######## counter_mode_arbiter ########
<file path="config.mk">
export PLATFORM = sky130hd
export DESIGN_NAME = counter_mode_arbiter
export DESIGN_NICKNAME = d
export VERILOG_FILES = /design/src/rtl/counter_mode_arbiter.sv
export SDC_FILE = /design/constraint.sdc
export NUM_CORES = 1
export LEC_CHECK = 0
export ABC_AREA = 1
export CORE_ASPECT_RATIO = 2
export CORE_UTILIZATION = 30
export DETAILED_ROUTE_END_ITERATION = 6
export MAX_ROUTING_LAYER = met4
export PLACE_DENSITY = 0.47
export SYNTH_ARGS = -nofsm -noshare
export SYNTH_HDL_FRONTEND = slang
export SYNTH_SLANG_ARGS = --single-unit
</file>
<file path="constraint.sdc">
create_clock -name clk_core -period 21 [get_ports clk_core]
set_clock_uncertainty 0.1 [all_clocks]
set_input_delay 2.1 -clock clk_core [delete_from_list [all_inputs] [get_ports clk_core]]
set_output_delay 2.1 -clock clk_core [all_outputs]
set_load 0.02 [all_outputs]
</file>
<file path="src/rtl/counter_mode_arbiter.sv">
// rtl/counter_mode_arbiter.sv - shared five-button panel and display arbiter for countdown/stopwatch engines
// Optional feature macro: COUNTER_MODE_ARBITER_AUTO_RETURN_EN (idle return from stopwatch view).

module counter_mode_arbiter #(
    parameter int DEBOUNCE_CYCLES = 2000000,
    parameter int ALARM_CYCLES    = 300000000,
    parameter int IDLE_CYCLES     = 1000000000
) (
    input  logic       clk_core,
    input  logic       rst,
    input  logic       left_button,
    input  logic       right_button,
    input  logic       center_button,
    input  logic       up_button,
    input  logic       down_button,
    input  logic       mode_button,
    output logic [4:0] cd_btn_o,
    output logic [4:0] sw_btn_o,
    input  logic [7:0] cd_min_i,
    input  logic [7:0] cd_sec_i,
    input  logic [7:0] cd_ms_10_i,
    input  logic [1:0] cd_target_i,
    input  logic       cd_time_out_i,
    input  logic [7:0] sw_min_i,
    input  logic [7:0] sw_sec_i,
    input  logic [7:0] sw_ms_10_i,
    input  logic [1:0] sw_target_i,
    output logic [7:0] min_o,
    output logic [7:0] sec_o,
    output logic [7:0] ms_10_o,
    output logic [1:0] target_o,
    output logic       mode_o,
    output logic       alarm_o
);
    localparam int NBTN = 6;
    localparam int MODE = 5;
    localparam int CW   = (DEBOUNCE_CYCLES > 1) ? $clog2(DEBOUNCE_CYCLES) : 1;
    localparam int AW   = (ALARM_CYCLES > 1) ? $clog2(ALARM_CYCLES) : 1;
    localparam logic [CW-1:0] DB_MAX     = CW'(DEBOUNCE_CYCLES - 1);
    localparam logic [AW-1:0] ALARM_LOAD = AW'(ALARM_CYCLES - 1);

    typedef enum logic [1:0] {
        CD_VIEW = 2'd0,
        SW_VIEW = 2'd1,
        ALARM   = 2'd2
    } state_t;

    state_t          state;
    state_t          state_next;
    logic [NBTN-1:0] raw_btn;
    logic [NBTN-1:0] sync_0;
    logic [NBTN-1:0] sync_1;
    logic [NBTN-1:0] stable;
    logic [NBTN-1:0] stable_d;
    logic [NBTN-1:0] press;
    logic [CW-1:0]   db_cnt [NBTN];
    logic [AW-1:0]   alarm_cnt;
    logic [AW-1:0]   alarm_cnt_next;
    logic            to_d;
    logic            to_rise;
    logic            any_press;

    // Bit 5 is the mode button; bits 4..0 line up with the engine pulse buses.
    assign raw_btn   = {mode_button, left_button, right_button, center_button, up_button, down_button};
    assign to_rise   = cd_time_out_i & ~to_d;
    assign any_press = |press;

    always_ff @(posedge clk_core or posedge rst) begin
        if (rst) begin
            sync_0   <= '0;
            sync_1   <= '0;
            stable   <= '0;
            stable_d <= '0;
            press    <= '0;
            for (int i = 0; i < NBTN; i++) begin
                db_cnt[i] <= '0;
            end
        end else begin
            sync_0   <= raw_btn;
            sync_1   <= sync_0;
            stable_d <= stable;
            press    <= stable & ~stable_d;
            for (int i = 0; i < NBTN; i++) begin
                if (sync_1[i] == stable[i]) begin
                    db_cnt[i] <= '0;
                end else if (db_cnt[i] == DB_MAX) begin
                    stable[i] <= sync_1[i];
                    db_cnt[i] <= '0;
                end else begin
                    db_cnt[i] <= db_cnt[i] + CW'(1);
                end
            end
        end
    end

`ifdef COUNTER_MODE_ARBITER_AUTO_RETURN_EN
    localparam int IW = (IDLE_CYCLES > 1) ? $clog2(IDLE_CYCLES) : 1;
    localparam logic [IW-1:0] IDLE_MAX = IW'(IDLE_CYCLES - 1);

    logic [IW-1:0] idle_cnt;
    logic          idle_hit;

    assign idle_hit = (state == SW_VIEW) && (idle_cnt == IDLE_MAX);

    always_ff @(posedge clk_core or posedge rst) begin
        if (rst) begin
            idle_cnt <= '0;
        end else if ((state != SW_VIEW) || any_press || idle_hit) begin
            idle_cnt <= '0;
        end else begin
            idle_cnt <= idle_cnt + IW'(1);
        end
    end
`else
    logic unused_idle_cfg;
    assign unused_idle_cfg = (IDLE_CYCLES != 0);
`endif

    // A new time-out edge outranks every other event, including a press in the same cycle.
    always_comb begin
        state_next     = state;
        alarm_cnt_next = alarm_cnt;
        case (state)
            CD_VIEW: begin
                if (to_rise) begin
                    state_next     = ALARM;
                    alarm_cnt_next = ALARM_LOAD;
                end else if (press[MODE]) begin
                    state_next = SW_VIEW;
                end
            end
            SW_VIEW: begin
                if (to_rise) begin
                    state_next     = ALARM;
                    alarm_cnt_next = ALARM_LOAD;
                end else if (press[MODE]) begin
                    state_next = CD_VIEW;
                end
`ifdef COUNTER_MODE_ARBITER_AUTO_RETURN_EN
                else if (idle_hit && !any_press) begin
                    state_next = CD_VIEW;
                end
`endif
            end
            ALARM: begin
                if (to_rise) begin
                    alarm_cnt_next = ALARM_LOAD;
                end else if (any_press || (alarm_cnt == '0)) begin
                    state_next = CD_VIEW;
                end else begin
                    alarm_cnt_next = alarm_cnt - AW'(1);
                end
            end
            default: begin
                state_next = CD_VIEW;
            end
        endcase
    end

    always_ff @(posedge clk_core or posedge rst) begin
        if (rst) begin
            state     <= CD_VIEW;
            alarm_cnt <= '0;
            to_d      <= 1'b0;
            mode_o    <= 1'b0;
            alarm_o   <= 1'b0;
            cd_btn_o  <= '0;
            sw_btn_o  <= '0;
            min_o     <= '0;
            sec_o     <= '0;
            ms_10_o   <= '0;
            target_o  <= '0;
        end else begin
            state     <= state_next;
            alarm_cnt <= alarm_cnt_next;
            to_d      <= cd_time_out_i;
            mode_o    <= (state_next == SW_VIEW);
            alarm_o   <= (state_next == ALARM);
            cd_btn_o  <= (state == CD_VIEW) ? press[4:0] : 5'b0;
            sw_btn_o  <= (state == SW_VIEW) ? press[4:0] : 5'b0;
            if (mode_o) begin
                min_o    <= sw_min_i;
                sec_o    <= sw_sec_i;
                ms_10_o  <= sw_ms_10_i;
                target_o <= sw_target_i;
            end else begin
                min_o    <= cd_min_i;
                sec_o    <= cd_sec_i;
                ms_10_o  <= cd_ms_10_i;
                target_o <= cd_target_i;
            end
        end
    end
endmodule

</file>
**counter_mode_arbiter: I/O pins on the die edge**

The bar under the picture is 50 um long. Pins as bars across the die edge, other pins in grey.
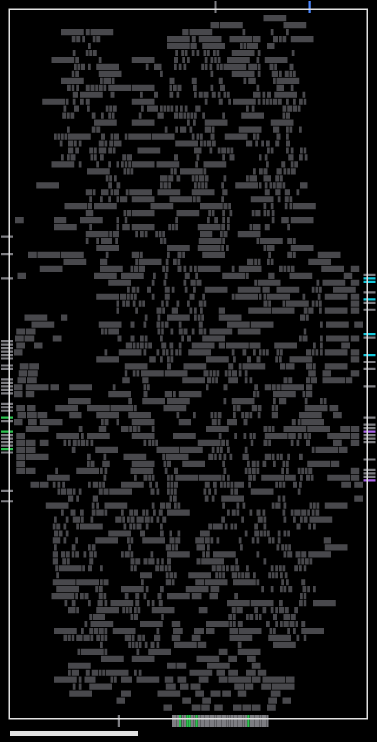
| port | colour | pins | direction | edge |
|---|---|---|---|---|
| `cd_sec_i` | green | 8 | input | 5 south, 3 west |
| `sw_btn_o` | cyan | 5 | output | east |
| `clk_core` | blue | 1 | input | north |
| `target_o` | purple | 2 | output | east |
all pins by edge: 42 south, 30 west, 25 east, 2 north
die height: 277 um
Die X: 139 um
PortBufs: 98

**counter_mode_arbiter: sequential cells grouped by signal name**

The bar under the picture is 50 um long. Other sequential cells in the stronger grey, the rest of the logic in the fainter grey.
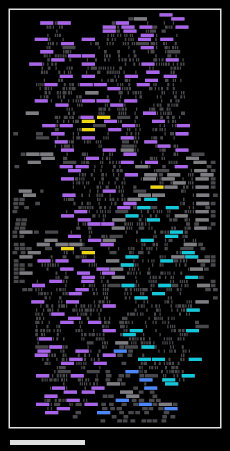
| netlist name | colour | placed flops |
|---|---|---|
| `db_cnt` | purple | 126 |
| `stable` | yellow | 6 |
| `alarm_cnt` | cyan | 29 |
| `ms_10_o` | blue | 8 |
not coloured: 57
Layout Utilization: 0.365
Sequential Area: 0.00566 mm^2
sequential power: 0.454 mW

==> results.py <==
# Physical implementation metrics
metrics = {
    "worst_setup_path": {
        "reg2reg_from": "alarm_cnt[0]$_DFFE_PP0P_",
        "timing.rr.end": "alarm_cnt[24]$_DFFE_PP0P_",
    },
    "pwr": {
        "powerDensity_mw_per_mm2": 68.1,
        "seqPwrFrac": 0.492,
    },
    "logic_synthesis": {
        "async_flop_share": 1.00,
        "synth_flops": 226,
        "synth_top_area_share": 0.500,
    },
    "detailed_routing": {
        "detail-route-antenna-nets": 0,
        "drt_iter0_drc": 394,
    },
    "final_layout": {
        "clock_buffers": 33,
        "comb_cells": 999,
    },
    "die": {
        "num_io_pins": 99,
    },
    "global_route": {
        "grt_use_met3": 0.0177,
    },
    "status": {
        "status": "completed",
    },
    "clock_tree": {
        "h-tree-depth": 1,
    },
}
layer usage:
| metal | vias to the layer above | share of wire | wire length [um] |
|---|---|---|---|
| met5 | - | 0 | 0 |
| met4 | 0 | 0.032 | 956 |
| met3 | 64 | 0.030 | 900 |
| met2 | 174 | 0.57 | 17200 |
| met1 | 4592 | 0.37 | 11100 |
| li1 | 4810 | - | - |
power by group through the flow:
stage	clock network, mW	logic [mW]	registers, mW
final	0.405	0.0638	0.454
after floorplan	0	0.0338	0.464
after CTS	0.423	0.0659	0.454
after detailed placement	0	0.0655	0.463
after global routing	0.438	0.0723	0.456
after global placement	0	0.0642	0.463

######## regfile_wb_arbiter ########
## config.mk

```make
export PLATFORM = sky130hd
export DESIGN_NAME = regfile_wb_arbiter
export DESIGN_NICKNAME = d
export VERILOG_FILES = /design/src/rtl/regfile_wb_arbiter.sv
export SDC_FILE = /design/constraint.sdc
export NUM_CORES = 1
export LEC_CHECK = 0
export CORE_MARGIN = 2
export CORE_UTILIZATION = 39
export DETAILED_ROUTE_END_ITERATION = 8
export HOLD_SLACK_MARGIN = 0.02
export PLACE_DENSITY = 0.83
export REMOVE_ABC_BUFFERS = 1
export SYNTH_ARGS = -nofsm -noshare
export SYNTH_HDL_FRONTEND = slang
export SYNTH_SLANG_ARGS = --single-unit
export TNS_END_PERCENT = 5
```

## constraint.sdc

```tcl
create_clock -name clk -period 2.1 [get_ports clk]
set_clock_uncertainty 0.1 [all_clocks]
set_input_delay 0.21 -clock clk [delete_from_list [all_inputs] [get_ports clk]]
set_output_delay 0.21 -clock clk [all_outputs]
set_load 0.1 [all_outputs]
```

## src/rtl/regfile_wb_arbiter.sv

```systemverilog
// Writeback arbiter that merges ALU and memory-load results onto a single register-file write port.
// Memory loads normally win; a starved ALU request is promoted once it has waited STARVE cycles.
module regfile_wb_arbiter #(
  parameter int DW     = 32,
  parameter int AW     = 5,
  parameter int STARVE = 3
) (
  input  logic          clk,
  input  logic          rst_n,
  input  logic          a_valid,
  input  logic [AW-1:0] a_addr,
  input  logic [DW-1:0] a_data,
  output logic          a_ready,
  input  logic          m_valid,
  input  logic [AW-1:0] m_addr,
  input  logic [DW-1:0] m_data,
  output logic          m_ready,
  output logic          rf_write,
  output logic [AW-1:0] rf_waddr,
  output logic [DW-1:0] rf_wdata,
  input  logic [AW-1:0] q_addr1,
  input  logic [AW-1:0] q_addr2,
  output logic          q_busy1,
  output logic          q_busy2
);

  typedef enum logic {MEM_PRI = 1'b0, ALU_PRI = 1'b1} pri_t;

  localparam logic [2:0] STARVE_CNT = 3'(STARVE);

  pri_t       pri_reg;
  logic [2:0] wait_cnt_reg;
  logic [2:0] wait_cnt_next;
  logic       a_req;
  logic       m_req;
  logic       a_grant;
  logic       m_grant;

  // Writes to register 0 are real handshakes but never compete for the port.
  assign a_req = a_valid && (a_addr != '0);
  assign m_req = m_valid && (m_addr != '0);

  always_comb begin
    a_ready = 1'b0;
    m_ready = 1'b0;
    if (rst_n) begin
      if (pri_reg == MEM_PRI) begin
        m_ready = m_valid;
        a_ready = a_valid && !(a_req && m_req);
      end else begin
        a_ready = a_valid;
        m_ready = m_valid && !(m_req && a_req);
      end
    end
  end

  assign a_grant = a_ready && a_req;
  assign m_grant = m_ready && m_req;

  always_comb begin
    wait_cnt_next = '0;
    if (a_req && !a_grant)
      wait_cnt_next = (wait_cnt_reg == 3'd7) ? 3'd7 : wait_cnt_reg + 3'd1;
  end

  always_ff @(posedge clk or negedge rst_n) begin
    if (!rst_n) begin
      pri_reg      <= MEM_PRI;
      wait_cnt_reg <= '0;
    end else begin
      wait_cnt_reg <= wait_cnt_next;
      case (pri_reg)
        MEM_PRI: if (wait_cnt_next == STARVE_CNT) pri_reg <= ALU_PRI;
        ALU_PRI: if (!a_valid || a_ready) pri_reg <= MEM_PRI;
        default: pri_reg <= MEM_PRI;
      endcase
    end
  end

  // Address and data only load on a grant so they hold between writes.
  always_ff @(posedge clk or negedge rst_n) begin
    if (!rst_n) begin
      rf_write <= 1'b0;
      rf_waddr <= '0;
      rf_wdata <= '0;
    end else begin
      rf_write <= a_grant || m_grant;
      if (a_grant) begin
        rf_waddr <= a_addr;
        rf_wdata <= a_data;
      end else if (m_grant) begin
        rf_waddr <= m_addr;
        rf_wdata <= m_data;
      end
    end
  end

  function automatic logic pending(input logic [AW-1:0] q);
    return (q != '0) &&
           ((a_valid && (a_addr == q)) ||
            (m_valid && (m_addr == q)) ||
            (rf_write && (rf_waddr == q)));
  endfunction

  assign q_busy1 = pending(q_addr1);
  assign q_busy2 = pending(q_addr2);

endmodule

```

==> results.py <==
# Physical implementation metrics
metrics = {
    "status": {
        "status": "finished, violations left",
        "failed_checks": "setup timing",
    },
    "logic_synthesis": {
        "synth-edff-count": 0,
        "top_cell": "nand2_1",
        "synth_top_area_share": 0.440,
        "logic_family": "simple AND/OR/NAND/NOR gates",
    },
    "worst_setup_path": {
        "timing.rr.end": "rf_wdata[27]$_DFFE_PN0P_",
        "reg2reg_from": "pri_reg$_DFF_PN0_",
        "cp_data_arrival_time_ns": 1.79,
        "crit_required_ns": 1.79,
    },
    "timing": {
        "setup_ws_ns": -0.00346,
        "setup_viol": 1,
    },
    "final_layout": {
        "logic_area_mm2": 0.00125,
        "area_growth_pct": 65.5,
    },
    "clock_tree": {
        "postCtsHoldBufs": 1,
        "clk_latency_ns": 0.28,
        "postCtsSetupRepairBufs": 1,
        "cts_tree": "built",
    },
    "die": {
        "tap_cells": 75,
        "die-width_um": 82.3,
    },
    "detailed_routing": {
        "wl_met3_um": 538,
        "route.detailed.wl_per_inst_um": 14.8,
        "drc_errors": 0,
    },
    "pwr": {
        "ir_drop_mv": 0.586,
    },
    "global_route": {
        "grt_use_total": 0.218,
    },
}
[power groups by stage]
| stage | registers (mW) | logic, mW | clock network, mW |
|---|---|---|---|
| after floorplan | 2.11 | 0.319 | 0 |
| after global placement | 1.07 | 1.97 | 0 |
| after detailed placement | 1.07 | 1.99 | 0 |
| after CTS | 1.06 | 2.00 | 0.497 |
| after global routing | 1.08 | 2.07 | 0.523 |
| final | 1.06 | 1.99 | 0.476 |
[per-layer routing]
metal,track usage,up-vias
li1,-,1256
met1,0.254,1212
met2,0.392,102
met3,0.0533,8
met4,0.0650,0
met5,0,-
**regfile_wb_arbiter: the clock network**

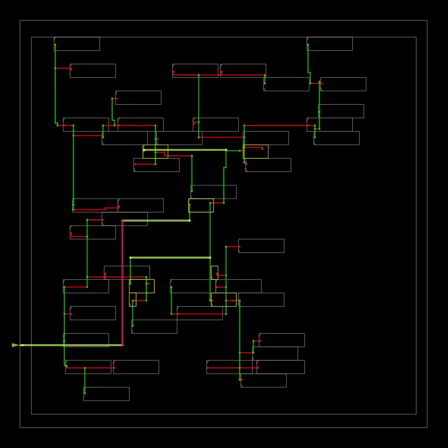
CTS buffer count: 5
clk pwr: 0.476 mW
# clk buffers: 7

**regfile_wb_arbiter: M1 wires**

The bar under the picture is 20 um long.
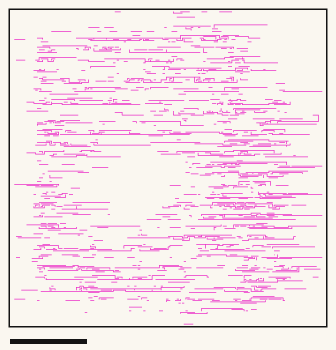
nets with wire on the layer: 440
longest straight run: 33.6 um
share of all routed wire: 40%
wire length on this layer: 3000 um
Global Route met1 Usage: 0.254
DRT Wirelength: 7450 um
Vias: 2578


######## aidc_lite_decomp_ctrl ########
**aidc_lite_decomp_ctrl: zoomed window**

The bar under the picture is 20 um long. Region (244, 353) to (294, 403) um. Cells in grey, sequential cells in the stronger grey; small squares are vias.
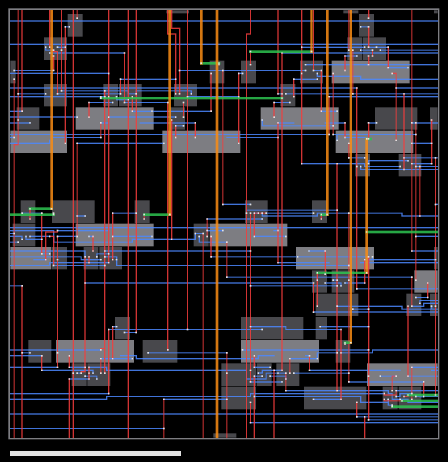
**aidc_lite_decomp_ctrl: the clock network**

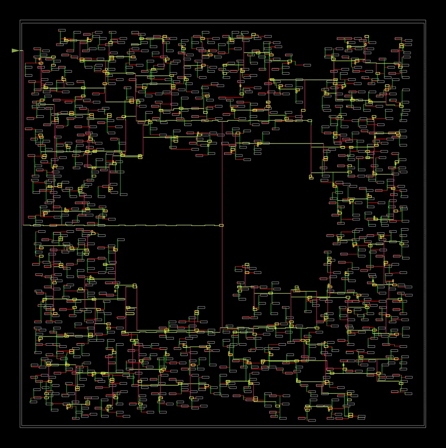
**aidc_lite_decomp_ctrl: I/O pins on the die edge**

The bar under the picture is 200 um long. Pins as bars across the die edge, other pins in grey.
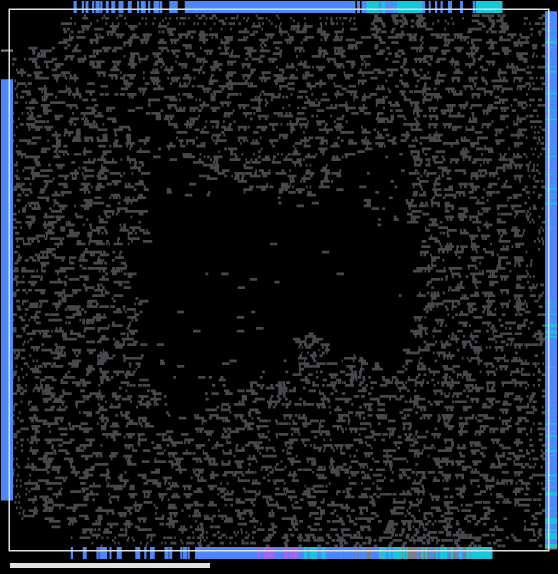
### src/rtl/aidc_lite_decomp_ctrl.sv
// ---------------------------------------------------------------------------
// aidc_lite_decomp_ctrl
//   Sequences one compressed packet at a time into NUM_DEC decompressor lanes.
//   The lane picked on the SOP beat receives every beat of the packet through a
//   one-cycle registered broadcast. The lanes' OR-shared single-beat write ports
//   fill a 16 x 64b line buffer. Once every forwarded beat has produced one write,
//   the 128B line is offered downstream with a valid/ready handshake.
//
// Ports
//   clk, rst_n                 clock, asynchronous active-low reset
//   in_valid_i/in_ready_o      compressed beat handshake
//   in_sop_i/in_eop_i          packet delimiters
//   in_sel_i                   target lane, sampled on an accepted SOP beat
//   in_data_i                  compressed beat
//   dec_valid_o                one-hot per-lane beat valid (registered)
//   dec_sop_o/dec_eop_o        broadcast delimiters (registered)
//   dec_data_o                 broadcast beat data (registered)
//   wr_valid_i/addr_i/data_i   per-lane buffer write ports (idle lanes drive 0)
//   line_valid_o/line_ready_i  decompressed line handshake
//   line_data_o                line, entry k at bits [64k+63:64k]
//   err_o/err_code_o           one-cycle error pulse; 1 bad sel, 2 overflow,
//                              3 orphan/stray SOP, 4 write conflict, 5 timeout
//
// Build option
//   AIDC_LITE_DECOMP_CTRL_TIMEOUT_EN : adds a WAIT watchdog of TIMEOUT cycles that
//   forces the partial line out with error 5. Without it WAIT holds indefinitely.
// ---------------------------------------------------------------------------
module aidc_lite_decomp_ctrl #(
  parameter int NUM_DEC = 4,
  parameter int SEL_W   = 2,
  parameter int TIMEOUT = 64
) (
  input  logic                  clk,
  input  logic                  rst_n,
  input  logic                  in_valid_i,
  output logic                  in_ready_o,
  input  logic                  in_sop_i,
  input  logic                  in_eop_i,
  input  logic [SEL_W-1:0]      in_sel_i,
  input  logic [31:0]           in_data_i,
  output logic [NUM_DEC-1:0]    dec_valid_o,
  output logic                  dec_sop_o,
  output logic                  dec_eop_o,
  output logic [31:0]           dec_data_o,
  input  logic [NUM_DEC-1:0]    wr_valid_i,
  input  logic [4*NUM_DEC-1:0]  wr_addr_i,
  input  logic [64*NUM_DEC-1:0] wr_data_i,
  output logic                  line_valid_o,
  input  logic                  line_ready_i,
  output logic [1023:0]         line_data_o,
  output logic                  err_o,
  output logic [2:0]            err_code_o
);

  if (NUM_DEC < 1 || NUM_DEC > (1 << SEL_W) || TIMEOUT < 1 || TIMEOUT > 128) begin : g_param_check
    $error("aidc_lite_decomp_ctrl: illegal NUM_DEC/SEL_W/TIMEOUT combination");
  end

  // S_DROP swallows a packet whose SOP named a non-existent lane.
  typedef enum logic [2:0] {S_IDLE, S_STREAM, S_DROP, S_WAIT, S_OUT} state_t;

  localparam logic [4:0] LINE_ENTRIES = 5'd16;

  state_t              state_q;
  logic [SEL_W-1:0]    sel_q;
  logic [4:0]          fwd_cnt_q;
  logic [4:0]          wr_cnt_q;
  logic                ovf_q;
  logic [63:0]         line_q [16];

  logic [NUM_DEC-1:0]  dec_valid_p1;
  logic                dec_sop_p1;
  logic                dec_eop_p1;
  logic [31:0]         dec_data_p1;

  logic                acc, sel_bad, fwd_room, wait_done, to_hit;
  logic                wr_any, wr_multi, wr_foreign, wr_take;
  logic [NUM_DEC-1:0]  sel_onehot;
  logic [3:0]          wr_addr;
  logic [63:0]         wr_data;
  logic [4:0]          err_flags;

  function automatic logic [4:0] sat_inc(input logic [4:0] c);
    return (c >= LINE_ENTRIES) ? LINE_ENTRIES : c + 5'd1;
  endfunction

  // Flag bit i stands for error code i+1; the lowest set code wins.
  function automatic logic [2:0] err_pick(input logic [4:0] f);
    logic [2:0] code;
    code = 3'd0;
    for (int i = 4; i >= 0; i--) begin
      if (f[i]) code = 3'(i + 1);
    end
    return code;
  endfunction

  // ---- stage 0: accept, write merge and error detection ----
  assign acc        = in_valid_i & in_ready_o;
  assign sel_bad    = int'(in_sel_i) >= NUM_DEC;
  assign fwd_room   = fwd_cnt_q < LINE_ENTRIES;
  assign wait_done  = wr_cnt_q == fwd_cnt_q;
  assign sel_onehot = NUM_DEC'(1) << sel_q;
  assign wr_any     = |wr_valid_i;
  assign wr_multi   = (wr_valid_i & (wr_valid_i - NUM_DEC'(1))) != '0;
  assign wr_foreign = (wr_valid_i & ~sel_onehot) != '0;
  assign wr_take    = wr_any & ((state_q == S_STREAM) | (state_q == S_WAIT));

  // Idle lanes drive zeros, so a plain OR recovers the active lane's write.
  always_comb begin
    wr_addr = '0;
    wr_data = '0;
    for (int i = 0; i < NUM_DEC; i++) begin
      wr_addr = wr_addr | wr_addr_i[4*i +: 4];
      wr_data = wr_data | wr_data_i[64*i +: 64];
    end
  end

  always_comb begin
    err_flags    = '0;
    err_flags[0] = acc & in_sop_i & sel_bad & (state_q == S_IDLE);
    err_flags[1] = acc & ~fwd_room & ~ovf_q & (state_q == S_STREAM);
    err_flags[2] = acc & (((state_q == S_IDLE) & ~in_sop_i) |
                          (((state_q == S_STREAM) | (state_q == S_DROP)) & in_sop_i));
    err_flags[3] = wr_any & (~wr_take | wr_multi | wr_foreign);
    err_flags[4] = to_hit;
  end

`ifdef AIDC_LITE_DECOMP_CTRL_TIMEOUT_EN
  logic [6:0] wd_q;

  assign to_hit = (state_q == S_WAIT) & ~wait_done & (wd_q == 7'(TIMEOUT - 1));

  always_ff @(posedge clk or negedge rst_n) begin
    if (!rst_n) begin
      wd_q <= '0;
    end else if ((state_q == S_WAIT) && !wait_done && !to_hit) begin
      wd_q <= wd_q + 7'd1;
    end else begin
      wd_q <= '0;
    end
  end
`else
  assign to_hit = 1'b0;
`endif

  // ---- stage 1: control FSM, line buffer, registered lane broadcast ----
  always_ff @(posedge clk or negedge rst_n) begin
    if (!rst_n) begin
      state_q      <= S_IDLE;
      in_ready_o   <= 1'b0;
      sel_q        <= '0;
      fwd_cnt_q    <= '0;
      wr_cnt_q     <= '0;
      ovf_q        <= 1'b0;
      line_valid_o <= 1'b0;
      err_o        <= 1'b0;
      err_code_o   <= '0;
      dec_valid_p1 <= '0;
      dec_sop_p1   <= 1'b0;
      dec_eop_p1   <= 1'b0;
      dec_data_p1  <= '0;
      for (int k = 0; k < 16; k++) line_q[k] <= '0;
    end else begin
      dec_valid_p1 <= '0;
      dec_sop_p1   <= 1'b0;
      dec_eop_p1   <= 1'b0;
      dec_data_p1  <= '0;
      err_o        <= |err_flags;
      err_code_o   <= err_pick(err_flags);

      // A conflicting write still lands and still counts as one write.
      if (wr_take) begin
        line_q[wr_addr] <= wr_data;
        wr_cnt_q        <= sat_inc(wr_cnt_q);
      end

      case (state_q)
        S_IDLE: begin
          in_ready_o <= 1'b1;
          if (acc && in_sop_i) begin
            for (int k = 0; k < 16; k++) line_q[k] <= '0;
            fwd_cnt_q <= '0;
            wr_cnt_q  <= '0;
            ovf_q     <= 1'b0;
            if (sel_bad) begin
              if (!in_eop_i) state_q <= S_DROP;
            end else begin
              sel_q        <= in_sel_i;
              dec_valid_p1 <= NUM_DEC'(1) << in_sel_i;
              dec_sop_p1   <= 1'b1;
              dec_eop_p1   <= in_eop_i;
              dec_data_p1  <= in_data_i;
              fwd_cnt_q    <= 5'd1;
              if (in_eop_i) begin
                state_q    <= S_WAIT;
                in_ready_o <= 1'b0;
              end else begin
                state_q <= S_STREAM;
              end
            end
          end
        end
        S_DROP: begin
          if (acc && in_eop_i) state_q <= S_IDLE;
        end
        S_STREAM: begin
          if (acc) begin
            // Beats past the 16-entry line are consumed but never reach a lane.
            if (fwd_room) begin
              dec_valid_p1 <= sel_onehot;
              dec_eop_p1   <= in_eop_i;
              dec_data_p1  <= in_data_i;
              fwd_cnt_q    <= fwd_cnt_q + 5'd1;
            end else begin
              ovf_q <= 1'b1;
            end
            if (in_eop_i) begin
              state_q    <= S_WAIT;
              in_ready_o <= 1'b0;
            end
          end
        end
        S_WAIT: begin
          if (wait_done || to_hit) begin
            state_q      <= S_OUT;
            line_valid_o <= 1'b1;
          end
        end
        S_OUT: begin
          if (line_ready_i) begin
            state_q      <= S_IDLE;
            line_valid_o <= 1'b0;
            in_ready_o   <= 1'b1;
          end
        end
        default: begin
          state_q <= S_IDLE;
        end
      endcase
    end
  end

  assign dec_valid_o = dec_valid_p1;
  assign dec_sop_o   = dec_sop_p1;
  assign dec_eop_o   = dec_eop_p1;
  assign dec_data_o  = dec_data_p1;

  always_comb begin
    line_data_o = '0;
    for (int k = 0; k < 16; k++) line_data_o[64*k +: 64] = line_q[k];
  end

endmodule
### config.mk
export PLATFORM = sky130hd
export DESIGN_NAME = aidc_lite_decomp_ctrl
export DESIGN_NICKNAME = d
export VERILOG_FILES = /design/src/rtl/aidc_lite_decomp_ctrl.sv
export SDC_FILE = /design/constraint.sdc
export NUM_CORES = 2
export LEC_CHECK = 0
export CAP_MARGIN = 25
export CORE_AREA = 2 2 536 538
export CTS_BUF_LIST = sky130_fd_sc_hd__clkbuf_8
export CTS_CLUSTER_SIZE = 16
export DETAILED_ROUTE_END_ITERATION = 8
export DIE_AREA = 0 0 538 540
export GPL_ROUTABILITY_DRIVEN = 0
export MAX_ROUTING_LAYER = met4
export PLACE_DENSITY_LB_ADDON = 0.05
export SLEW_MARGIN = 20
export SYNTH_ARGS = -nofsm -noshare
export SYNTH_HDL_FRONTEND = slang
export SYNTH_SLANG_ARGS = --single-unit
### constraint.sdc
create_clock -name clk -period 2.18 [get_ports clk]
set_clock_uncertainty 0.15 [all_clocks]
set_input_delay 0.327 -clock clk [delete_from_list [all_inputs] [get_ports clk]]
set_output_delay 0.327 -clock clk [all_outputs]
set_load 0.02 [all_outputs]
==> results.py <==
# Physical implementation metrics
metrics = {
    "logic_synthesis": {
        "ys_cells": 3909,
        "ys_sh_simple": 0.0164,
        "ys_area_mm2": 0.0444,
        "aoi_share": 0.312,
        "synth.net_count": 4228,
    },
    "global_route": {
        "grt_overflow": 0,
        "grt_pass1_wl_um": 427000,
        "met1_usage": 0.291,
    },
    "final_layout": {
        "finalNonFillerCells": 9528,
    },
    "detailed_routing": {
        "wl_met2_um": 145000,
        "topRoutingLayerUsed": "met4",
        "drc_errors": 0,
        "drt-met1-wl_um": 143000,
    },
    "pwr": {
        "power_frac_comb": 0.325,
        "power.total_mw": 75.7,
        "p_leak_nw": 31.2,
    },
    "clock_tree": {
        "ctsResizeCount": 5250,
    },
    "worst_setup_path": {
        "cp_max_fo": 45,
        "crit_top_cell": "buf_4",
    },
    "timing": {
        "setup_viol": 2,
        "fmax_mhz": 458,
        "setup_ws_ns": -0.00200,
    },
    "status": {
        "status": "finished, violations left",
        "failed_checks": "setup timing",
    },
    "min_path": {
        "hold_path_end": "line_data_o[989]$_DFF_PN0_",
    },
    "run": {
        "warnings": 31,
    },
}
Notes on 'zoomed window' of aidc_lite_decomp_ctrl above:
| layer | colour |
|---|---|
| met3 | green |
| met1 | blue |
| met2 | red |
| met4 | orange |
most frequent: o211ai_1 (13), dfrtp_1 (13), o21ai_0 (11)
cells with their middle in the window: 61
sequential cells in the window: 13
netlist names of flops here include: `line_data_o` (13)

Notes on 'the clock network' of aidc_lite_decomp_ctrl above:
CTS buffer count: 227
Seq cells: 1084
clk pwr: 21.5 mW
# clk buffers: 276
# clock sinks: 1084

Notes on 'I/O pins on the die edge' of aidc_lite_decomp_ctrl above:
| port | colour | pins | direction | edge |
|---|---|---|---|---|
| `wr_addr_i` | purple | 16 | input | south |
| `wr_data_i` | cyan | 256 | input | 88 east, 84 north, 84 south |
| `in_eop_i` | orange | 1 | input | south |
| `line_data_o` | blue | 1024 | output | 309 west, 306 east, 242 north, 167 south |

## sequential cells by signal, summed over array words and instances, names as in the netlist
register      count
err_code_o        3
state_q           3
line_valid_o      1
dec_valid_o       4
sel_q             2
dec_data_o       32
dec_eop_o         1
fwd_cnt_q         5
line_data_o    1024
ovf_q             1
dec_sop_o         1
in_ready_o        1
wr_cnt_q          5
err_o             1
## power groups by stage
stage               clock network (mW)  logic, mW  registers, mW
finish                            21.5       24.6           29.6
floorplan                            0       5.56           33.3
global placement                     0       27.4           29.6
CTS                               22.5       24.9           29.5
detailed placement                   0       27.5           29.6
global route                      23.4       26.4           30.0

######## gelato_ifetch ########
**gelato_ifetch: I/O pins on the die edge**

The bar under the picture is 20 um long. Pins as bars across the die edge, other pins in grey.
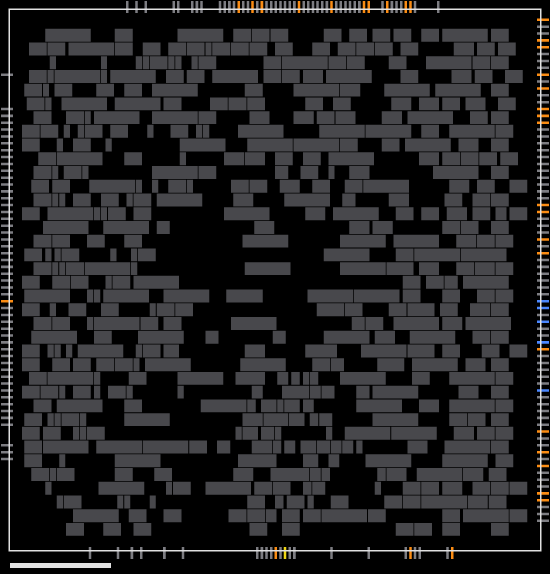
**gelato_ifetch: zoomed window**

The bar under the picture is 20 um long. Region (28, 50) to (78, 100) um. Cells in grey, sequential cells in the stronger grey; small squares are vias.
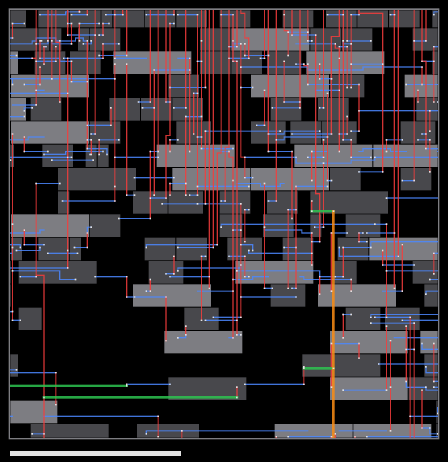
==> src/rtl/gelato_ifetch.sv <==
// gelato_ifetch: instruction fetch stage with a single fetch in flight.
// Takes one warp PC from the fetch scheduler, reads one instruction word,
// hands it to decode over valid/ready and then pulses an activate back to
// the PC table so the warp can be scheduled again. A misaligned PC skips
// the memory read and is delivered as a faulting, zero instruction.
// A low rdy freezes every flop, which also stretches the one-cycle pulses.
`timescale 1ns/1ps

module gelato_ifetch #(
    parameter int ADDR_W  = 32,
    parameter int INST_W  = 32,
    parameter int WARP_W  = 5,
    parameter int SPLIT_W = 5
) (
    input  logic               clk,
    input  logic               rst,
    input  logic               rdy,
    input  logic               pc_valid,
    input  logic [ADDR_W-1:0]  pc,
    input  logic [WARP_W-1:0]  pc_warp_num,
    input  logic [SPLIT_W-1:0] pc_split_num,
    output logic               pc_caught,
    output logic               mem_req_valid,
    output logic [ADDR_W-1:0]  mem_req_addr,
    input  logic               mem_req_ready,
    input  logic               mem_rsp_valid,
    input  logic [INST_W-1:0]  mem_rsp_data,
    output logic               inst_valid,
    input  logic               inst_ready,
    output logic [INST_W-1:0]  inst,
    output logic [ADDR_W-1:0]  inst_pc,
    output logic [WARP_W-1:0]  inst_warp_num,
    output logic [SPLIT_W-1:0] inst_split_num,
    output logic               inst_fault,
    output logic               activate_valid,
    output logic [WARP_W-1:0]  activate_warp,
    input  logic               flush
);

    typedef enum logic [2:0] {
        S_IDLE  = 3'd0,
        S_REQ   = 3'd1,
        S_WAIT  = 3'd2,
        S_OUT   = 3'd3,
        S_DRAIN = 3'd4
    } state_t;

    state_t               state_q,          state_d;
    logic [ADDR_W-1:0]    pc_q,             pc_d;
    logic [WARP_W-1:0]    warp_q,           warp_d;
    logic [SPLIT_W-1:0]   split_q,          split_d;
    logic                 pc_caught_q,      pc_caught_d;
    logic                 mem_req_valid_q,  mem_req_valid_d;
    logic [INST_W-1:0]    inst_q,           inst_d;
    logic                 inst_valid_q,     inst_valid_d;
    logic                 inst_fault_q,     inst_fault_d;
    logic                 activate_valid_q, activate_valid_d;
    logic [WARP_W-1:0]    activate_warp_q,  activate_warp_d;
    logic                 rsp_expected_s;

    // Next-state and next-output computation; everything holds while rdy is low.
    always_comb begin
        state_d          = state_q;
        pc_d             = pc_q;
        warp_d           = warp_q;
        split_d          = split_q;
        pc_caught_d      = pc_caught_q;
        mem_req_valid_d  = mem_req_valid_q;
        inst_d           = inst_q;
        inst_valid_d     = inst_valid_q;
        inst_fault_d     = inst_fault_q;
        activate_valid_d = activate_valid_q;
        activate_warp_d  = activate_warp_q;
        if (rdy) begin
            // Pulses last one enabled cycle.
            pc_caught_d      = 1'b0;
            activate_valid_d = 1'b0;
            case (state_q)
                S_IDLE: begin
                    if (pc_valid && !flush) begin
                        pc_d        = pc;
                        warp_d      = pc_warp_num;
                        split_d     = pc_split_num;
                        pc_caught_d = 1'b1;
                        if (pc[1:0] != 2'b00) begin
                            // Misaligned: never touch memory, deliver a fault.
                            inst_d       = {INST_W{1'b0}};
                            inst_valid_d = 1'b1;
                            inst_fault_d = 1'b1;
                            state_d      = S_OUT;
                        end else begin
                            mem_req_valid_d = 1'b1;
                            state_d         = S_REQ;
                        end
                    end else begin
                        state_d = S_IDLE;
                    end
                end
                S_REQ: begin
                    if (flush) begin
                        mem_req_valid_d = 1'b0;
                        if (mem_req_ready) begin
                            // Request already issued: its response must be drained.
                            state_d = S_DRAIN;
                        end else begin
                            activate_valid_d = 1'b1;
                            activate_warp_d  = warp_q;
                            state_d          = S_IDLE;
                        end
                    end else if (mem_req_ready) begin
                        mem_req_valid_d = 1'b0;
                        state_d         = S_WAIT;
                    end else begin
                        state_d = S_REQ;
                    end
                end
                S_WAIT: begin
                    if (flush && mem_rsp_valid) begin
                        // Response arrives with the flush: consume and drop it now.
                        activate_valid_d = 1'b1;
                        activate_warp_d  = warp_q;
                        state_d          = S_IDLE;
                    end else if (flush) begin
                        state_d = S_DRAIN;
                    end else if (mem_rsp_valid) begin
                        inst_d       = mem_rsp_data;
                        inst_valid_d = 1'b1;
                        inst_fault_d = 1'b0;
                        state_d      = S_OUT;
                    end else begin
                        state_d = S_WAIT;
                    end
                end
                S_OUT: begin
                    if (flush || inst_ready) begin
                        inst_valid_d     = 1'b0;
                        activate_valid_d = 1'b1;
                        activate_warp_d  = warp_q;
                        state_d          = S_IDLE;
                    end else begin
                        state_d = S_OUT;
                    end
                end
                S_DRAIN: begin
                    if (mem_rsp_valid) begin
                        activate_valid_d = 1'b1;
                        activate_warp_d  = warp_q;
                        state_d          = S_IDLE;
                    end else begin
                        state_d = S_DRAIN;
                    end
                end
                default: begin
                    state_d         = S_IDLE;
                    mem_req_valid_d = 1'b0;
                    inst_valid_d    = 1'b0;
                end
            endcase
        end else begin
            state_d = state_q;
        end
    end

    // State and output registers with asynchronous clear.
    always_ff @(posedge clk or posedge rst) begin
        if (rst) begin
            state_q          <= S_IDLE;
            pc_q             <= {ADDR_W{1'b0}};
            warp_q           <= {WARP_W{1'b0}};
            split_q          <= {SPLIT_W{1'b0}};
            pc_caught_q      <= 1'b0;
            mem_req_valid_q  <= 1'b0;
            inst_q           <= {INST_W{1'b0}};
            inst_valid_q     <= 1'b0;
            inst_fault_q     <= 1'b0;
            activate_valid_q <= 1'b0;
            activate_warp_q  <= {WARP_W{1'b0}};
        end else begin
            state_q          <= state_d;
            pc_q             <= pc_d;
            warp_q           <= warp_d;
            split_q          <= split_d;
            pc_caught_q      <= pc_caught_d;
            mem_req_valid_q  <= mem_req_valid_d;
            inst_q           <= inst_d;
            inst_valid_q     <= inst_valid_d;
            inst_fault_q     <= inst_fault_d;
            activate_valid_q <= activate_valid_d;
            activate_warp_q  <= activate_warp_d;
        end
    end

    assign pc_caught      = pc_caught_q;
    assign mem_req_valid  = mem_req_valid_q;
    assign mem_req_addr   = pc_q;
    assign inst_valid     = inst_valid_q;
    assign inst           = inst_q;
    assign inst_pc        = pc_q;
    assign inst_warp_num  = warp_q;
    assign inst_split_num = split_q;
    assign inst_fault     = inst_fault_q;
    assign activate_valid = activate_valid_q;
    assign activate_warp  = activate_warp_q;

    assign rsp_expected_s = (state_q == S_WAIT) || (state_q == S_DRAIN);

    gelato_ifetch_chk u_chk (
        .clk           (clk),
        .rst           (rst),
        .mem_rsp_valid (mem_rsp_valid),
        .rsp_expected  (rsp_expected_s)
    );

endmodule

// Protocol checker: a memory response is only legal while one is outstanding.
module gelato_ifetch_chk (
    input logic clk,
    input logic rst,
    input logic mem_rsp_valid,
    input logic rsp_expected
);

    // Flag any read response that arrives with no request outstanding.
    always @(posedge clk) begin
        if (!rst && mem_rsp_valid) begin
            assert (rsp_expected)
            else $error("gelato_ifetch: mem_rsp_valid with no outstanding request");
        end
    end

endmodule
==> config.mk <==
export PLATFORM = sky130hd
export DESIGN_NAME = gelato_ifetch
export DESIGN_NICKNAME = d
export VERILOG_FILES = /design/src/rtl/gelato_ifetch.sv
export SDC_FILE = /design/constraint.sdc
export NUM_CORES = 1
export LEC_CHECK = 0
export CAP_MARGIN = 20
export CORE_AREA = 2 2 103 105
export CTS_BUF_LIST = sky130_fd_sc_hd__clkbuf_16
export DETAILED_ROUTE_END_ITERATION = 8
export DIE_AREA = 0 0 105 107
export HOLD_SLACK_MARGIN = 0.06
export PLACE_DENSITY_LB_ADDON = 0.15
export SLEW_MARGIN = 40
export SYNTH_ARGS = -nofsm -noshare
export SYNTH_HDL_FRONTEND = slang
export SYNTH_SLANG_ARGS = --single-unit
==> constraint.sdc <==
create_clock -name clk -period 3.2 [get_ports clk]
set_input_delay 0.32 -clock clk [delete_from_list [all_inputs] [get_ports clk]]
set_output_delay 0.32 -clock clk [all_outputs]
set_load 0.01 [all_outputs]
==> results.py <==
# Physical implementation metrics
metrics = {
    "final_layout": {
        "seqCellArea_mm2": 0.00218,
        "inv_count": 37,
        "largest_class": "flip-flops and latches",
    },
    "worst_setup_path": {
        "timing.rr.end": "inst_pc[2]$_DFFE_PP0P_",
        "endpoint_kind": "register",
        "crit_buf_inv": 1,
    },
    "status": {
        "status": "completed",
    },
    "global_route": {
        "grt_max_degree": 46,
        "grt.met2_usage": 0.284,
    },
    "pwr": {
        "seqPwrFrac": 0.351,
    },
    "timing": {
        "finalCritPeriodShare": 0.657,
        "hold_viol_final": 0,
        "fmax_mhz": 476,
    },
    "logic_synthesis": {
        "aoi_share": 0.0494,
    },
    "min_path": {
        "hold_path_class": "in2async",
    },
    "run": {
        "warnings": 26,
    },
}
About 'I/O pins on the die edge' of gelato_ifetch:
| port | colour | pins | direction | edge |
|---|---|---|---|---|
| `inst_ready` | yellow | 1 | input | south |
| `inst_pc` | orange | 32 | output | 18 east, 10 north, 3 south, 1 west |
| `activate_warp` | blue | 5 | output | east |

About 'zoomed window' of gelato_ifetch:
| layer | colour |
|---|---|
| met2 | red |
| met4 | orange |
| met1 | blue |
| met3 | green |
sequential cells in the window: 22
cells with their middle in the window: 102
most frequent: clkdlybuf4s50_1 (38), dfrtp_1 (22), mux2_1 (15)
netlist names of flops here include: `inst_pc` (10), `inst` (4), `inst_split_num` (4)

## how the worst min path moves through the flow
stage | start | endpoint
floorplan | pc[0] | inst_pc[0]$_DFFE_PP0P_
global placement | activate_valid$_DFFE_PP0P_ | activate_valid$_DFFE_PP0P_
detailed placement | inst_valid$_DFFE_PP0P_ | inst_valid$_DFFE_PP0P_
CTS | rst | inst_split_num[0]$_DFFE_PP0P_
global route | rst | inst_pc[25]$_DFFE_PP0P_
finish | rst | inst_pc[11]$_DFFE_PP0P_

######## mbus_sleep_seq ########
**mbus_sleep_seq: sequential cells grouped by signal name**

The bar under the picture is 20 um long. Other sequential cells in the stronger grey, the rest of the logic in the fainter grey.
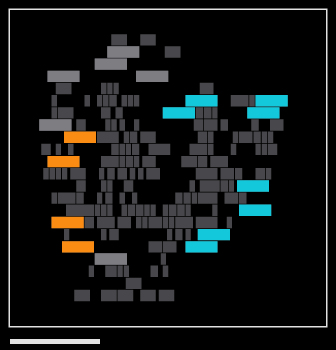
**mbus_sleep_seq: M1 wires**

The bar under the picture is 20 um long.
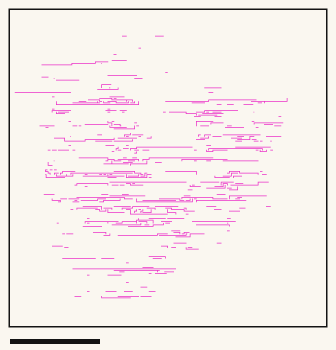
**mbus_sleep_seq: signal metal coverage by tile**

The bar under the picture is 20 um long. The die is cut into 14 by 14 equal tiles; dark blue is low, red is high, scaled to the fullest tile. Values are wire area over tile area, all layers added.
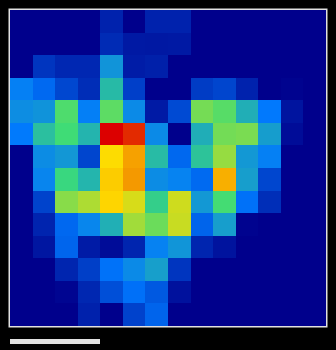
## config.mk

```make
export PLATFORM = sky130hd
export DESIGN_NAME = mbus_sleep_seq
export DESIGN_NICKNAME = d
export VERILOG_FILES = /design/src/rtl/mbus_sleep_seq.sv
export SDC_FILE = /design/constraint.sdc
export NUM_CORES = 1
export LEC_CHECK = 0
export ABC_AREA = 1
export ABC_CLOCK_PERIOD_IN_PS = 3820
export CAP_MARGIN = 20
export CORE_MARGIN = 5
export CORE_UTILIZATION = 30
export DETAILED_ROUTE_END_ITERATION = 6
export GPL_TIMING_DRIVEN = 0
export HOLD_SLACK_MARGIN = 0.06
export PLACE_DENSITY_LB_ADDON = 0.2
export SLEW_MARGIN = 25
export SYNTH_ARGS = -nofsm -noshare
export SYNTH_HDL_FRONTEND = slang
export SYNTH_SLANG_ARGS = --single-unit
```

## constraint.sdc

```tcl
create_clock -name CLK -period 3.82 [get_ports CLK]
set_clock_uncertainty 0.05 [all_clocks]
set_input_delay 0.764 -clock CLK [delete_from_list [all_inputs] [get_ports CLK]]
set_output_delay 0.764 -clock CLK [all_outputs]
set_load 0.01 [all_outputs]
```

## src/rtl/mbus_sleep_seq.sv

```systemverilog
`default_nettype none
// ============================================================================
// Module      : mbus_sleep_seq
// Description : Power-gating sequencer for one MBus layer (power, clock,
//               reset, isolation ordering on wake and on sleep).
// Revision    : 1.0 - initial release
// ============================================================================
module mbus_sleep_seq #(
  parameter int PWR_DLY = 4,
  parameter int CLK_DLY = 2,
  parameter int RST_DLY = 2,
  parameter int ISO_DLY = 2,
  parameter int CNT_W   = 8
) (
  input  logic CLK,
  input  logic RESETn,
  input  logic WAKEUP_REQ,
  input  logic SLEEP_REQ,
  input  logic EXT_INT_REQ,
  input  logic EXT_INT_CLR,
  output logic POWER_ON,
  output logic RELEASE_CLK,
  output logic RELEASE_RST,
  output logic RELEASE_ISO,
  output logic EXTERNAL_INT,
  output logic BUSY
);

  localparam logic [3:0] c_SLEEP    = 4'd0;
  localparam logic [3:0] c_PWR_UP   = 4'd1;
  localparam logic [3:0] c_CLK_EN   = 4'd2;
  localparam logic [3:0] c_RST_REL  = 4'd3;
  localparam logic [3:0] c_ACTIVE   = 4'd4;
  localparam logic [3:0] c_ISO_HOLD = 4'd5;
  localparam logic [3:0] c_RST_ASRT = 4'd6;
  localparam logic [3:0] c_CLK_GATE = 4'd7;
  localparam logic [3:0] c_PWR_DN   = 4'd8;

  localparam logic [CNT_W-1:0] c_PWR_LD = CNT_W'(PWR_DLY - 1);
  localparam logic [CNT_W-1:0] c_CLK_LD = CNT_W'(CLK_DLY - 1);
  localparam logic [CNT_W-1:0] c_RST_LD = CNT_W'(RST_DLY - 1);
  localparam logic [CNT_W-1:0] c_ISO_LD = CNT_W'(ISO_DLY - 1);

  logic [3:0]       r_state, w_state_nxt;
  logic [CNT_W-1:0] r_cnt, w_cnt_nxt;
  logic             r_power_on, r_release_clk, r_release_rst, r_release_iso;
  logic             r_ext_int, r_busy;
  logic             w_power_on, w_release_clk, w_release_rst, w_release_iso;
  logic             w_ext_int_nxt, w_busy;
  logic             w_wake, w_cnt_zero;

  assign w_wake        = WAKEUP_REQ | EXT_INT_REQ | r_ext_int;
  assign w_cnt_zero    = (r_cnt == '0);
  // Set has priority over clear when both pulse together.
  assign w_ext_int_nxt = EXT_INT_REQ ? 1'b1 : (EXT_INT_CLR ? 1'b0 : r_ext_int);

  always_ff @(posedge CLK) begin
    if (!RESETn) begin
      r_state       <= c_SLEEP;
      r_cnt         <= '0;
      r_power_on    <= 1'b0;
      r_release_clk <= 1'b0;
      r_release_rst <= 1'b0;
      r_release_iso <= 1'b0;
      r_ext_int     <= 1'b0;
      r_busy        <= 1'b0;
    end else begin
      r_state       <= w_state_nxt;
      r_cnt         <= w_cnt_nxt;
      r_power_on    <= w_power_on;
      r_release_clk <= w_release_clk;
      r_release_rst <= w_release_rst;
      r_release_iso <= w_release_iso;
      r_ext_int     <= w_ext_int_nxt;
      r_busy        <= w_busy;
    end
  end

  // Each wait state loads DLY-1 on entry and exits on the edge where it reads 0.
  always_comb begin
    w_state_nxt = r_state;
    w_cnt_nxt   = w_cnt_zero ? '0 : r_cnt - 1'b1;
    case (r_state)
      c_SLEEP: if (w_wake) begin
        w_state_nxt = c_PWR_UP;
        w_cnt_nxt   = c_PWR_LD;
      end
      c_PWR_UP: if (w_cnt_zero) begin
        w_state_nxt = c_CLK_EN;
        w_cnt_nxt   = c_CLK_LD;
      end
      c_CLK_EN: if (w_cnt_zero) begin
        w_state_nxt = c_RST_REL;
        w_cnt_nxt   = c_RST_LD;
      end
      c_RST_REL: if (w_cnt_zero) begin
        w_state_nxt = c_ACTIVE;
        w_cnt_nxt   = '0;
      end
      c_ACTIVE: if (SLEEP_REQ && !w_wake) begin
        w_state_nxt = c_ISO_HOLD;
        w_cnt_nxt   = c_ISO_LD;
      end
      c_ISO_HOLD: if (w_cnt_zero) begin
        w_state_nxt = c_RST_ASRT;
        w_cnt_nxt   = c_RST_LD;
      end
      c_RST_ASRT: if (w_cnt_zero) begin
        w_state_nxt = c_CLK_GATE;
        w_cnt_nxt   = c_CLK_LD;
      end
      c_CLK_GATE: if (w_cnt_zero) begin
        w_state_nxt = c_PWR_DN;
        w_cnt_nxt   = c_PWR_LD;
      end
      c_PWR_DN: if (w_cnt_zero) begin
        w_state_nxt = c_SLEEP;
        w_cnt_nxt   = '0;
      end
      default: begin
        w_state_nxt = c_SLEEP;
        w_cnt_nxt   = '0;
      end
    endcase
  end

  // Outputs decode the next state so the registered copies track the state register.
  always_comb begin
    w_power_on    = 1'b0;
    w_release_clk = 1'b0;
    w_release_rst = 1'b0;
    w_release_iso = 1'b0;
    w_busy        = 1'b1;
    case (w_state_nxt)
      c_SLEEP:    w_busy = 1'b0;
      c_PWR_UP:   w_power_on = 1'b1;
      c_CLK_EN:   {w_power_on, w_release_clk} = 2'b11;
      c_RST_REL:  {w_power_on, w_release_clk, w_release_rst} = 3'b111;
      c_ACTIVE: begin
        {w_power_on, w_release_clk, w_release_rst, w_release_iso} = 4'b1111;
        w_busy = 1'b0;
      end
      c_ISO_HOLD: {w_power_on, w_release_clk, w_release_rst} = 3'b111;
      c_RST_ASRT: {w_power_on, w_release_clk} = 2'b11;
      c_CLK_GATE: w_power_on = 1'b1;
      c_PWR_DN:   w_power_on = 1'b0;
      default:    w_busy = 1'b0;
    endcase
  end

  assign POWER_ON     = r_power_on;
  assign RELEASE_CLK  = r_release_clk;
  assign RELEASE_RST  = r_release_rst;
  assign RELEASE_ISO  = r_release_iso;
  assign EXTERNAL_INT = r_ext_int;
  assign BUSY         = r_busy;

  a_release_order : assert property (@(posedge CLK) disable iff (!RESETn)
    (!RELEASE_ISO || RELEASE_RST) && (!RELEASE_RST || RELEASE_CLK) && (!RELEASE_CLK || POWER_ON));

endmodule
`default_nettype wire

```

==> results.py <==
# Physical implementation metrics
metrics = {
    "logic_synthesis": {
        "synth.net_count": 162,
        "synth_top_area_share": 0.327,
    },
    "clock_tree": {
        "clockBufferDepth": 2,
    },
    "worst_setup_path": {
        "r2r_cells": 9,
        "path_class": "in2reg",
        "cp.depth": 5,
        "regToRegSetupSlack_ns": 2.23,
        "cp_data_arrival_time_ns": 2.17,
        "cpPeakStageDelay_ns": 0.46,
    },
    "status": {
        "status": "completed",
    },
    "global_route": {
        "grt_overflow": 0,
    },
    "timing": {
        "layout_min_cycle_time_ns": 2.04,
        "setup_viol": 0,
        "slew_headroom": 0.754,
        "finalCritPeriodShare": 0.535,
    },
    "pwr": {
        "pg_clk_mw": 0.154,
    },
    "run": {
        "maxCapViolations": 0,
    },
    "die": {
        "fp.dieH_um": 70.6,
    },
    "min_path": {
        "hold_path_depth": 2,
    },
    "place": {
        "io_buffers": 11,
    },
    "detailed_routing": {
        "wl_met3_um": 70,
    },
}
## Picture notes: 'sequential cells grouped by signal name' of mbus_sleep_seq
| netlist name | colour | placed flops |
|---|---|---|
| `r_cnt` | cyan | 8 |
| `r_state` | orange | 4 |
not coloured: 6
Layout Utilization: 0.368
Sequential Area: 360 um^2
sequential power: 0.329 mW
Seq/total area: 0.272

## Picture notes: 'M1 wires' of mbus_sleep_seq
share of all routed wire: 46%
longest straight run: 23.0 um
nets with wire on the layer: 164
main direction: horizontal
wire length on this layer: 989 um
Global Route met1 Usage: 0.112
DRT Wirelength: 2150 um
Vias: 942

## Picture notes: 'signal metal coverage by tile' of mbus_sleep_seq
densest ninth of the die: centre
emptiest ninth of the die: south-east
mean over tiles: 0.066
nearly empty tiles: 43%
fullest tile: 0.38
tiles over half the peak: 12%

## metrics by stage
| step | hold slack, ns | instance area (um^2) | power, mW | setup slack (ns) |
|---|---|---|---|---|
| floorplan | 0.484 | 1100 | 1.07 | 2.15 |
| global placement | 0.505 | 1270 | 1.26 | 1.51 |
| detailed placement | 0.503 | 1270 | 1.27 | 1.48 |
| CTS | 0.518 | 1330 | 1.43 | 1.75 |
| global route | 0.546 | 1330 | 1.57 | 1.51 |
| finish | 0.515 | 1330 | 1.41 | 1.78 |

######## quad_step_decoder ########
**quad_step_decoder: floorplan with the power grid**

Pins as bars on the die edge.
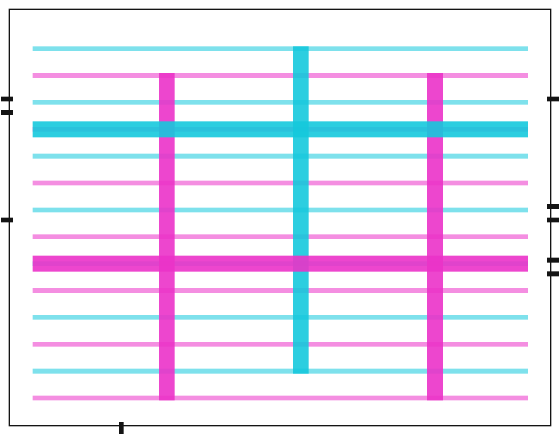
**quad_step_decoder: signal metal coverage by tile**

The bar under the picture is 20 um long. The die is cut into 11 by 8 equal tiles; dark blue is low, red is high, scaled to the fullest tile. Values are wire area over tile area, all layers added.
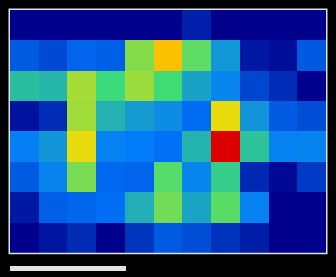
File: config.mk
export PLATFORM = sky130hd
export DESIGN_NAME = quad_step_decoder
export DESIGN_NICKNAME = d
export VERILOG_FILES = /design/src/rtl/quad_pkg.sv /design/src/rtl/quad_deb_filter.sv /design/src/rtl/quad_step_decoder.sv
export SDC_FILE = /design/constraint.sdc
export NUM_CORES = 1
export LEC_CHECK = 0
export ABC_CLOCK_PERIOD_IN_PS = 1700
export CORE_ASPECT_RATIO = 0.75
export CORE_MARGIN = 2
export CORE_UTILIZATION = 45
export CTS_BUF_LIST = sky130_fd_sc_hd__clkbuf_16
export CTS_CLUSTER_SIZE = 24
export DETAILED_ROUTE_END_ITERATION = 7
export GPL_TIMING_DRIVEN = 0
export MAX_ROUTING_LAYER = met4
export PLACE_DENSITY = 0.66
export SYNTH_ARGS = -nofsm -noshare
export SYNTH_HDL_FRONTEND = slang
export SYNTH_HIERARCHICAL = 1
export SYNTH_SLANG_ARGS = --single-unit
File: constraint.sdc
create_clock -name clk -period 1.7 [get_ports clk]
set_input_delay 0.51 -clock clk [delete_from_list [all_inputs] [get_ports clk]]
set_output_delay 0.51 -clock clk [all_outputs]
set_load 0.005 [all_outputs]
File: src/rtl/quad_pkg.sv
// quad_pkg: phase encodings, step kinds and the phase-transition classifier for quad_step_decoder
package quad_pkg;
  localparam logic [1:0] PH_00 = 2'b00;
  localparam logic [1:0] PH_01 = 2'b01;
  localparam logic [1:0] PH_11 = 2'b11;
  localparam logic [1:0] PH_10 = 2'b10;
  typedef enum logic [1:0] {STEP_NONE, STEP_UP, STEP_DOWN, STEP_ILLEGAL} step_t;
  function automatic logic [1:0] fwd_next(input logic [1:0] p);
    return p == PH_00 ? PH_01 : p == PH_01 ? PH_11 : p == PH_11 ? PH_10 : PH_00;
  endfunction
  function automatic step_t step_of(input logic [1:0] prev, input logic [1:0] cur);
    return cur == prev ? STEP_NONE :
           (cur ^ prev) == 2'b11 ? STEP_ILLEGAL :
           cur == fwd_next(prev) ? STEP_UP : STEP_DOWN;
  endfunction
endpackage

File: src/rtl/quad_deb_filter.sv
// quad_deb_filter: 2-flop synchronizer plus debounce filter for one encoder channel
//   clk, rst (async, active-high); din raw channel; load forces filt to the synchronized sample;
//   sync synchronized sample; filt debounced value.
module quad_deb_filter #(
  parameter int DEB_CYCLES = 4
) (
  input  logic clk,
  input  logic rst,
  input  logic din,
  input  logic load,
  output logic sync,
  output logic filt
);
  localparam int CW = $clog2(DEB_CYCLES + 1);
  logic s1;
  logic [CW-1:0] cnt;
  // The count runs while sync differs from filt; the DEB_CYCLES-th differing sample commits it.
  always_ff @(posedge clk or posedge rst)
    if (rst) begin
      s1   <= 1'b0;
      sync <= 1'b0;
      filt <= 1'b0;
      cnt  <= '0;
    end else begin
      s1   <= din;
      sync <= s1;
      if (load) begin
        filt <= sync;
        cnt  <= '0;
      end else if (sync == filt) cnt <= '0;
      else if (cnt == CW'(DEB_CYCLES - 1)) begin
        filt <= sync;
        cnt  <= '0;
      end else cnt <= cnt + 1'b1;
    end
endmodule

File: src/rtl/quad_step_decoder.sv
// quad_step_decoder: debounced quadrature decoder producing registered up/down step pulses
//   clk, rst (async, active-high); a_in, b_in raw encoder channels; en step-output enable;
//   up/down one-cycle step pulses; dir last emitted direction (1 = up); err illegal-jump pulse,
//   driven only when QUAD_ERR_EN is defined, otherwise constant 0.
module quad_step_decoder import quad_pkg::*; #(
  parameter int DEB_CYCLES = 4
) (
  input  logic clk,
  input  logic rst,
  input  logic a_in,
  input  logic b_in,
  input  logic en,
  output logic up,
  output logic down,
  output logic dir,
  output logic err
);
  localparam int SW = $clog2(DEB_CYCLES + 2);
  logic sa, sb, fa, fb, seeded;
  logic [SW-1:0] seed_cnt;
  logic [1:0] phase;
  step_t st;
  quad_deb_filter #(.DEB_CYCLES(DEB_CYCLES)) u_a (
    .clk(clk), .rst(rst), .din(a_in), .load(!seeded), .sync(sa), .filt(fa)
  );
  quad_deb_filter #(.DEB_CYCLES(DEB_CYCLES)) u_b (
    .clk(clk), .rst(rst), .din(b_in), .load(!seeded), .sync(sb), .filt(fb)
  );
  assign st = step_of(phase, {fa, fb});
  // Until seeded, filters and phase track the synchronized pins so a resting non-00 detent
  // never looks like a step; phase keeps tracking regardless of en so there is no catch-up.
  always_ff @(posedge clk or posedge rst)
    if (rst) begin
      seeded   <= 1'b0;
      seed_cnt <= '0;
      phase    <= PH_00;
      up       <= 1'b0;
      down     <= 1'b0;
      dir      <= 1'b0;
    end else begin
      up   <= 1'b0;
      down <= 1'b0;
      if (!seeded) begin
        seed_cnt <= seed_cnt + 1'b1;
        seeded   <= seed_cnt == SW'(DEB_CYCLES + 1);
        phase    <= {sa, sb};
      end else begin
        phase <= {fa, fb};
        if (en && st == STEP_UP) begin
          up  <= 1'b1;
          dir <= 1'b1;
        end
        if (en && st == STEP_DOWN) begin
          down <= 1'b1;
          dir  <= 1'b0;
        end
      end
    end
`ifdef QUAD_ERR_EN
  logic err_q;
  logic [7:0] err_cnt;
  always_ff @(posedge clk or posedge rst)
    if (rst) begin
      err_q   <= 1'b0;
      err_cnt <= '0;
    end else begin
      err_q <= seeded && st == STEP_ILLEGAL;
      if (seeded && st == STEP_ILLEGAL && !(&err_cnt)) err_cnt <= err_cnt + 1'b1;
    end
  assign err = err_q;
`else
  assign err = 1'b0;
`endif
endmodule

==> results.py <==
# Physical implementation metrics
metrics = {
    "clock_tree": {
        "ctsResizeCount": 0,
        "cts_tree": "built",
    },
    "worst_setup_path": {
        "reg2reg_from": "u_a/cnt[0]$_DFF_PP0_",
        "crit_start": "dir$_DFFE_PP0P_",
    },
    "timing": {
        "setup_ws_ns": 0.0645,
        "fmax_mhz": 611,
    },
    "place": {
        "place.gp.congestion": 0.674,
    },
    "logic_synthesis": {
        "async_flop_share": 1.00,
        "ys_sh_simple": 0.136,
        "ys.warnings.count": 6,
        "common_cells": "dfrtp_1, nor3b_1",
        "xor_area_frac": 0.0694,
    },
    "detailed_routing": {
        "drt_pass1_iterations": 2,
        "vias_per_cell": 4.77,
    },
    "global_route": {
        "grt_use_met3": 0.0571,
    },
    "status": {
        "status": "completed",
    },
    "die": {
        "num_io_pins": 9,
    },
}
Notes on 'floorplan with the power grid' of quad_step_decoder above:
| net | colour |
|---|---|
| VDD | cyan |
| VSS | magenta |
met5 straps: 2
met4 straps: 3
rows: 13
Die X: 54.7 um
die height: 42.0 um
core area: 0.00177 mm^2
Max VDD drop: 0.951 mV

Notes on 'signal metal coverage by tile' of quad_step_decoder above:
nearly empty tiles: 21%
fullest tile: 0.33
mean over tiles: 0.082
emptiest ninth of the die: north-east
tiles over half the peak: 16%
Overall Global Routing Usage: 0.137
Routed WL per cell: 12.2 um
DRT Wirelength: 1200 um
Vias: 467

## final cells by class
| cell class | count | area (um^2) |
|---|---|---|
| fillers | 151 | 731 |
| multi-input cells | 37 | 303 |
| flip-flops and latches | 21 | 526 |
| repair buffers | 7 | 70.1 |
| clock inverters | 1 | 3.75 |
| plain buffers | 2 | 18.8 |
| inverters | 5 | 18.8 |
| well taps | 22 | 27.5 |
| clock buffers | 3 | 75.1 |
## where the power goes
group	internal [mW]	switching (mW)	total, mW
Sequential	0.616	0.0792	0.695
Clock	0.313	0.165	0.478
Combinational	0.228	0.159	0.387

######## stacker_game_ctrl ########
**stacker_game_ctrl: M1 wires**

The bar under the picture is 20 um long.
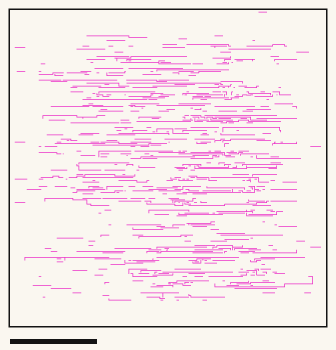
**stacker_game_ctrl: I/O pins on the die edge**

The bar under the picture is 20 um long. Pins as bars across the die edge, other pins in grey.
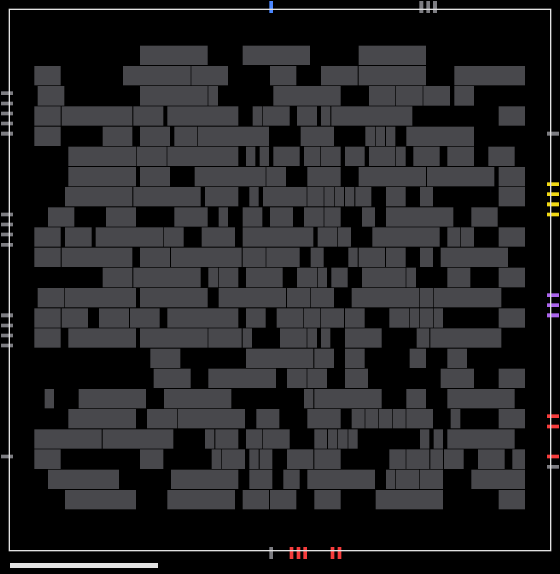
**config.mk**
```make
export PLATFORM = sky130hd
export DESIGN_NAME = stacker_game_ctrl
export DESIGN_NICKNAME = d
export VERILOG_FILES = /design/src/rtl/stacker_game_ctrl_pkg.sv /design/src/rtl/stacker_game_ctrl_key_press_sync.sv /design/src/rtl/stacker_game_ctrl.sv
export SDC_FILE = /design/constraint.sdc
export NUM_CORES = 1
export LEC_CHECK = 0
export CAP_MARGIN = 20
export CORE_MARGIN = 3
export CORE_UTILIZATION = 51
export DETAILED_ROUTE_END_ITERATION = 7
export PLACE_DENSITY_LB_ADDON = 0.1
export SYNTH_ARGS = -nofsm -noshare
export SYNTH_HDL_FRONTEND = slang
export SYNTH_HIERARCHICAL = 1
export SYNTH_SLANG_ARGS = --single-unit
```
**constraint.sdc**
```tcl
create_clock -name Clock -period 2.5 [get_ports Clock]
set_input_delay 0.375 -clock Clock [delete_from_list [all_inputs] [get_ports Clock]]
set_output_delay 0.375 -clock Clock [all_outputs]
set_load 0.05 [all_outputs]
```
**src/rtl/stacker_game_ctrl_pkg.sv**
```systemverilog
// Shared types and constants for the four-row stacker game controller.
package stacker_game_ctrl_pkg;

  localparam int unsigned NUM_ROWS      = 4;
  localparam int unsigned DEF_POS_W     = 3;
  localparam int unsigned DEF_SCORE_W   = 8;
  localparam int unsigned DEF_MAX_LEVEL = 7;
  localparam int unsigned STATE_W       = 3;
  localparam int unsigned ROW_IDX_W     = 2;
  localparam int unsigned SPEED_W       = 3;

  typedef enum logic [STATE_W-1:0] {
    IDLE     = 3'd0,
    PLAY     = 3'd1,
    CHECK    = 3'd2,
    LEVEL_UP = 3'd3,
    OVER     = 3'd4
  } state_e;

  // One-hot row mask for a row index.
  function automatic logic [NUM_ROWS-1:0] row_onehot(input logic [ROW_IDX_W-1:0] idx);
    return NUM_ROWS'(1) << idx;
  endfunction

endpackage

```
**src/rtl/stacker_game_ctrl_key_press_sync.sv**
```systemverilog
// Active-low key synchronizer with a registered one-cycle press pulse on the falling edge.
module key_press_sync (
  input  logic clk,
  input  logic rst_n,
  input  logic key_n,
  output logic press
);

  logic       sync1;
  logic       sync2;
  logic       prev;
  logic [2:0] valid;

  // valid marks which stages hold real post-reset samples, so a key held
  // through reset release never produces a press.
  always_ff @(posedge clk or negedge rst_n) begin
    if (!rst_n) begin
      sync1 <= 1'b1;
      sync2 <= 1'b1;
      prev  <= 1'b1;
      valid <= 3'b000;
      press <= 1'b0;
    end else begin
      sync1 <= key_n;
      sync2 <= sync1;
      prev  <= sync2;
      valid <= {valid[1:0], 1'b1};
      press <= valid[2] & prev & ~sync2;
    end
  end

endmodule

```
**src/rtl/stacker_game_ctrl.sv**
```systemverilog
// Stacker game sequencer: Stop button handling, row run/lit control, level, score and speed.
module stacker_game_ctrl
  import stacker_game_ctrl_pkg::*;
#(
  parameter int unsigned POS_W     = DEF_POS_W,
  parameter int unsigned SCORE_W   = DEF_SCORE_W,
  parameter int unsigned MAX_LEVEL = DEF_MAX_LEVEL
) (
  input  logic                      Clock,
  input  logic                      Resetn,
  input  logic                      Stop,
  input  logic [NUM_ROWS*POS_W-1:0] row_pos,
  output logic [NUM_ROWS-1:0]       row_run,
  output logic [NUM_ROWS-1:0]       row_lit,
  output logic [SPEED_W-1:0]        speed,
  output logic [SCORE_W-1:0]        score,
  output logic                      game_over,
  output logic                      busy
);

  state_e                 state, state_n;
  logic [ROW_IDX_W-1:0]   row_idx, row_idx_n;
  logic [ROW_IDX_W-1:0]   prev_idx;
  logic [POS_W-1:0]       locked   [NUM_ROWS];
  logic [POS_W-1:0]       locked_n [NUM_ROWS];
  logic [POS_W-1:0]       pos_arr  [NUM_ROWS];
  logic [NUM_ROWS-1:0]    run_n, lit_n;
  logic [SPEED_W-1:0]     speed_n;
  logic [SCORE_W-1:0]     score_n;
  logic                   game_over_n, busy_n;
  logic                   press;
  logic                   match;

  key_press_sync u_stop_key (
    .clk   (Clock),
    .rst_n (Resetn),
    .key_n (Stop),
    .press (press)
  );

  // Unpack the flat counter bus into per-row positions.
  always_comb begin
    for (int r = 0; r < NUM_ROWS; r++) begin
      pos_arr[r] = row_pos[r*POS_W +: POS_W];
    end
  end

  // The bottom row always matches; higher rows must land on the row below.
  always_comb begin
    prev_idx = row_idx - ROW_IDX_W'(1);
    match    = (row_idx == '0) || (locked[row_idx] == locked[prev_idx]);
  end

  always_ff @(posedge Clock or negedge Resetn) begin
    if (!Resetn) begin
      state     <= IDLE;
      row_idx   <= '0;
      row_run   <= '0;
      row_lit   <= NUM_ROWS'(1);
      speed     <= SPEED_W'(1);
      score     <= '0;
      game_over <= 1'b0;
      busy      <= 1'b0;
      for (int r = 0; r < NUM_ROWS; r++) begin
        locked[r] <= '0;
      end
    end else begin
      state     <= state_n;
      row_idx   <= row_idx_n;
      row_run   <= run_n;
      row_lit   <= lit_n;
      speed     <= speed_n;
      score     <= score_n;
      game_over <= game_over_n;
      busy      <= busy_n;
      locked    <= locked_n;
    end
  end

  always_comb begin
    state_n   = state;
    row_idx_n = row_idx;
    run_n     = row_run;
    lit_n     = row_lit;
    speed_n   = speed;
    score_n   = score;
    locked_n  = locked;

    case (state)
      IDLE, OVER: begin
        run_n = '0;
        if (press) begin
          state_n   = PLAY;
          row_idx_n = '0;
          run_n     = NUM_ROWS'(1);
          lit_n     = NUM_ROWS'(1);
          score_n   = '0;
          speed_n   = SPEED_W'(1);
        end
      end
      PLAY: begin
        if (press) begin
          locked_n[row_idx] = pos_arr[row_idx];
          run_n             = '0;
          state_n           = CHECK;
        end
      end
      CHECK: begin
        if (!match) begin
          state_n = OVER;
        end else if (row_idx == ROW_IDX_W'(NUM_ROWS - 1)) begin
          state_n = LEVEL_UP;
        end else begin
          row_idx_n = row_idx + ROW_IDX_W'(1);
          run_n     = row_onehot(row_idx + ROW_IDX_W'(1));
          lit_n     = row_lit | row_onehot(row_idx + ROW_IDX_W'(1));
          state_n   = PLAY;
        end
      end
      LEVEL_UP: begin
        if (score != {SCORE_W{1'b1}}) begin
          score_n = score + SCORE_W'(1);
        end
        if (speed < SPEED_W'(MAX_LEVEL)) begin
          speed_n = speed + SPEED_W'(1);
        end
        row_idx_n = '0;
        run_n     = NUM_ROWS'(1);
        lit_n     = NUM_ROWS'(1);
        state_n   = PLAY;
      end
      default: begin
        state_n = IDLE;
        run_n   = '0;
      end
    endcase

    game_over_n = (state_n == OVER);
    busy_n      = (state_n == CHECK) || (state_n == LEVEL_UP);
  end

endmodule
```
==> results.py <==
# Physical implementation metrics
metrics = {
    "status": {
        "status": "completed",
    },
    "worst_setup_path": {
        "worstSetupStartpointType": "register",
        "endpoint": "row_run[2]$_DFFE_PN0P_",
        "crit_start": "row_idx[0]$_DFFE_PN0P_",
    },
    "clock_tree": {
        "root_buffer": "clkbuf_8",
        "ctsResizeCount": 0,
        "cts_buffers": 5,
        "clock_sinks": 45,
    },
    "final_layout": {
        "lay_top_cells": "dfrtp_1, clkdlybuf4s50_1, nand2_1, mux2_2, nor2_1",
        "seqCellArea_mm2": 0.00113,
        "fin_area_mm2": 0.00287,
        "clock_buffers": 5,
        "drive_above_1_share": 0.178,
    },
    "pwr": {
        "switchingPower_mw": 0.768,
        "powerDensity_mw_per_mm2": 767,
        "seq_power_mw": 0.923,
        "power_frac_comb": 0.328,
        "clkPwrFrac": 0.253,
    },
    "run": {
        "warnings": 31,
    },
    "detailed_routing": {
        "drc_errors": 0,
    },
    "timing": {
        "setup_tns_ns": 0,
    },
    "logic_synthesis": {
        "synth_top_area_share": 0.440,
    },
    "die": {
        "fp.dieH_um": 72.8,
    },
    "global_route": {
        "grt_max_degree": 46,
    },
}
## Picture notes: 'M1 wires' of stacker_game_ctrl
wire length on this layer: 2100 um
longest straight run: 21.6 um
nets with wire on the layer: 217
DRT Wirelength: 4690 um
Global Route met1 Usage: 0.245
Vias: 1669

## Picture notes: 'I/O pins on the die edge' of stacker_game_ctrl
| port | colour | pins | direction | edge |
|---|---|---|---|---|
| `busy` | blue | 1 | output | north |
| `speed` | purple | 3 | output | east |
| `row_run` | yellow | 4 | output | east |
| `score` | red | 8 | output | 5 south, 3 east |
all pins by edge: 14 west, 12 east, 6 south, 4 north

-- per-layer routing --
metal / routed length (um) / GRT usage / vias up
met4: 80 / 0.0615 / 0
met1: 2100 / 0.245 / 837
met5: 0 / 0 / -
li1: - / - / 780
met3: 190 / 0.0496 / 8
met2: 2320 / 0.314 / 44
-- sequential cells by signal, indices dropped and copies added, names as in the netlist, 2 cells and up --
signal            count
score                 8
state                 3
row_lit               4
row_idx               2
speed                 3
u_stop_key/valid      3
row_run               4
locked               12

######## fir_coeff_load_ctrl ########
**fir_coeff_load_ctrl: signal metal coverage by tile**

The bar under the picture is 20 um long. The die is cut into 25 by 13 equal tiles; dark blue is low, red is high, scaled to the fullest tile. Values are wire area over tile area, all layers added.
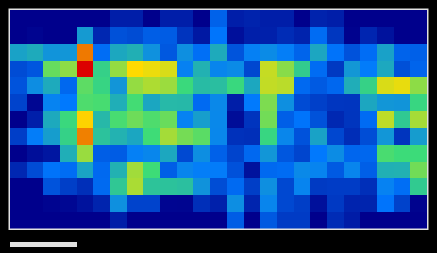
**fir_coeff_load_ctrl: M1 wires**

The bar under the picture is 20 um long.
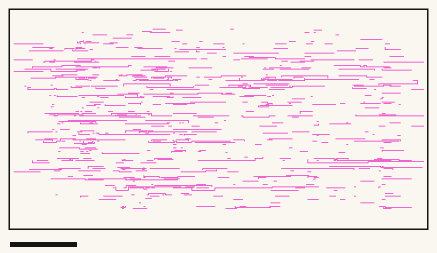
<file path="src/rtl/fir_ctrl_pkg.sv">
// ---------------------------------------------------------------------------
// fir_ctrl_pkg
// Shared definitions for the FIR coefficient load controller:
//   - default geometry of the 33-tap filter (taps, address/data/drop widths)
//   - controller state encoding (also exported on the debug state port)
//   - idle levels of the active-low SRAM control strobes
// ---------------------------------------------------------------------------
package fir_ctrl_pkg;

    localparam int NUM_TAPS_DEF = 33;
    localparam int ADDR_W_DEF   = 6;
    localparam int DATA_W_DEF   = 16;
    localparam int DROP_W_DEF   = 8;

    typedef enum logic [1:0] {
        ST_IDLE   = 2'd0,
        ST_LOAD   = 2'd1,
        ST_COMMIT = 2'd2,
        ST_RUN    = 2'd3
    } fir_state_e;

    // SRAM strobes are active-low; these are the levels driven whenever no
    // write is being issued.
    localparam logic RAM_CSN_IDLE = 1'b1;
    localparam logic RAM_WRN_IDLE = 1'b1;

endpackage

</file>
<file path="src/rtl/fir_sample_en_pipe.sv">
// ---------------------------------------------------------------------------
// fir_sample_en_pipe
// Two-stage enable pipe: a qualified sample at cycle t produces a one-cycle
// delay-line enable at t+1 and a one-cycle accumulate enable at t+2.
// A synchronous flush suppresses both the incoming sample and any pulse
// already in flight, so no enable escapes once the filter stops running.
//
// Ports
//   i_clk       clock
//   i_rst       asynchronous active-high reset
//   i_sample    sample qualified for processing this cycle
//   i_flush     drop the incoming sample and all pending pulses
//   o_en_delay  shift the sample delay line (registered)
//   o_en_acc    accumulate / update the filter output (registered)
// ---------------------------------------------------------------------------
module fir_sample_en_pipe (
    input  logic i_clk,
    input  logic i_rst,
    input  logic i_sample,
    input  logic i_flush,
    output logic o_en_delay,
    output logic o_en_acc
);

    logic r_en_delay;
    logic r_en_acc;

    always_ff @(posedge i_clk or posedge i_rst) begin
        if (i_rst) begin
            r_en_delay <= 1'b0;
            r_en_acc   <= 1'b0;
        end else begin
            r_en_delay <= i_sample & ~i_flush;
            r_en_acc   <= r_en_delay & ~i_flush;
        end
    end

    assign o_en_delay = r_en_delay;
    assign o_en_acc   = r_en_acc;

endmodule

</file>
<file path="src/rtl/fir_coeff_load_ctrl.sv">
// ---------------------------------------------------------------------------
// fir_coeff_load_ctrl
// Sequencer for the 33-tap direct-form FIR. Loads a coefficient set from a
// host stream into the coefficient SRAM, commits it, and only then lets the
// filter run. A rising edge on the update flag starts a reload (preempting a
// running filter); dropping the flag before the set is complete abandons it.
// Samples arriving while the filter is not running are counted (saturating).
//
// Coefficient handshake: a coefficient is transferred in every cycle where
// iCoeffValid and oCoeffReady are both high at the clock edge; the host must
// hold iCoeffData stable while iCoeffValid is high and oCoeffReady is low.
//
// Ports
//   iClk_12M           12 MHz system clock
//   iRst               asynchronous active-high reset
//   iCoeffiUpdateFlag  level; rising edge requests a reload, low aborts a load
//   iCoeffValid        host coefficient valid
//   iCoeffData         host coefficient (signed), tap order 0..NUM_TAPS-1
//   oCoeffReady        controller accepts a coefficient
//   iSampleValid       a new filter input sample is present
//   oCsnRam            SRAM chip select, active-low
//   oWrnRam            SRAM write enable, active-low
//   oAddrRam           SRAM address (holds last value between writes)
//   oWrDtRam           SRAM write data (holds last value between writes)
//   oEnDelay           shift the sample delay line
//   oEnAcc             accumulate / update the filter output
//   oCoeffLoaded       a complete coefficient set is in SRAM
//   oUpdateDone        one-cycle pulse when a set is committed
//   oUpdateAbort       one-cycle pulse when a reload is abandoned
//   oDropCnt           samples ignored while not running, saturating
//   oDbgState          current controller state (fir_state_e encoding)
// ---------------------------------------------------------------------------
module fir_coeff_load_ctrl
    import fir_ctrl_pkg::*;
#(
    parameter int NUM_TAPS = NUM_TAPS_DEF,
    parameter int ADDR_W   = ADDR_W_DEF,
    parameter int DATA_W   = DATA_W_DEF,
    parameter int DROP_W   = DROP_W_DEF
) (
    input  logic              iClk_12M,
    input  logic              iRst,
    input  logic              iCoeffiUpdateFlag,
    input  logic              iCoeffValid,
    input  logic [DATA_W-1:0] iCoeffData,
    output logic              oCoeffReady,
    input  logic              iSampleValid,
    output logic              oCsnRam,
    output logic              oWrnRam,
    output logic [ADDR_W-1:0] oAddrRam,
    output logic [DATA_W-1:0] oWrDtRam,
    output logic              oEnDelay,
    output logic              oEnAcc,
    output logic              oCoeffLoaded,
    output logic              oUpdateDone,
    output logic              oUpdateAbort,
    output logic [DROP_W-1:0] oDropCnt,
    output logic [1:0]        oDbgState
);

    localparam logic [ADDR_W-1:0] LAST_TAP = ADDR_W'(NUM_TAPS - 1);
    localparam logic [DROP_W-1:0] DROP_MAX = '1;

    fir_state_e        r_state;
    logic [ADDR_W-1:0] r_tap_cnt;
    logic              r_flag_q;
    logic              r_coeff_ready;
    logic              r_csn;
    logic              r_wrn;
    logic [ADDR_W-1:0] r_addr;
    logic [DATA_W-1:0] r_wdata;
    logic              r_loaded;
    logic              r_done;
    logic              r_abort;
    logic [DROP_W-1:0] r_drop_cnt;

    logic w_start;
    logic w_accept;
    logic w_last_tap;
    logic w_run;
    logic w_pipe_sample;
    logic w_pipe_flush;

    assign w_start    = iCoeffiUpdateFlag & ~r_flag_q;
    assign w_accept   = iCoeffValid & r_coeff_ready & (r_state == ST_LOAD);
    assign w_last_tap = (r_tap_cnt == LAST_TAP);
    assign w_run      = (r_state == ST_RUN);

    // A RUN cycle that also sees a reload request is the last RUN cycle:
    // flushing there keeps every enable pulse inside RUN.
    assign w_pipe_sample = iSampleValid & w_run;
    assign w_pipe_flush  = ~w_run | w_start;

    // Controller FSM with registered outputs.
    always_ff @(posedge iClk_12M or posedge iRst) begin
        if (iRst) begin
            r_state       <= ST_IDLE;
            r_tap_cnt     <= '0;
            r_flag_q      <= 1'b0;
            r_coeff_ready <= 1'b0;
            r_csn         <= RAM_CSN_IDLE;
            r_wrn         <= RAM_WRN_IDLE;
            r_addr        <= '0;
            r_wdata       <= '0;
            r_loaded      <= 1'b0;
            r_done        <= 1'b0;
            r_abort       <= 1'b0;
        end else begin
            r_flag_q <= iCoeffiUpdateFlag;
            // Strobes and pulses default to idle; address/data hold.
            r_csn    <= RAM_CSN_IDLE;
            r_wrn    <= RAM_WRN_IDLE;
            r_done   <= 1'b0;
            r_abort  <= 1'b0;

            case (r_state)
                ST_IDLE: begin
                    if (w_start) begin
                        r_state       <= ST_LOAD;
                        r_tap_cnt     <= '0;
                        r_coeff_ready <= 1'b1;
                        r_loaded      <= 1'b0;
                    end else if (r_loaded) begin
                        r_state <= ST_RUN;
                    end
                end

                ST_LOAD: begin
                    if (w_accept) begin
                        r_csn   <= 1'b0;
                        r_wrn   <= 1'b0;
                        r_addr  <= r_tap_cnt;
                        r_wdata <= iCoeffData;
                    end
                    // The final accept takes priority over a falling flag.
                    if (w_accept && w_last_tap) begin
                        r_state       <= ST_COMMIT;
                        r_coeff_ready <= 1'b0;
                    end else if (!iCoeffiUpdateFlag) begin
                        r_state       <= ST_IDLE;
                        r_coeff_ready <= 1'b0;
                        r_abort       <= 1'b1;
                        r_loaded      <= 1'b0;
                    end else if (w_accept) begin
                        // Stops at LAST_TAP, so the counter never wraps.
                        r_tap_cnt <= r_tap_cnt + 1'b1;
                    end
                end

                ST_COMMIT: begin
                    // The last SRAM write is on the bus during this cycle.
                    r_state  <= ST_RUN;
                    r_loaded <= 1'b1;
                    r_done   <= 1'b1;
                end

                ST_RUN: begin
                    if (w_start) begin
                        r_state       <= ST_LOAD;
                        r_tap_cnt     <= '0;
                        r_coeff_ready <= 1'b1;
                        r_loaded      <= 1'b0;
                    end
                end

                default: begin
                    r_state <= ST_IDLE;
                end
            endcase
        end
    end

    // Dropped-sample counter; cleared only by reset.
    always_ff @(posedge iClk_12M or posedge iRst) begin
        if (iRst) begin
            r_drop_cnt <= '0;
        end else if (iSampleValid && !w_run && (r_drop_cnt != DROP_MAX)) begin
            r_drop_cnt <= r_drop_cnt + 1'b1;
        end
    end

    fir_sample_en_pipe u_en_pipe (
        .i_clk      (iClk_12M),
        .i_rst      (iRst),
        .i_sample   (w_pipe_sample),
        .i_flush    (w_pipe_flush),
        .o_en_delay (oEnDelay),
        .o_en_acc   (oEnAcc)
    );

    assign oCoeffReady  = r_coeff_ready;
    assign oCsnRam      = r_csn;
    assign oWrnRam      = r_wrn;
    assign oAddrRam     = r_addr;
    assign oWrDtRam     = r_wdata;
    assign oCoeffLoaded = r_loaded;
    assign oUpdateDone  = r_done;
    assign oUpdateAbort = r_abort;
    assign oDropCnt     = r_drop_cnt;
    assign oDbgState    = r_state;

endmodule

</file>
<file path="config.mk">
export PLATFORM = sky130hd
export DESIGN_NAME = fir_coeff_load_ctrl
export DESIGN_NICKNAME = d
export VERILOG_FILES = /design/src/rtl/fir_ctrl_pkg.sv /design/src/rtl/fir_sample_en_pipe.sv /design/src/rtl/fir_coeff_load_ctrl.sv
export SDC_FILE = /design/constraint.sdc
export NUM_CORES = 1
export LEC_CHECK = 0
export ABC_AREA = 0
export ABC_CLOCK_PERIOD_IN_PS = 2100
export CELL_PAD_IN_SITES_DETAIL_PLACEMENT = 2
export CELL_PAD_IN_SITES_GLOBAL_PLACEMENT = 2
export CORE_ASPECT_RATIO = 0.5
export CORE_MARGIN = 3
export CORE_UTILIZATION = 30
export CTS_CLUSTER_DIAMETER = 40
export CTS_CLUSTER_SIZE = 12
export DETAILED_ROUTE_END_ITERATION = 6
export PLACE_DENSITY_LB_ADDON = 0.1
export SKIP_CTS_REPAIR_TIMING = 1
export SLEW_MARGIN = 20
export SYNTH_ARGS = -nofsm -noshare
export SYNTH_HDL_FRONTEND = slang
export SYNTH_SLANG_ARGS = --single-unit
</file>
<file path="constraint.sdc">
create_clock -name iClk_12M -period 2.1 [get_ports iClk_12M]
set_input_delay 0.21 -clock iClk_12M [delete_from_list [all_inputs] [get_ports iClk_12M]]
set_output_delay 0.21 -clock iClk_12M [all_outputs]
set_load 0.05 [all_outputs]
</file>
==> results.py <==
# Physical implementation metrics
metrics = {
    "detailed_routing": {
        "wl_met3_um": 365,
        "detail-route-antenna-nets": 0,
        "drt_pass1_iterations": 4,
        "wl_met2_um": 2680,
    },
    "worst_setup_path": {
        "r2r_cells": 4,
        "reg2reg_from": "oDbgState[0]$_DFFE_PP0P_",
        "crit_required_ns": 2.27,
    },
    "final_layout": {
        "seq_share": 0.389,
        "logic_area_um2": 865,
        "clock_area_frac": 0.0511,
        "diodes": 0,
        "ff_count": 46,
    },
    "logic_synthesis": {
        "async_flop_share": 1.00,
        "netlist_area_mm2": 0.00209,
        "synth_cell_types": 41,
        "flop_cell": "dfrtp_1",
        "synth.net_count": 194,
    },
    "status": {
        "status": "completed",
    },
    "pwr": {
        "maxPowerGroup": "combinational cells",
        "pg_clk_mw": 0.807,
        "seq_power_mw": 1.53,
        "switchingPower_mw": 2.51,
    },
    "timing": {
        "finalCritPeriodShare": 0.904,
        "slew_headroom": 0.645,
        "skew_ns": 0.00418,
    },
    "global_route": {
        "grt_overflow": 0,
    },
    "clock_tree": {
        "cts.reportedPaths.clkPinSlew_ns": 0.06,
        "h-tree-depth": 2,
        "clock_sinks": 46,
    },
    "place": {
        "dp_cells": 313,
    },
}
Notes on 'signal metal coverage by tile' of fir_coeff_load_ctrl above:
tiles over half the peak: 13%
fullest tile: 0.43
mean over tiles: 0.11
emptiest ninth of the die: south-west

Notes on 'M1 wires' of fir_coeff_load_ctrl above:
wire length on this layer: 2360 um
share of all routed wire: 43%
nets with wire on the layer: 220

## metrics by stage
step / setup slack [ns] / instance area, um^2 / hold WS [ns] / utilization
after detailed placement: 0.233 / 2810 / 0.470 / 0.439
after CTS: 0.186 / 2960 / 0.160 / 0.463
final: 0.201 / 2960 / 0.159 / 0.463
after global placement: 0.284 / 2810 / 0.466 / 0.439
after floorplan: 0.0382 / 2090 / 0.241 / -
after global routing: 0.0490 / 2960 / 0.177 / 0.463
## worst max-delay path, delay by kind of cell (launching register included)
family	cells	cell delay, ns
adders and majority gates	1	0.60
DFF	1	0.44
buffers and inverters	1	0.11
AOI/OAI and AO/OA	2	0.63

######## branch_resolve_queue ########
**branch_resolve_queue: the clock network**

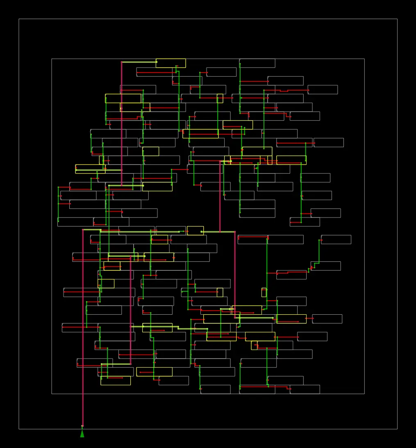
**branch_resolve_queue: I/O pins on the die edge**

The bar under the picture is 20 um long. Pins as bars across the die edge, other pins in grey.
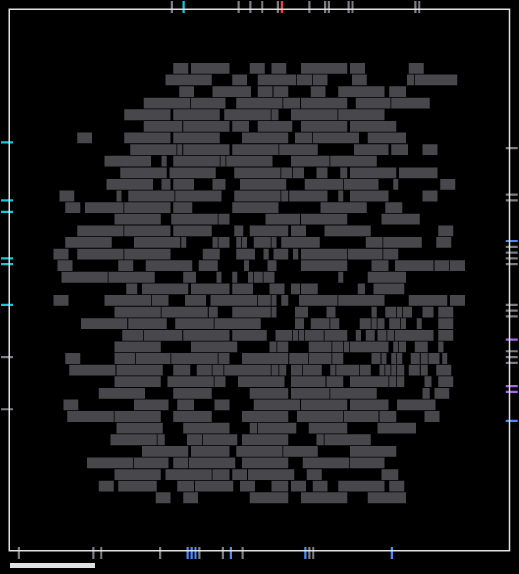
===== src/rtl/branch_resolve_queue.sv =====
// rtl/branch_resolve_queue.sv - in-order queue of predicted branches, resolves oldest and trains/flushes
// Holds {addr, opcode, pred, ghr} per outstanding branch; a resolve pops the head and emits registered
// training/flush pulses one cycle later. A mispredict discards every younger entry in the same cycle.
module branch_resolve_queue #(
  parameter int DEPTH  = 4,
  parameter int ADDR_W = 8,
  parameter int GHR_W  = 8
) (
  input  logic                     clk,
  input  logic                     rst,
  input  logic                     push,
  input  logic [ADDR_W-1:0]        push_addr,
  input  logic [6:0]               push_opcode,
  input  logic                     push_pred,
  input  logic [GHR_W-1:0]         push_ghr,
  input  logic                     resolve_valid,
  input  logic                     resolve_taken,
  output logic                     update,
  output logic [ADDR_W-1:0]        update_address,
  output logic                     branch_taken,
  output logic                     mispredict,
  output logic [GHR_W-1:0]         restore_ghr,
  output logic                     full,
  output logic                     empty,
  output logic [$clog2(DEPTH):0]   count,
  output logic                     err_overflow,
  output logic                     err_underflow
);

  localparam int PTR_W = $clog2(DEPTH);
  localparam int CNT_W = PTR_W + 1;
  localparam logic [6:0] OP_COND = 7'b1100011;
  localparam logic [CNT_W-1:0] CNT_ONE  = {{(CNT_W-1){1'b0}}, 1'b1};
  localparam logic [CNT_W-1:0] CNT_FULL = CNT_W'(DEPTH);

  logic [ADDR_W-1:0] mem_addr [DEPTH];
  logic [6:0]        mem_op   [DEPTH];
  logic              mem_pred [DEPTH];
  logic [GHR_W-1:0]  mem_ghr  [DEPTH];

  logic [PTR_W-1:0] head, tail;

  logic [ADDR_W-1:0] head_addr;
  logic [6:0]        head_op;
  logic              head_pred;
  logic [GHR_W-1:0]  head_ghr;

  logic              head_is_cond;
  logic              resolve_ok;
  logic              eff_taken;
  logic              flush;
  logic              push_ok;
  logic              push_rej;
  logic              underflow;
  logic [GHR_W-1:0]  restore_next;

  assign empty = (count == '0);
  assign full  = (count == CNT_FULL);

  assign head_addr = mem_addr[head];
  assign head_op   = mem_op[head];
  assign head_pred = mem_pred[head];
  assign head_ghr  = mem_ghr[head];

  // JAL/JALR are always taken; only conditional branches use the execute outcome.
  always_comb begin
    head_is_cond = (head_op == OP_COND);
    resolve_ok   = resolve_valid && !empty;
    eff_taken    = head_is_cond ? resolve_taken : 1'b1;
    flush        = resolve_ok && (eff_taken != head_pred);
    push_ok      = push && !flush && (!full || resolve_ok);
    push_rej     = push && !flush && full && !resolve_ok;
    underflow    = resolve_valid && empty;
    restore_next = (head_ghr << 1) | {{(GHR_W-1){1'b0}}, eff_taken};
  end

  // Entry payload carries no reset; only the pointers decide what is valid.
  always_ff @(posedge clk) begin
    if (rst && push_ok) begin
      mem_addr[tail] <= push_addr;
      mem_op[tail]   <= push_opcode;
      mem_pred[tail] <= push_pred;
      mem_ghr[tail]  <= push_ghr;
    end
  end

  always_ff @(posedge clk or negedge rst) begin
    if (!rst) begin
      head  <= '0;
      tail  <= '0;
      count <= '0;
    end else if (flush) begin
      head  <= tail;
      count <= '0;
    end else begin
      if (push_ok)    tail <= tail + 1'b1;
      if (resolve_ok) head <= head + 1'b1;
      case ({push_ok, resolve_ok})
        2'b10:   count <= count + CNT_ONE;
        2'b01:   count <= count - CNT_ONE;
        default: count <= count;
      endcase
    end
  end

  always_ff @(posedge clk or negedge rst) begin
    if (!rst) begin
      update         <= 1'b0;
      update_address <= '0;
      branch_taken   <= 1'b0;
      mispredict     <= 1'b0;
      restore_ghr    <= '0;
      err_overflow   <= 1'b0;
      err_underflow  <= 1'b0;
    end else begin
      update     <= resolve_ok && head_is_cond;
      mispredict <= flush;
      if (resolve_ok && head_is_cond) begin
        update_address <= head_addr;
        branch_taken   <= eff_taken;
      end
      if (flush) restore_ghr <= restore_next;
      err_overflow  <= err_overflow  | push_rej;
      err_underflow <= err_underflow | underflow;
    end
  end

endmodule


===== config.mk =====
export PLATFORM = sky130hd
export DESIGN_NAME = branch_resolve_queue
export DESIGN_NICKNAME = d
export VERILOG_FILES = /design/src/rtl/branch_resolve_queue.sv
export SDC_FILE = /design/constraint.sdc
export NUM_CORES = 1
export LEC_CHECK = 0
export CORE_ASPECT_RATIO = 1.1
export CORE_MARGIN = 10
export CORE_UTILIZATION = 45
export CTS_CLUSTER_SIZE = 30
export DETAILED_ROUTE_END_ITERATION = 7
export GPL_TIMING_DRIVEN = 0
export PLACE_DENSITY_LB_ADDON = 0.25
export SLEW_MARGIN = 20
export SYNTH_ARGS = -nofsm -noshare
export SYNTH_HDL_FRONTEND = slang
export SYNTH_SLANG_ARGS = --single-unit

===== constraint.sdc =====
create_clock -name clk -period 7 [get_ports clk]
set_clock_uncertainty 0.15 [all_clocks]
set_input_delay 1.05 -clock clk [delete_from_list [all_inputs] [get_ports clk]]
set_output_delay 1.05 -clock clk [all_outputs]
set_load 0.005 [all_outputs]

==> results.py <==
# Physical implementation metrics
metrics = {
    "status": {
        "status": "completed",
    },
    "final_layout": {
        "buffers": 79,
        "ff_count": 120,
    },
    "detailed_routing": {
        "routed_wl_um": 8620,
        "route.detailed.wl_per_inst_um": 18.3,
        "detail-route-antenna-nets": 0,
    },
    "worst_setup_path": {
        "crit_slowest_cell": "clkdlybuf4s50_1",
        "cpPeakStageDelay_ns": 0.55,
    },
    "timing": {
        "setup_ws_ns": 3.23,
        "rsz0062_at_grt": "no",
        "slew_headroom": 0.378,
        "setup_tns_ns": 0,
    },
    "run": {
        "warnings": 30,
    },
    "global_route": {
        "grt.met2_usage": 0.197,
    },
    "logic_synthesis": {
        "synth_top_area_share": 0.595,
        "common_cells": "edfxtp_1, dfrtp_1, mux4_2, nand2_1, mux2_2",
    },
    "clock_tree": {
        "ctsResizeCount": 0,
    },
    "pwr": {
        "power_frac_comb": 0.245,
    },
    "place": {
        "dp_cells": 438,
    },
}
About 'the clock network' of branch_resolve_queue:
CTS buffer count: 17
# clk buffers: 22
# clock sinks: 120

About 'I/O pins on the die edge' of branch_resolve_queue:
| port | colour | pins | direction | edge |
|---|---|---|---|---|
| `resolve_taken` | red | 1 | input | north |
| `push_opcode` | cyan | 7 | input | 6 west, 1 north |
| `count` | purple | 3 | output | east |
| `restore_ghr` | blue | 8 | output | 6 south, 2 east |
all pins by edge: 18 east, 15 south, 14 north, 8 west
Die X: 117 um
PortBufs: 51
die height: 127 um

path summary, 6_finish.rpt:
check,from,to,slack (ns)
max,resolve_taken,count[2]$_DFFE_PN0P_,3.23
min,rst,update_address[2]$_DFFE_PN0P_,0.29
max reg2reg,head[0]$_DFFE_PN0P_,count[2]$_DFFE_PN0P_,3.45
min reg2reg,err_underflow$_DFF_PN0_,err_underflow$_DFF_PN0_,0.30
max in group asynchronous,rst,restore_ghr[6]$_DFFE_PN0P_,5.99
min in group clk,err_underflow$_DFF_PN0_,err_underflow$_DFF_PN0_,0.30

######## spi_master_engine ########
**spi_master_engine: the clock network**

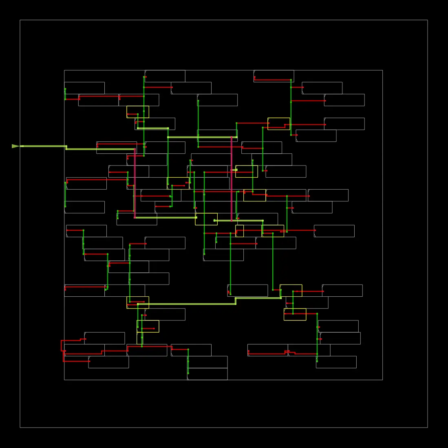
**spi_master_engine: I/O pins on the die edge**

The bar under the picture is 20 um long. Pins as bars across the die edge, other pins in grey.
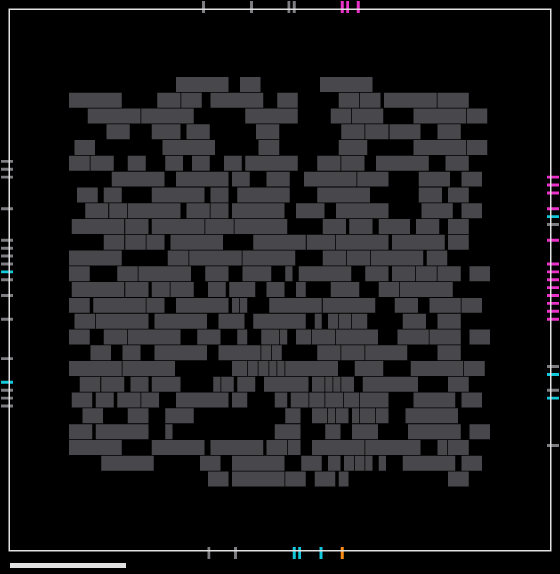
### src/rtl/spi_pkg.sv
// Shared types for the SPI master engine.
//   spi_state_t : FSM state encoding (IDLE=0 .. DONE=4), also exported on tp[7:5].
//   TP_*        : bit positions of the fields in the 8-bit debug bus tp.
package spi_pkg;

   typedef enum logic [2:0] {
      ST_IDLE  = 3'd0,
      ST_ALIGN = 3'd1,
      ST_SHIFT = 3'd2,
      ST_LAST  = 3'd3,
      ST_DONE  = 3'd4
   } spi_state_t;

   localparam int TP_STATE_MSB = 7;
   localparam int TP_STATE_LSB = 5;
   localparam int TP_SS_N      = 4;
   localparam int TP_SCLK      = 3;
   localparam int TP_MOSI      = 2;
   localparam int TP_MISO      = 1;
   localparam int TP_RX_VALID  = 0;

endpackage

### src/rtl/sclk_edge_detect.sv
// Brings the asynchronous bit-rate square wave into the clk domain and
// produces single-cycle edge pulses.
//   clk, reset_n : system clock, asynchronous active-low reset
//   sclk         : asynchronous bit-rate square wave
//   sync         : synchronized level of sclk
//   rise / fall  : one-clk pulses on 0->1 / 1->0 of the synchronized level
module sclk_edge_detect (
   input  logic clk,
   input  logic reset_n,
   input  logic sclk,
   output logic sync,
   output logic rise,
   output logic fall
);

   logic meta;
   logic sync_q;
   logic prev_q;

   always_ff @(posedge clk or negedge reset_n) begin
      if (!reset_n) begin
         meta   <= 1'b0;
         sync_q <= 1'b0;
         prev_q <= 1'b0;
      end else begin
         meta   <= sclk;
         sync_q <= meta;
         prev_q <= sync_q;
      end
   end

   assign sync = sync_q;
   assign rise = sync_q & ~prev_q;
   assign fall = ~sync_q & prev_q;

endmodule

### src/rtl/spi_master_engine.sv
// Single-slave SPI master, modes 0-3, one DWIDTH-bit word per tx_valid rising edge.
// Bit timing is taken from the external square wave sclk (<= clk/8).
// Build option: define SPI_MASTER_LSB_FIRST_EN to shift LSB first (default MSB first).
//   clk, reset_n          : system clock, asynchronous active-low reset
//   sclk                  : bit-rate square wave (asynchronous)
//   spi_sclk/ss_n/mosi    : SPI outputs (registered);  spi_miso : SPI input
//   tx_valid/tx_ready/tx_data : start request, idle flag, word to send
//   rx_valid/rx_data      : one-clk strobe and last received word
//   tp                    : {state, ss_n, sclk, mosi, miso, rx_valid}
//
// state    | meaning
// ---------+----------------------------------------------------------
// IDLE     | waiting for a tx_valid rising edge, tx_ready high
// ALIGN    | ss_n asserted, waiting for a falling bit-clock edge (setup)
// SHIFT    | spi_sclk follows sclk, bits move on leading/trailing edges
// LAST     | clock parked at CPOL, ss_n held for half a bit
// DONE     | publish rx_data with a one-clk rx_valid
module spi_master_engine
   import spi_pkg::*;
#(
   parameter int DWIDTH = 16,
   parameter bit CPOL   = 1'b0,
   parameter bit CPHA   = 1'b0
) (
   input  logic              clk,
   input  logic              reset_n,
   input  logic              sclk,
   output logic              spi_sclk,
   output logic              spi_ss_n,
   input  logic              spi_miso,
   output logic              spi_mosi,
   input  logic              tx_valid,
   output logic              tx_ready,
   input  logic [DWIDTH-1:0] tx_data,
   output logic              rx_valid,
   output logic [DWIDTH-1:0] rx_data,
   output logic [7:0]        tp
);

`ifdef SPI_MASTER_LSB_FIRST_EN
   localparam bit LSB_FIRST = 1'b1;
`else
   localparam bit LSB_FIRST = 1'b0;
`endif

   localparam int CW = $clog2(DWIDTH + 1);

   spi_state_t        state, state_nxt;
   logic [DWIDTH-1:0] tx_sr, tx_sr_nxt;
   logic [DWIDTH-1:0] rx_sr, rx_sr_nxt;
   logic [DWIDTH-1:0] rx_data_nxt;
   logic [CW-1:0]     bit_cnt, bit_cnt_nxt;
   logic              ss_n_nxt, sclk_nxt, mosi_nxt, rx_valid_nxt;
   logic              tx_valid_q1, tx_valid_q2, trigger;
   logic              sclk_sync, rise_t, fall_t;

   sclk_edge_detect u_sclk_edge (
      .clk     (clk),
      .reset_n (reset_n),
      .sclk    (sclk),
      .sync    (sclk_sync),
      .rise    (rise_t),
      .fall    (fall_t)
   );

   function automatic logic first_bit(input logic [DWIDTH-1:0] w);
      return LSB_FIRST ? w[0] : w[DWIDTH-1];
   endfunction

   function automatic logic [DWIDTH-1:0] tx_shift(input logic [DWIDTH-1:0] w);
      return LSB_FIRST ? (w >> 1) : (w << 1);
   endfunction

   function automatic logic [DWIDTH-1:0] rx_shift(input logic [DWIDTH-1:0] w, input logic b);
      return LSB_FIRST ? {b, w[DWIDTH-1:1]} : {w[DWIDTH-2:0], b};
   endfunction

   assign trigger  = tx_valid_q1 & ~tx_valid_q2;
   assign tx_ready = (state == ST_IDLE);

   always_ff @(posedge clk or negedge reset_n) begin
      if (!reset_n) begin
         state       <= ST_IDLE;
         tx_sr       <= '0;
         rx_sr       <= '0;
         bit_cnt     <= '0;
         spi_ss_n    <= 1'b1;
         spi_sclk    <= CPOL;
         spi_mosi    <= 1'b0;
         rx_data     <= '0;
         rx_valid    <= 1'b0;
         tx_valid_q1 <= 1'b0;
         tx_valid_q2 <= 1'b0;
      end else begin
         state       <= state_nxt;
         tx_sr       <= tx_sr_nxt;
         rx_sr       <= rx_sr_nxt;
         bit_cnt     <= bit_cnt_nxt;
         spi_ss_n    <= ss_n_nxt;
         spi_sclk    <= sclk_nxt;
         spi_mosi    <= mosi_nxt;
         rx_data     <= rx_data_nxt;
         rx_valid    <= rx_valid_nxt;
         tx_valid_q1 <= tx_valid;
         tx_valid_q2 <= tx_valid_q1;
      end
   end

   always_comb begin
      state_nxt    = state;
      tx_sr_nxt    = tx_sr;
      rx_sr_nxt    = rx_sr;
      bit_cnt_nxt  = bit_cnt;
      ss_n_nxt     = spi_ss_n;
      sclk_nxt     = CPOL;
      mosi_nxt     = spi_mosi;
      rx_data_nxt  = rx_data;
      rx_valid_nxt = 1'b0;
      case (state)
         ST_IDLE: begin
            if (trigger) begin
               tx_sr_nxt   = tx_data;
               rx_sr_nxt   = '0;
               bit_cnt_nxt = '0;
               ss_n_nxt    = 1'b0;
               state_nxt   = ST_ALIGN;
               // Mode with sampling on the leading edge needs the first bit
               // on the wire before the clock starts.
               if (!CPHA) begin
                  mosi_nxt  = first_bit(tx_data);
                  tx_sr_nxt = tx_shift(tx_data);
               end
            end
         end
         ST_ALIGN: begin
            if (fall_t) state_nxt = ST_SHIFT;
         end
         ST_SHIFT: begin
            sclk_nxt = CPOL ^ sclk_sync;
            if (rise_t) begin
               if (!CPHA) begin
                  rx_sr_nxt   = rx_shift(rx_sr, spi_miso);
                  bit_cnt_nxt = bit_cnt + CW'(1);
               end else begin
                  mosi_nxt  = first_bit(tx_sr);
                  tx_sr_nxt = tx_shift(tx_sr);
               end
            end
            if (fall_t) begin
               if (!CPHA) begin
                  // The final trailing edge ends the word; mosi keeps the last bit.
                  if (bit_cnt == CW'(DWIDTH)) begin
                     state_nxt = ST_LAST;
                  end else begin
                     mosi_nxt  = first_bit(tx_sr);
                     tx_sr_nxt = tx_shift(tx_sr);
                  end
               end else begin
                  rx_sr_nxt   = rx_shift(rx_sr, spi_miso);
                  bit_cnt_nxt = bit_cnt + CW'(1);
                  if (bit_cnt == CW'(DWIDTH - 1)) state_nxt = ST_LAST;
               end
            end
         end
         ST_LAST: begin
            if (rise_t) begin
               ss_n_nxt  = 1'b1;
               state_nxt = ST_DONE;
            end
         end
         ST_DONE: begin
            rx_data_nxt  = rx_sr;
            rx_valid_nxt = 1'b1;
            state_nxt    = ST_IDLE;
         end
         default: state_nxt = ST_IDLE;
      endcase
   end

   always_comb begin
      tp                            = '0;
      tp[TP_STATE_MSB:TP_STATE_LSB] = state;
      tp[TP_SS_N]                   = spi_ss_n;
      tp[TP_SCLK]                   = spi_sclk;
      tp[TP_MOSI]                   = spi_mosi;
      tp[TP_MISO]                   = spi_miso;
      tp[TP_RX_VALID]               = rx_valid;
   end

endmodule

### config.mk
export PLATFORM = sky130hd
export DESIGN_NAME = spi_master_engine
export DESIGN_NICKNAME = d
export VERILOG_FILES = /design/src/rtl/spi_pkg.sv /design/src/rtl/sclk_edge_detect.sv /design/src/rtl/spi_master_engine.sv
export SDC_FILE = /design/constraint.sdc
export NUM_CORES = 1
export LEC_CHECK = 0
export CORE_MARGIN = 10
export CORE_UTILIZATION = 52
export CTS_CLUSTER_DIAMETER = 80
export DETAILED_ROUTE_END_ITERATION = 8
export PLACE_DENSITY = 0.79
export REMOVE_ABC_BUFFERS = 1
export SLEW_MARGIN = 30
export SYNTH_ARGS = -nofsm -noshare
export SYNTH_HDL_FRONTEND = slang
export SYNTH_SLANG_ARGS = --single-unit
### constraint.sdc
create_clock -name clk -period 2.14 [get_ports clk]
set_input_delay 0.428 -clock clk [delete_from_list [all_inputs] [get_ports clk]]
set_output_delay 0.428 -clock clk [all_outputs]
set_load 0.01 [all_outputs]
==> results.py <==
# Physical implementation metrics
metrics = {
    "logic_synthesis": {
        "common_cells": "dfrtp_1, mux2_2, a22o_1, mux2_4, buf_4",
        "logic_family": "multiplexers",
        "mux_area_frac": 0.204,
        "largest_area_cell": "dfrtp_1",
        "synth.avg_cell_area_um2": 14.5,
    },
    "final_layout": {
        "fill_cells": 395,
        "fin_area_mm2": 0.00351,
        "finalNonFillerCells": 319,
    },
    "worst_setup_path": {
        "crit_slowest_cell": "clkdlybuf4s50_1",
        "cp_data_arrival_time_ns": 1.59,
        "worstSetupStartpointType": "register",
        "endpoint_kind": "primary output",
        "r2r_cells": 5,
        "cp_max_fo": 9,
    },
    "clock_tree": {
        "cts.reportedPaths.clkPinSlew_ns": 0.06,
        "h-tree-depth": 3,
        "postCtsSetupRepairBufs": 0,
    },
    "die": {
        "core_mm2": 0.00514,
    },
    "pwr": {
        "clkPwrFrac": 0.219,
        "maxPowerGroup": "sequential cells",
        "p_leak_nw": 1.60,
    },
    "status": {
        "status": "completed",
    },
    "run": {
        "maxCapViolations": 0,
    },
    "global_route": {
        "antenna_found_initial": 0,
        "grt_max_degree": 58,
    },
    "min_path": {
        "hold_path_class": "reg2reg",
    },
    "timing": {
        "setup_ws_ns": 0.124,
        "setup_tns_ns": 0,
        "setup_viol": 0,
    },
}
## Picture notes: 'the clock network' of spi_master_engine
# clk buffers: 12
clk pwr: 0.865 mW

## Picture notes: 'I/O pins on the die edge' of spi_master_engine
| port | colour | pins | direction | edge |
|---|---|---|---|---|
| `tx_ready` | orange | 1 | output | south |
| `tp` | cyan | 8 | output | 3 east, 3 south, 2 west |
| `tx_data` | magenta | 16 | input | 13 east, 3 north |
all pins by edge: 20 east, 17 west, 7 north, 6 south

[state kept, by name (all words and copies together) (netlist names)]
register	count
bit_cnt	5
rx_data	16
rx_sr	16
rx_valid	1
spi_mosi	1
spi_sclk	1
spi_ss_n	1
state	3
tx_sr	15
tx_valid_q1	1
tx_valid_q2	1
u_sclk_edge.meta	1
u_sclk_edge.prev_q	1
u_sclk_edge.sync	1
[worst register-to-register path: stages (launching register included)]
cell     delay [ns]
dfrtp_1        0.48
or3b_1         0.56
nor2_8         0.14
nor2_2         0.04
buf_4          0.21
mux2_2         0.28

######## adder_pipe ########
$ cat config.mk
export PLATFORM = sky130hd
export DESIGN_NAME = adder_pipe
export DESIGN_NICKNAME = d
export VERILOG_FILES = /design/src/rtl/adder_pipe.sv
export SDC_FILE = /design/constraint.sdc
export NUM_CORES = 1
export LEC_CHECK = 0
export CAP_MARGIN = 10
export CORE_ASPECT_RATIO = 1.1
export CORE_UTILIZATION = 45
export DETAILED_ROUTE_END_ITERATION = 10
export PLACE_DENSITY_LB_ADDON = 0.05
export SKIP_LAST_GASP = 1
export SLEW_MARGIN = 25
export SYNTH_ARGS = -nofsm -noshare
export SYNTH_HDL_FRONTEND = slang
export SYNTH_SLANG_ARGS = --single-unit
export TNS_END_PERCENT = 50
$ cat constraint.sdc
create_clock -name clk -period 5.7 [get_ports clk]
set_input_delay 0.57 -clock clk [delete_from_list [all_inputs] [get_ports clk]]
set_output_delay 0.57 -clock clk [all_outputs]
set_load 0.02 [all_outputs]
$ cat src/rtl/adder_pipe.sv
// Valid/ready multi-mode adder: all arithmetic in stage 0, STAGES-1 register stages after; latency STAGES cycles.
// Global stall: every stage holds while valid_o && !ready_i. Optional macro ADDER_SATURATE_EN enables f_i=2'b11 saturation.
module adder_pipe #(
  parameter int WIDTH  = 8,
  parameter int STAGES = 2
) (
  input  logic             clk,
  input  logic             rst,
  input  logic             valid_i,
  output logic             ready_o,
  input  logic [1:0]       f_i,
  input  logic [WIDTH-1:0] a_i,
  input  logic [WIDTH-1:0] b_i,
  output logic             valid_o,
  input  logic             ready_i,
  output logic [WIDTH-1:0] y_o,
  output logic             carry_o,
  output logic             ovf_o
);

  typedef struct packed {
    logic [WIDTH-1:0] y;
    logic             carry;
    logic             ovf;
  } res_t;

  logic [WIDTH:0]            sum;
  logic [WIDTH-1:0]          eac;
  logic                      sgn_ovf;
  logic                      adv;
  res_t                      res_d;
  logic [STAGES-1:0]         vld_q;
  res_t [STAGES-1:0]         res_q;

  always_comb begin
    sum           = {1'b0, a_i} + {1'b0, b_i};
    // End-around carry cannot wrap again: the low part is at most 2^WIDTH-2 when the carry is set.
    eac           = sum[WIDTH-1:0] + {{(WIDTH-1){1'b0}}, sum[WIDTH]};
    res_d         = '0;
    res_d.carry   = sum[WIDTH];
    res_d.y       = (f_i == 2'b01) ? eac : sum[WIDTH-1:0];
    sgn_ovf       = (a_i[WIDTH-1] == b_i[WIDTH-1]) && (res_d.y[WIDTH-1] != a_i[WIDTH-1]);
    res_d.ovf     = (f_i == 2'b00) ? sum[WIDTH] : sgn_ovf;
`ifdef ADDER_SATURATE_EN
    if (f_i == 2'b11 && sgn_ovf) begin
      res_d.y = a_i[WIDTH-1] ? {1'b1, {(WIDTH-1){1'b0}}} : {1'b0, {(WIDTH-1){1'b1}}};
    end
`endif
  end

  assign valid_o = vld_q[STAGES-1];
  assign y_o     = res_q[STAGES-1].y;
  assign carry_o = res_q[STAGES-1].carry;
  assign ovf_o   = res_q[STAGES-1].ovf;
  assign ready_o = !valid_o || ready_i;
  assign adv     = ready_o;

  always_ff @(posedge clk) begin
    if (rst) begin
      vld_q <= '0;
      res_q <= '0;
    end else if (adv) begin
      vld_q[0] <= valid_i;
      if (valid_i) begin
        res_q[0] <= res_d;
      end
      for (int i = 1; i < STAGES; i++) begin
        vld_q[i] <= vld_q[i-1];
        if (vld_q[i-1]) begin
          res_q[i] <= res_q[i-1];
        end
      end
    end
  end

endmodule

**adder_pipe: the clock network**

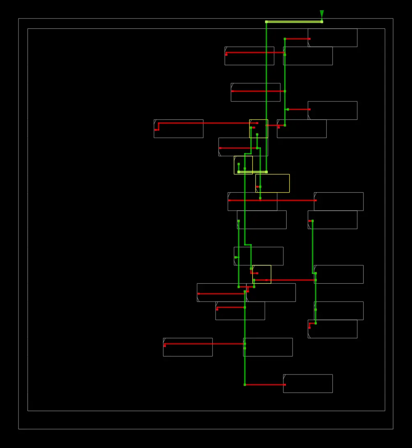
clk_skew: 0.000762 ns
Seq cells: 22
# clk buffers: 4
clk pwr: 0.0834 mW

routing by layer:
layer	wire length (um)	global-route usage
met2	1440	0.335
met3	132	0.0210
met1	1240	0.194
met4	0	0.0523
met5	0	0
flip-flops by register name, indices dropped and copies added (netlist names):
register  flops
res_q        10
y_o           8
vld_q         2
carry_o       1
ovf_o         1
critical path: cells and delay by family:
family	cells	cell delay (ns)
AND-OR/OR-AND	5	0.78
AND/OR/NAND/NOR	4	0.83
buffers and inverters	1	0.46
adder cells (fa/ha/maj)	4	0.74
==> results.py <==
# Physical implementation metrics
metrics = {
    "worst_setup_path": {
        "cpPeakStageDelay_ns": 0.52,
        "crit_slowest_cell": "or4_1",
        "timing.rr.end": "res_q[9]$_SDFFE_PP0P_",
        "cp_data_arrival_time_ns": 3.39,
        "r2r_cells": 7,
    },
    "logic_synthesis": {
        "ys_sh_adder": 0.101,
        "async_flop_share": 0,
        "synth_cells": 177,
        "synth_seq_share": 0.306,
        "ys_sh_simple": 0.213,
        "top_cell": "dfxtp_1",
        "synth-edff-count": 0,
    },
    "detailed_routing": {
        "route.detailed.wl_per_inst_um": 12.0,
        "drc_errors": 0,
        "route.vias.total": 1300,
    },
    "die": {
        "fp.dieH_um": 61.4,
        "num_io_pins": 34,
        "rows": 21,
    },
    "final_layout": {
        "lay_top_cells": "clkdlybuf4s50_1, dfxtp_1, nand2_1, a21oi_1, nor2_1",
        "final_common_cell": "clkdlybuf4s50_1",
        "area_growth_pct": 20.9,
    },
    "place": {
        "place_ws_ns": 2.21,
    },
    "global_route": {
        "grt_overflow": 0,
    },
    "clock_tree": {
        "ctsResizeCount": 0,
        "root_buffer": "clkbuf_4",
    },
    "pwr": {
        "maxPowerGroup": "sequential cells",
        "power.total_mw": 0.367,
        "powerComb_mw": 0.113,
    },
    "timing": {
        "finalCritPeriodShare": 0.557,
    },
    "status": {
        "status": "completed",
    },
}

######## tdm_demux_8x1 ########
**tdm_demux_8x1: signal metal coverage by tile**

The bar under the picture is 20 um long. The die is cut into 10 by 10 equal tiles; dark blue is low, red is high, scaled to the fullest tile. Values are wire area over tile area, all layers added.
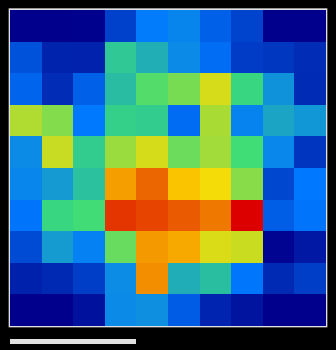
**tdm_demux_8x1: sequential cells grouped by signal name**

The bar under the picture is 20 um long. Other sequential cells in the stronger grey, the rest of the logic in the fainter grey.
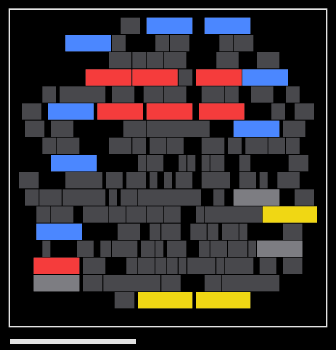
--- config.mk ---
export PLATFORM = sky130hd
export DESIGN_NAME = tdm_demux_8x1
export DESIGN_NICKNAME = d
export VERILOG_FILES = /design/src/rtl/tdm_pkg.sv /design/src/rtl/tdm_slot_ctr.sv /design/src/rtl/tdm_demux_8x1.sv
export SDC_FILE = /design/constraint.sdc
export NUM_CORES = 1
export LEC_CHECK = 0
export CAP_MARGIN = 15
export CORE_UTILIZATION = 45
export DETAILED_ROUTE_END_ITERATION = 8
export PLACE_DENSITY = 0.73
export SYNTH_ARGS = -nofsm -noshare
export SYNTH_HDL_FRONTEND = slang
export SYNTH_SLANG_ARGS = --single-unit
--- constraint.sdc ---
create_clock -name clk -period 1.6 [get_ports clk]
set_clock_uncertainty 0.2 [all_clocks]
set_input_delay 0.24 -clock clk [delete_from_list [all_inputs] [get_ports clk]]
set_output_delay 0.24 -clock clk [all_outputs]
set_load 0.01 [all_outputs]
--- src/rtl/tdm_pkg.sv ---
// tdm_pkg
// Shared definitions for the 8-channel TDM receive path: channel count,
// slot index width, slot index type and the framing state enum.
package tdm_pkg;

    localparam int NCH    = 8;
    localparam int SLOT_W = 3;

    typedef logic [SLOT_W-1:0] slot_t;

    // HUNT: waiting for the first sync strobe.
    // LOCKED: tracking slots and assembling frames.
    typedef enum logic {
        HUNT   = 1'b0,
        LOCKED = 1'b1
    } state_e;

    localparam slot_t LAST_SLOT = slot_t'(NCH - 1);

endpackage : tdm_pkg

--- src/rtl/tdm_slot_ctr.sv ---
// tdm_slot_ctr
// Slot index counter for the TDM receiver. Loads 1 when a frame is
// (re)started on the slot-0 strobe, increments with natural 3-bit wrap
// (7 -> 0) on every accepted slot, otherwise holds.
//
// Ports:
//   clk     rising-edge clock
//   rst     synchronous active-high reset (slot -> 0)
//   load_i  force slot index to 1 (slot 0 has just been taken)
//   inc_i   advance slot index by one, wrapping 7 -> 0
//   slot_o  registered slot index of the next slot to be written
module tdm_slot_ctr
    import tdm_pkg::*;
(
    input  logic  clk,
    input  logic  rst,
    input  logic  load_i,
    input  logic  inc_i,
    output slot_t slot_o
);

    slot_t slot_q;
    slot_t slot_d;

    // load wins over inc; the top never asserts both, but the order keeps
    // a resync deterministic if it ever did.
    always_comb begin
        slot_d = slot_q;
        if (load_i) begin
            slot_d = slot_t'(1);
        end else if (inc_i) begin
            slot_d = slot_q + slot_t'(1);
        end
    end

    always_ff @(posedge clk) begin
        if (rst) begin
            slot_q <= '0;
        end else begin
            slot_q <= slot_d;
        end
    end

    assign slot_o = slot_q;

endmodule : tdm_slot_ctr

--- src/rtl/tdm_demux_8x1.sv ---
// tdm_demux_8x1
// Registered 1-to-8 time-division demultiplexer. A serial stream carries
// one bit per slot (slots 0..7, slot 0 flagged by sync). Bits are gathered
// in a 7-bit shadow register; the slot-7 bit completes the frame and the
// whole frame is transferred to b with a one-cycle frame_valid pulse.
// A sync seen mid-frame while locked discards the partial frame, pulses
// sync_err and restarts at slot 1 with din taken as slot 0.
//
// Ports:
//   clk          rising-edge clock
//   rst          synchronous active-high reset, priority over all inputs
//   din          serial data bit for the current slot
//   en           slot strobe; din/sync sampled only when en=1
//   sync         marks the en cycle carrying slot 0
//   b            last complete frame, b[k] = bit received in slot k
//   slot         index of the next slot to be written
//   frame_valid  one-cycle pulse, b has just been updated
//   sync_err     one-cycle pulse, sync arrived at slot!=0 while locked
//   locked       1 while in LOCKED state
module tdm_demux_8x1
    import tdm_pkg::*;
(
    input  logic           clk,
    input  logic           rst,
    input  logic           din,
    input  logic           en,
    input  logic           sync,
    output logic [NCH-1:0] b,
    output logic [SLOT_W-1:0] slot,
    output logic           frame_valid,
    output logic           sync_err,
    output logic           locked
);

    state_e         state_q;
    state_e         state_d;
    slot_t          slot_q;
    logic [NCH-2:0] shadow_q;
    logic [NCH-2:0] shadow_d;
    logic [NCH-1:0] b_q;
    logic [NCH-1:0] b_d;
    logic           frame_valid_q;
    logic           sync_err_q;

    logic is_locked;
    logic start_lock;   // first sync while hunting
    logic sync_mis;     // sync at a non-zero slot while locked
    logic slot_wr;      // normal in-order slot write while locked
    logic frame_done;   // slot-7 write completes the frame
    logic ctr_load;

    // ------------------------------------------------------------------
    // Event decode
    // ------------------------------------------------------------------
    assign is_locked  = (state_q == LOCKED);
    assign start_lock = en && sync && !is_locked;
    assign sync_mis   = en && sync && is_locked && (slot_q != slot_t'(0));
    // Covers both sync=1 at slot 0 and the flywheel case (sync=0 at slot 0).
    assign slot_wr    = en && is_locked && !sync_mis;
    assign frame_done = slot_wr && (slot_q == LAST_SLOT);
    assign ctr_load   = start_lock || sync_mis;

    tdm_slot_ctr u_slot_ctr (
        .clk    (clk),
        .rst    (rst),
        .load_i (ctr_load),
        .inc_i  (slot_wr),
        .slot_o (slot_q)
    );

    // ------------------------------------------------------------------
    // FSM: state register / next-state / outputs
    // ------------------------------------------------------------------
    always_ff @(posedge clk) begin
        if (rst) begin
            state_q <= HUNT;
        end else begin
            state_q <= state_d;
        end
    end

    // Once locked, the block never returns to HUNT except via reset;
    // misaligned syncs are handled by resynchronising in place.
    always_comb begin
        state_d = state_q;
        if (start_lock) begin
            state_d = LOCKED;
        end
    end

    always_comb begin
        locked = is_locked;
    end

    // ------------------------------------------------------------------
    // Shadow register: slot k (0..6) lands in shadow bit k. Slot 0 is also
    // written on a (re)start. Unwritten bits keep their previous values.
    // ------------------------------------------------------------------
    for (genvar gi = 0; gi < NCH - 1; gi++) begin : g_shadow
        logic wr;
        assign wr = (slot_wr && (slot_q == slot_t'(gi))) ||
                    (ctr_load && (gi == 0));
        assign shadow_d[gi] = wr ? din : shadow_q[gi];
    end

    // The slot-7 bit bypasses the shadow and goes straight into b together
    // with the seven stored bits.
    always_comb begin
        b_d = b_q;
        if (frame_done) begin
            b_d = {din, shadow_q};
        end
    end

    always_ff @(posedge clk) begin
        if (rst) begin
            shadow_q      <= '0;
            b_q           <= '0;
            frame_valid_q <= 1'b0;
            sync_err_q    <= 1'b0;
        end else begin
            shadow_q      <= shadow_d;
            b_q           <= b_d;
            // frame_done and sync_mis are mutually exclusive by construction,
            // so the two pulses can never coincide.
            frame_valid_q <= frame_done;
            sync_err_q    <= sync_mis;
        end
    end

    assign b           = b_q;
    assign slot        = slot_q;
    assign frame_valid = frame_valid_q;
    assign sync_err    = sync_err_q;

endmodule : tdm_demux_8x1

==> results.py <==
# Physical implementation metrics
metrics = {
    "worst_setup_path": {
        "endpoint": "u_slot_ctr.slot_o[0]$_SDFFE_PP0P_",
        "worstSetupStartpointType": "input port",
        "timing.rr.end": "shadow_q[1]$_SDFFE_PP0P_",
        "endpoint_kind": "register",
        "cp_data_arrival_time_ns": 1.56,
    },
    "die": {
        "fp.dieH_um": 50.1,
        "rows": 17,
    },
    "timing": {
        "hold_viol_final": 0,
        "setup_ws_ns": 0.0466,
        "setup_tns_ns": 0,
        "holdWs_ns": 0.279,
    },
    "detailed_routing": {
        "wl_met2_um": 989,
    },
    "pwr": {
        "seq_power_mw": 0.531,
        "power.total_mw": 0.925,
    },
    "clock_tree": {
        "clockBufferDepth": 2,
        "cts_tree": "built",
    },
    "logic_synthesis": {
        "ys.warnings.count": 0,
    },
    "status": {
        "status": "completed",
    },
    "final_layout": {
        "finalNonFillerCells": 162,
    },
}
About 'signal metal coverage by tile' of tdm_demux_8x1:
tiles over half the peak: 29%
densest ninth of the die: centre
emptiest ninth of the die: north-west
nearly empty tiles: 10%
mean over tiles: 0.13
fullest tile: 0.36
Routed WL per cell: 12.9 um
DRT Wirelength: 2080 um
Overall Global Routing Usage: 0.185
Vias: 808

About 'sequential cells grouped by signal name' of tdm_demux_8x1:
| netlist name | colour | placed flops |
|---|---|---|
| `shadow_q` | red | 7 |
| `u_slot_ctr.slot_o` | yellow | 3 |
| `b` | blue | 8 |

final cells by class:
type / instances / area (um^2)
well taps: 28 / 35.0
inverters: 7 / 26.3
fillers: 181 / 753
flip-flops and latches: 21 / 432
clock inverters: 1 / 5.00
clock buffers: 3 / 22.5
multi-input cells: 69 / 629
repair buffers: 33 / 288
per-layer routing:
layer,global-route usage,vias to the layer above
met5,0,-
met4,0.0905,0
met3,0.0278,2
met2,0.280,12
met1,0.254,383
li1,-,411
repair_timing:
item | CTS | global route
hold buffers | 0 | 0
gates resized | 19 | 11
pin swaps | 2 | 4
setup buffers | 0 | 2
endpoints found under the setup margin | 24 | 15


## Gallery

I/O pins on the die edge.
The bar under the picture is 20 um long. Pins as bars across the die edge, other pins in grey.
picture 1
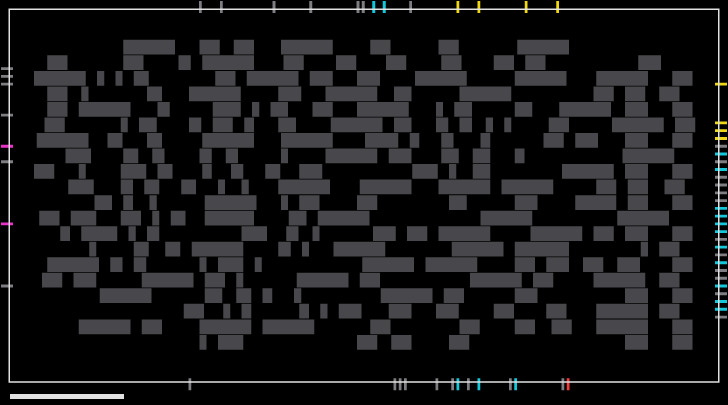
picture 2
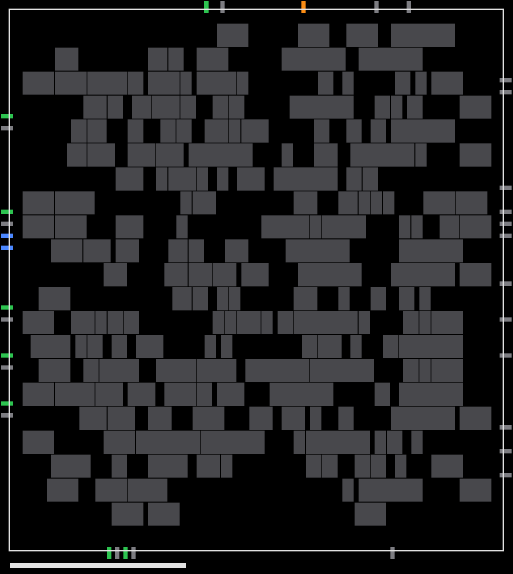
picture 3
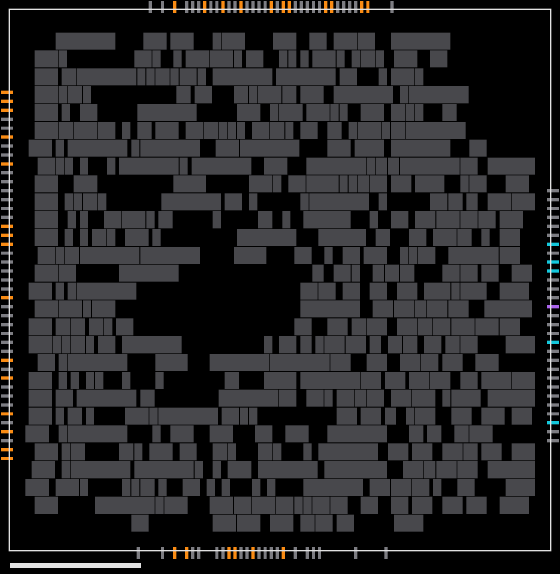
picture 4
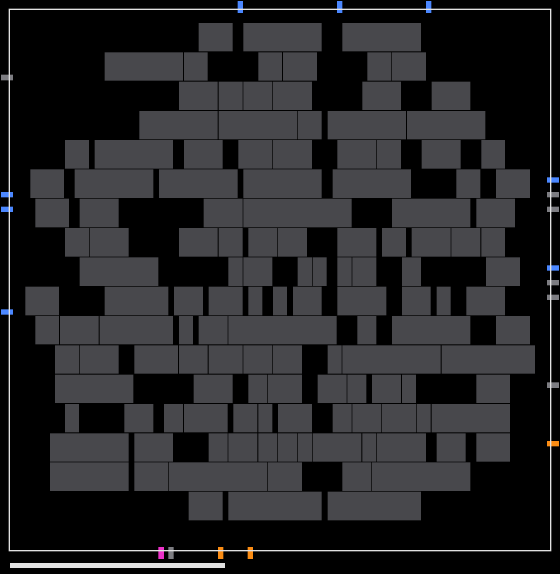
The one with the fewest pins is picture 4.
fir_coeff_load_ctrl -> picture 1
adder_pipe -> picture 2
tdm_demux_8x1 -> picture 4
regfile_wb_arbiter -> picture 3


## Gallery

Sequential cells grouped by signal name.
image #1
The bar under the picture is 20 um long. Other sequential cells in the stronger grey, the rest of the logic in the fainter grey.
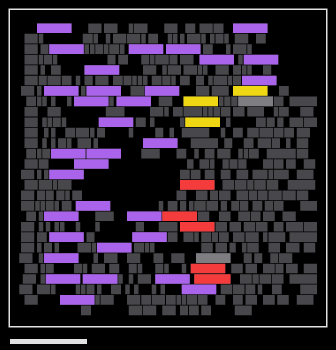
image #2
The bar under the picture is 20 um long. Other sequential cells in the stronger grey, the rest of the logic in the fainter grey.
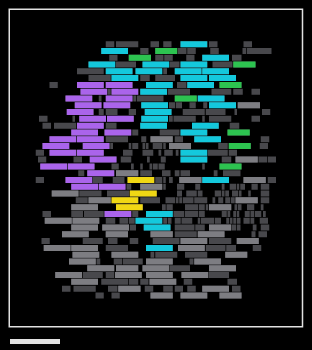
image #3
The bar under the picture is 20 um long. Other sequential cells in the stronger grey, the rest of the logic in the fainter grey.
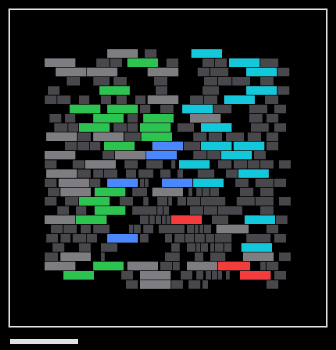
image #4
The bar under the picture is 20 um long. Other sequential cells in the stronger grey, the rest of the logic in the fainter grey.
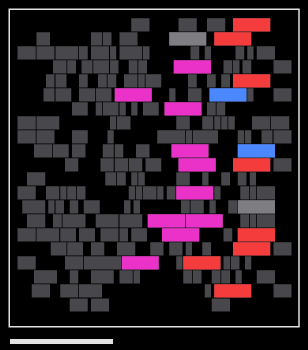
image #5
The bar under the picture is 20 um long. Other sequential cells in the stronger grey, the rest of the logic in the fainter grey.
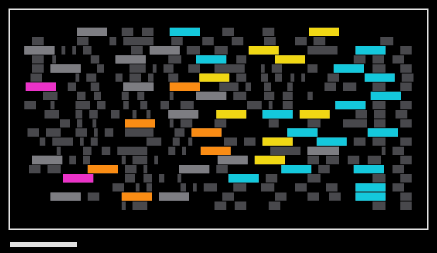
image #6
The bar under the picture is 200 um long. Other sequential cells in the stronger grey, the rest of the logic in the fainter grey.
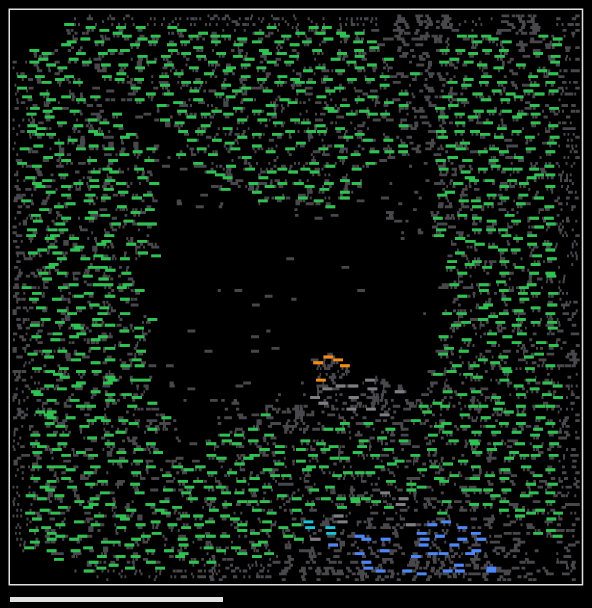
| from | picture |
|---|---|
| regfile_wb_arbiter | image #1 |
| branch_resolve_queue | image #2 |
| fir_coeff_load_ctrl | image #5 |
| spi_master_engine | image #3 |
| aidc_lite_decomp_ctrl | image #6 |
| adder_pipe | image #4 |
Of these, fewest sequential cells: image #4
Of these, smallest die: image #4

Power figures rest on the tool's default switching activity, not on a simulated workload.
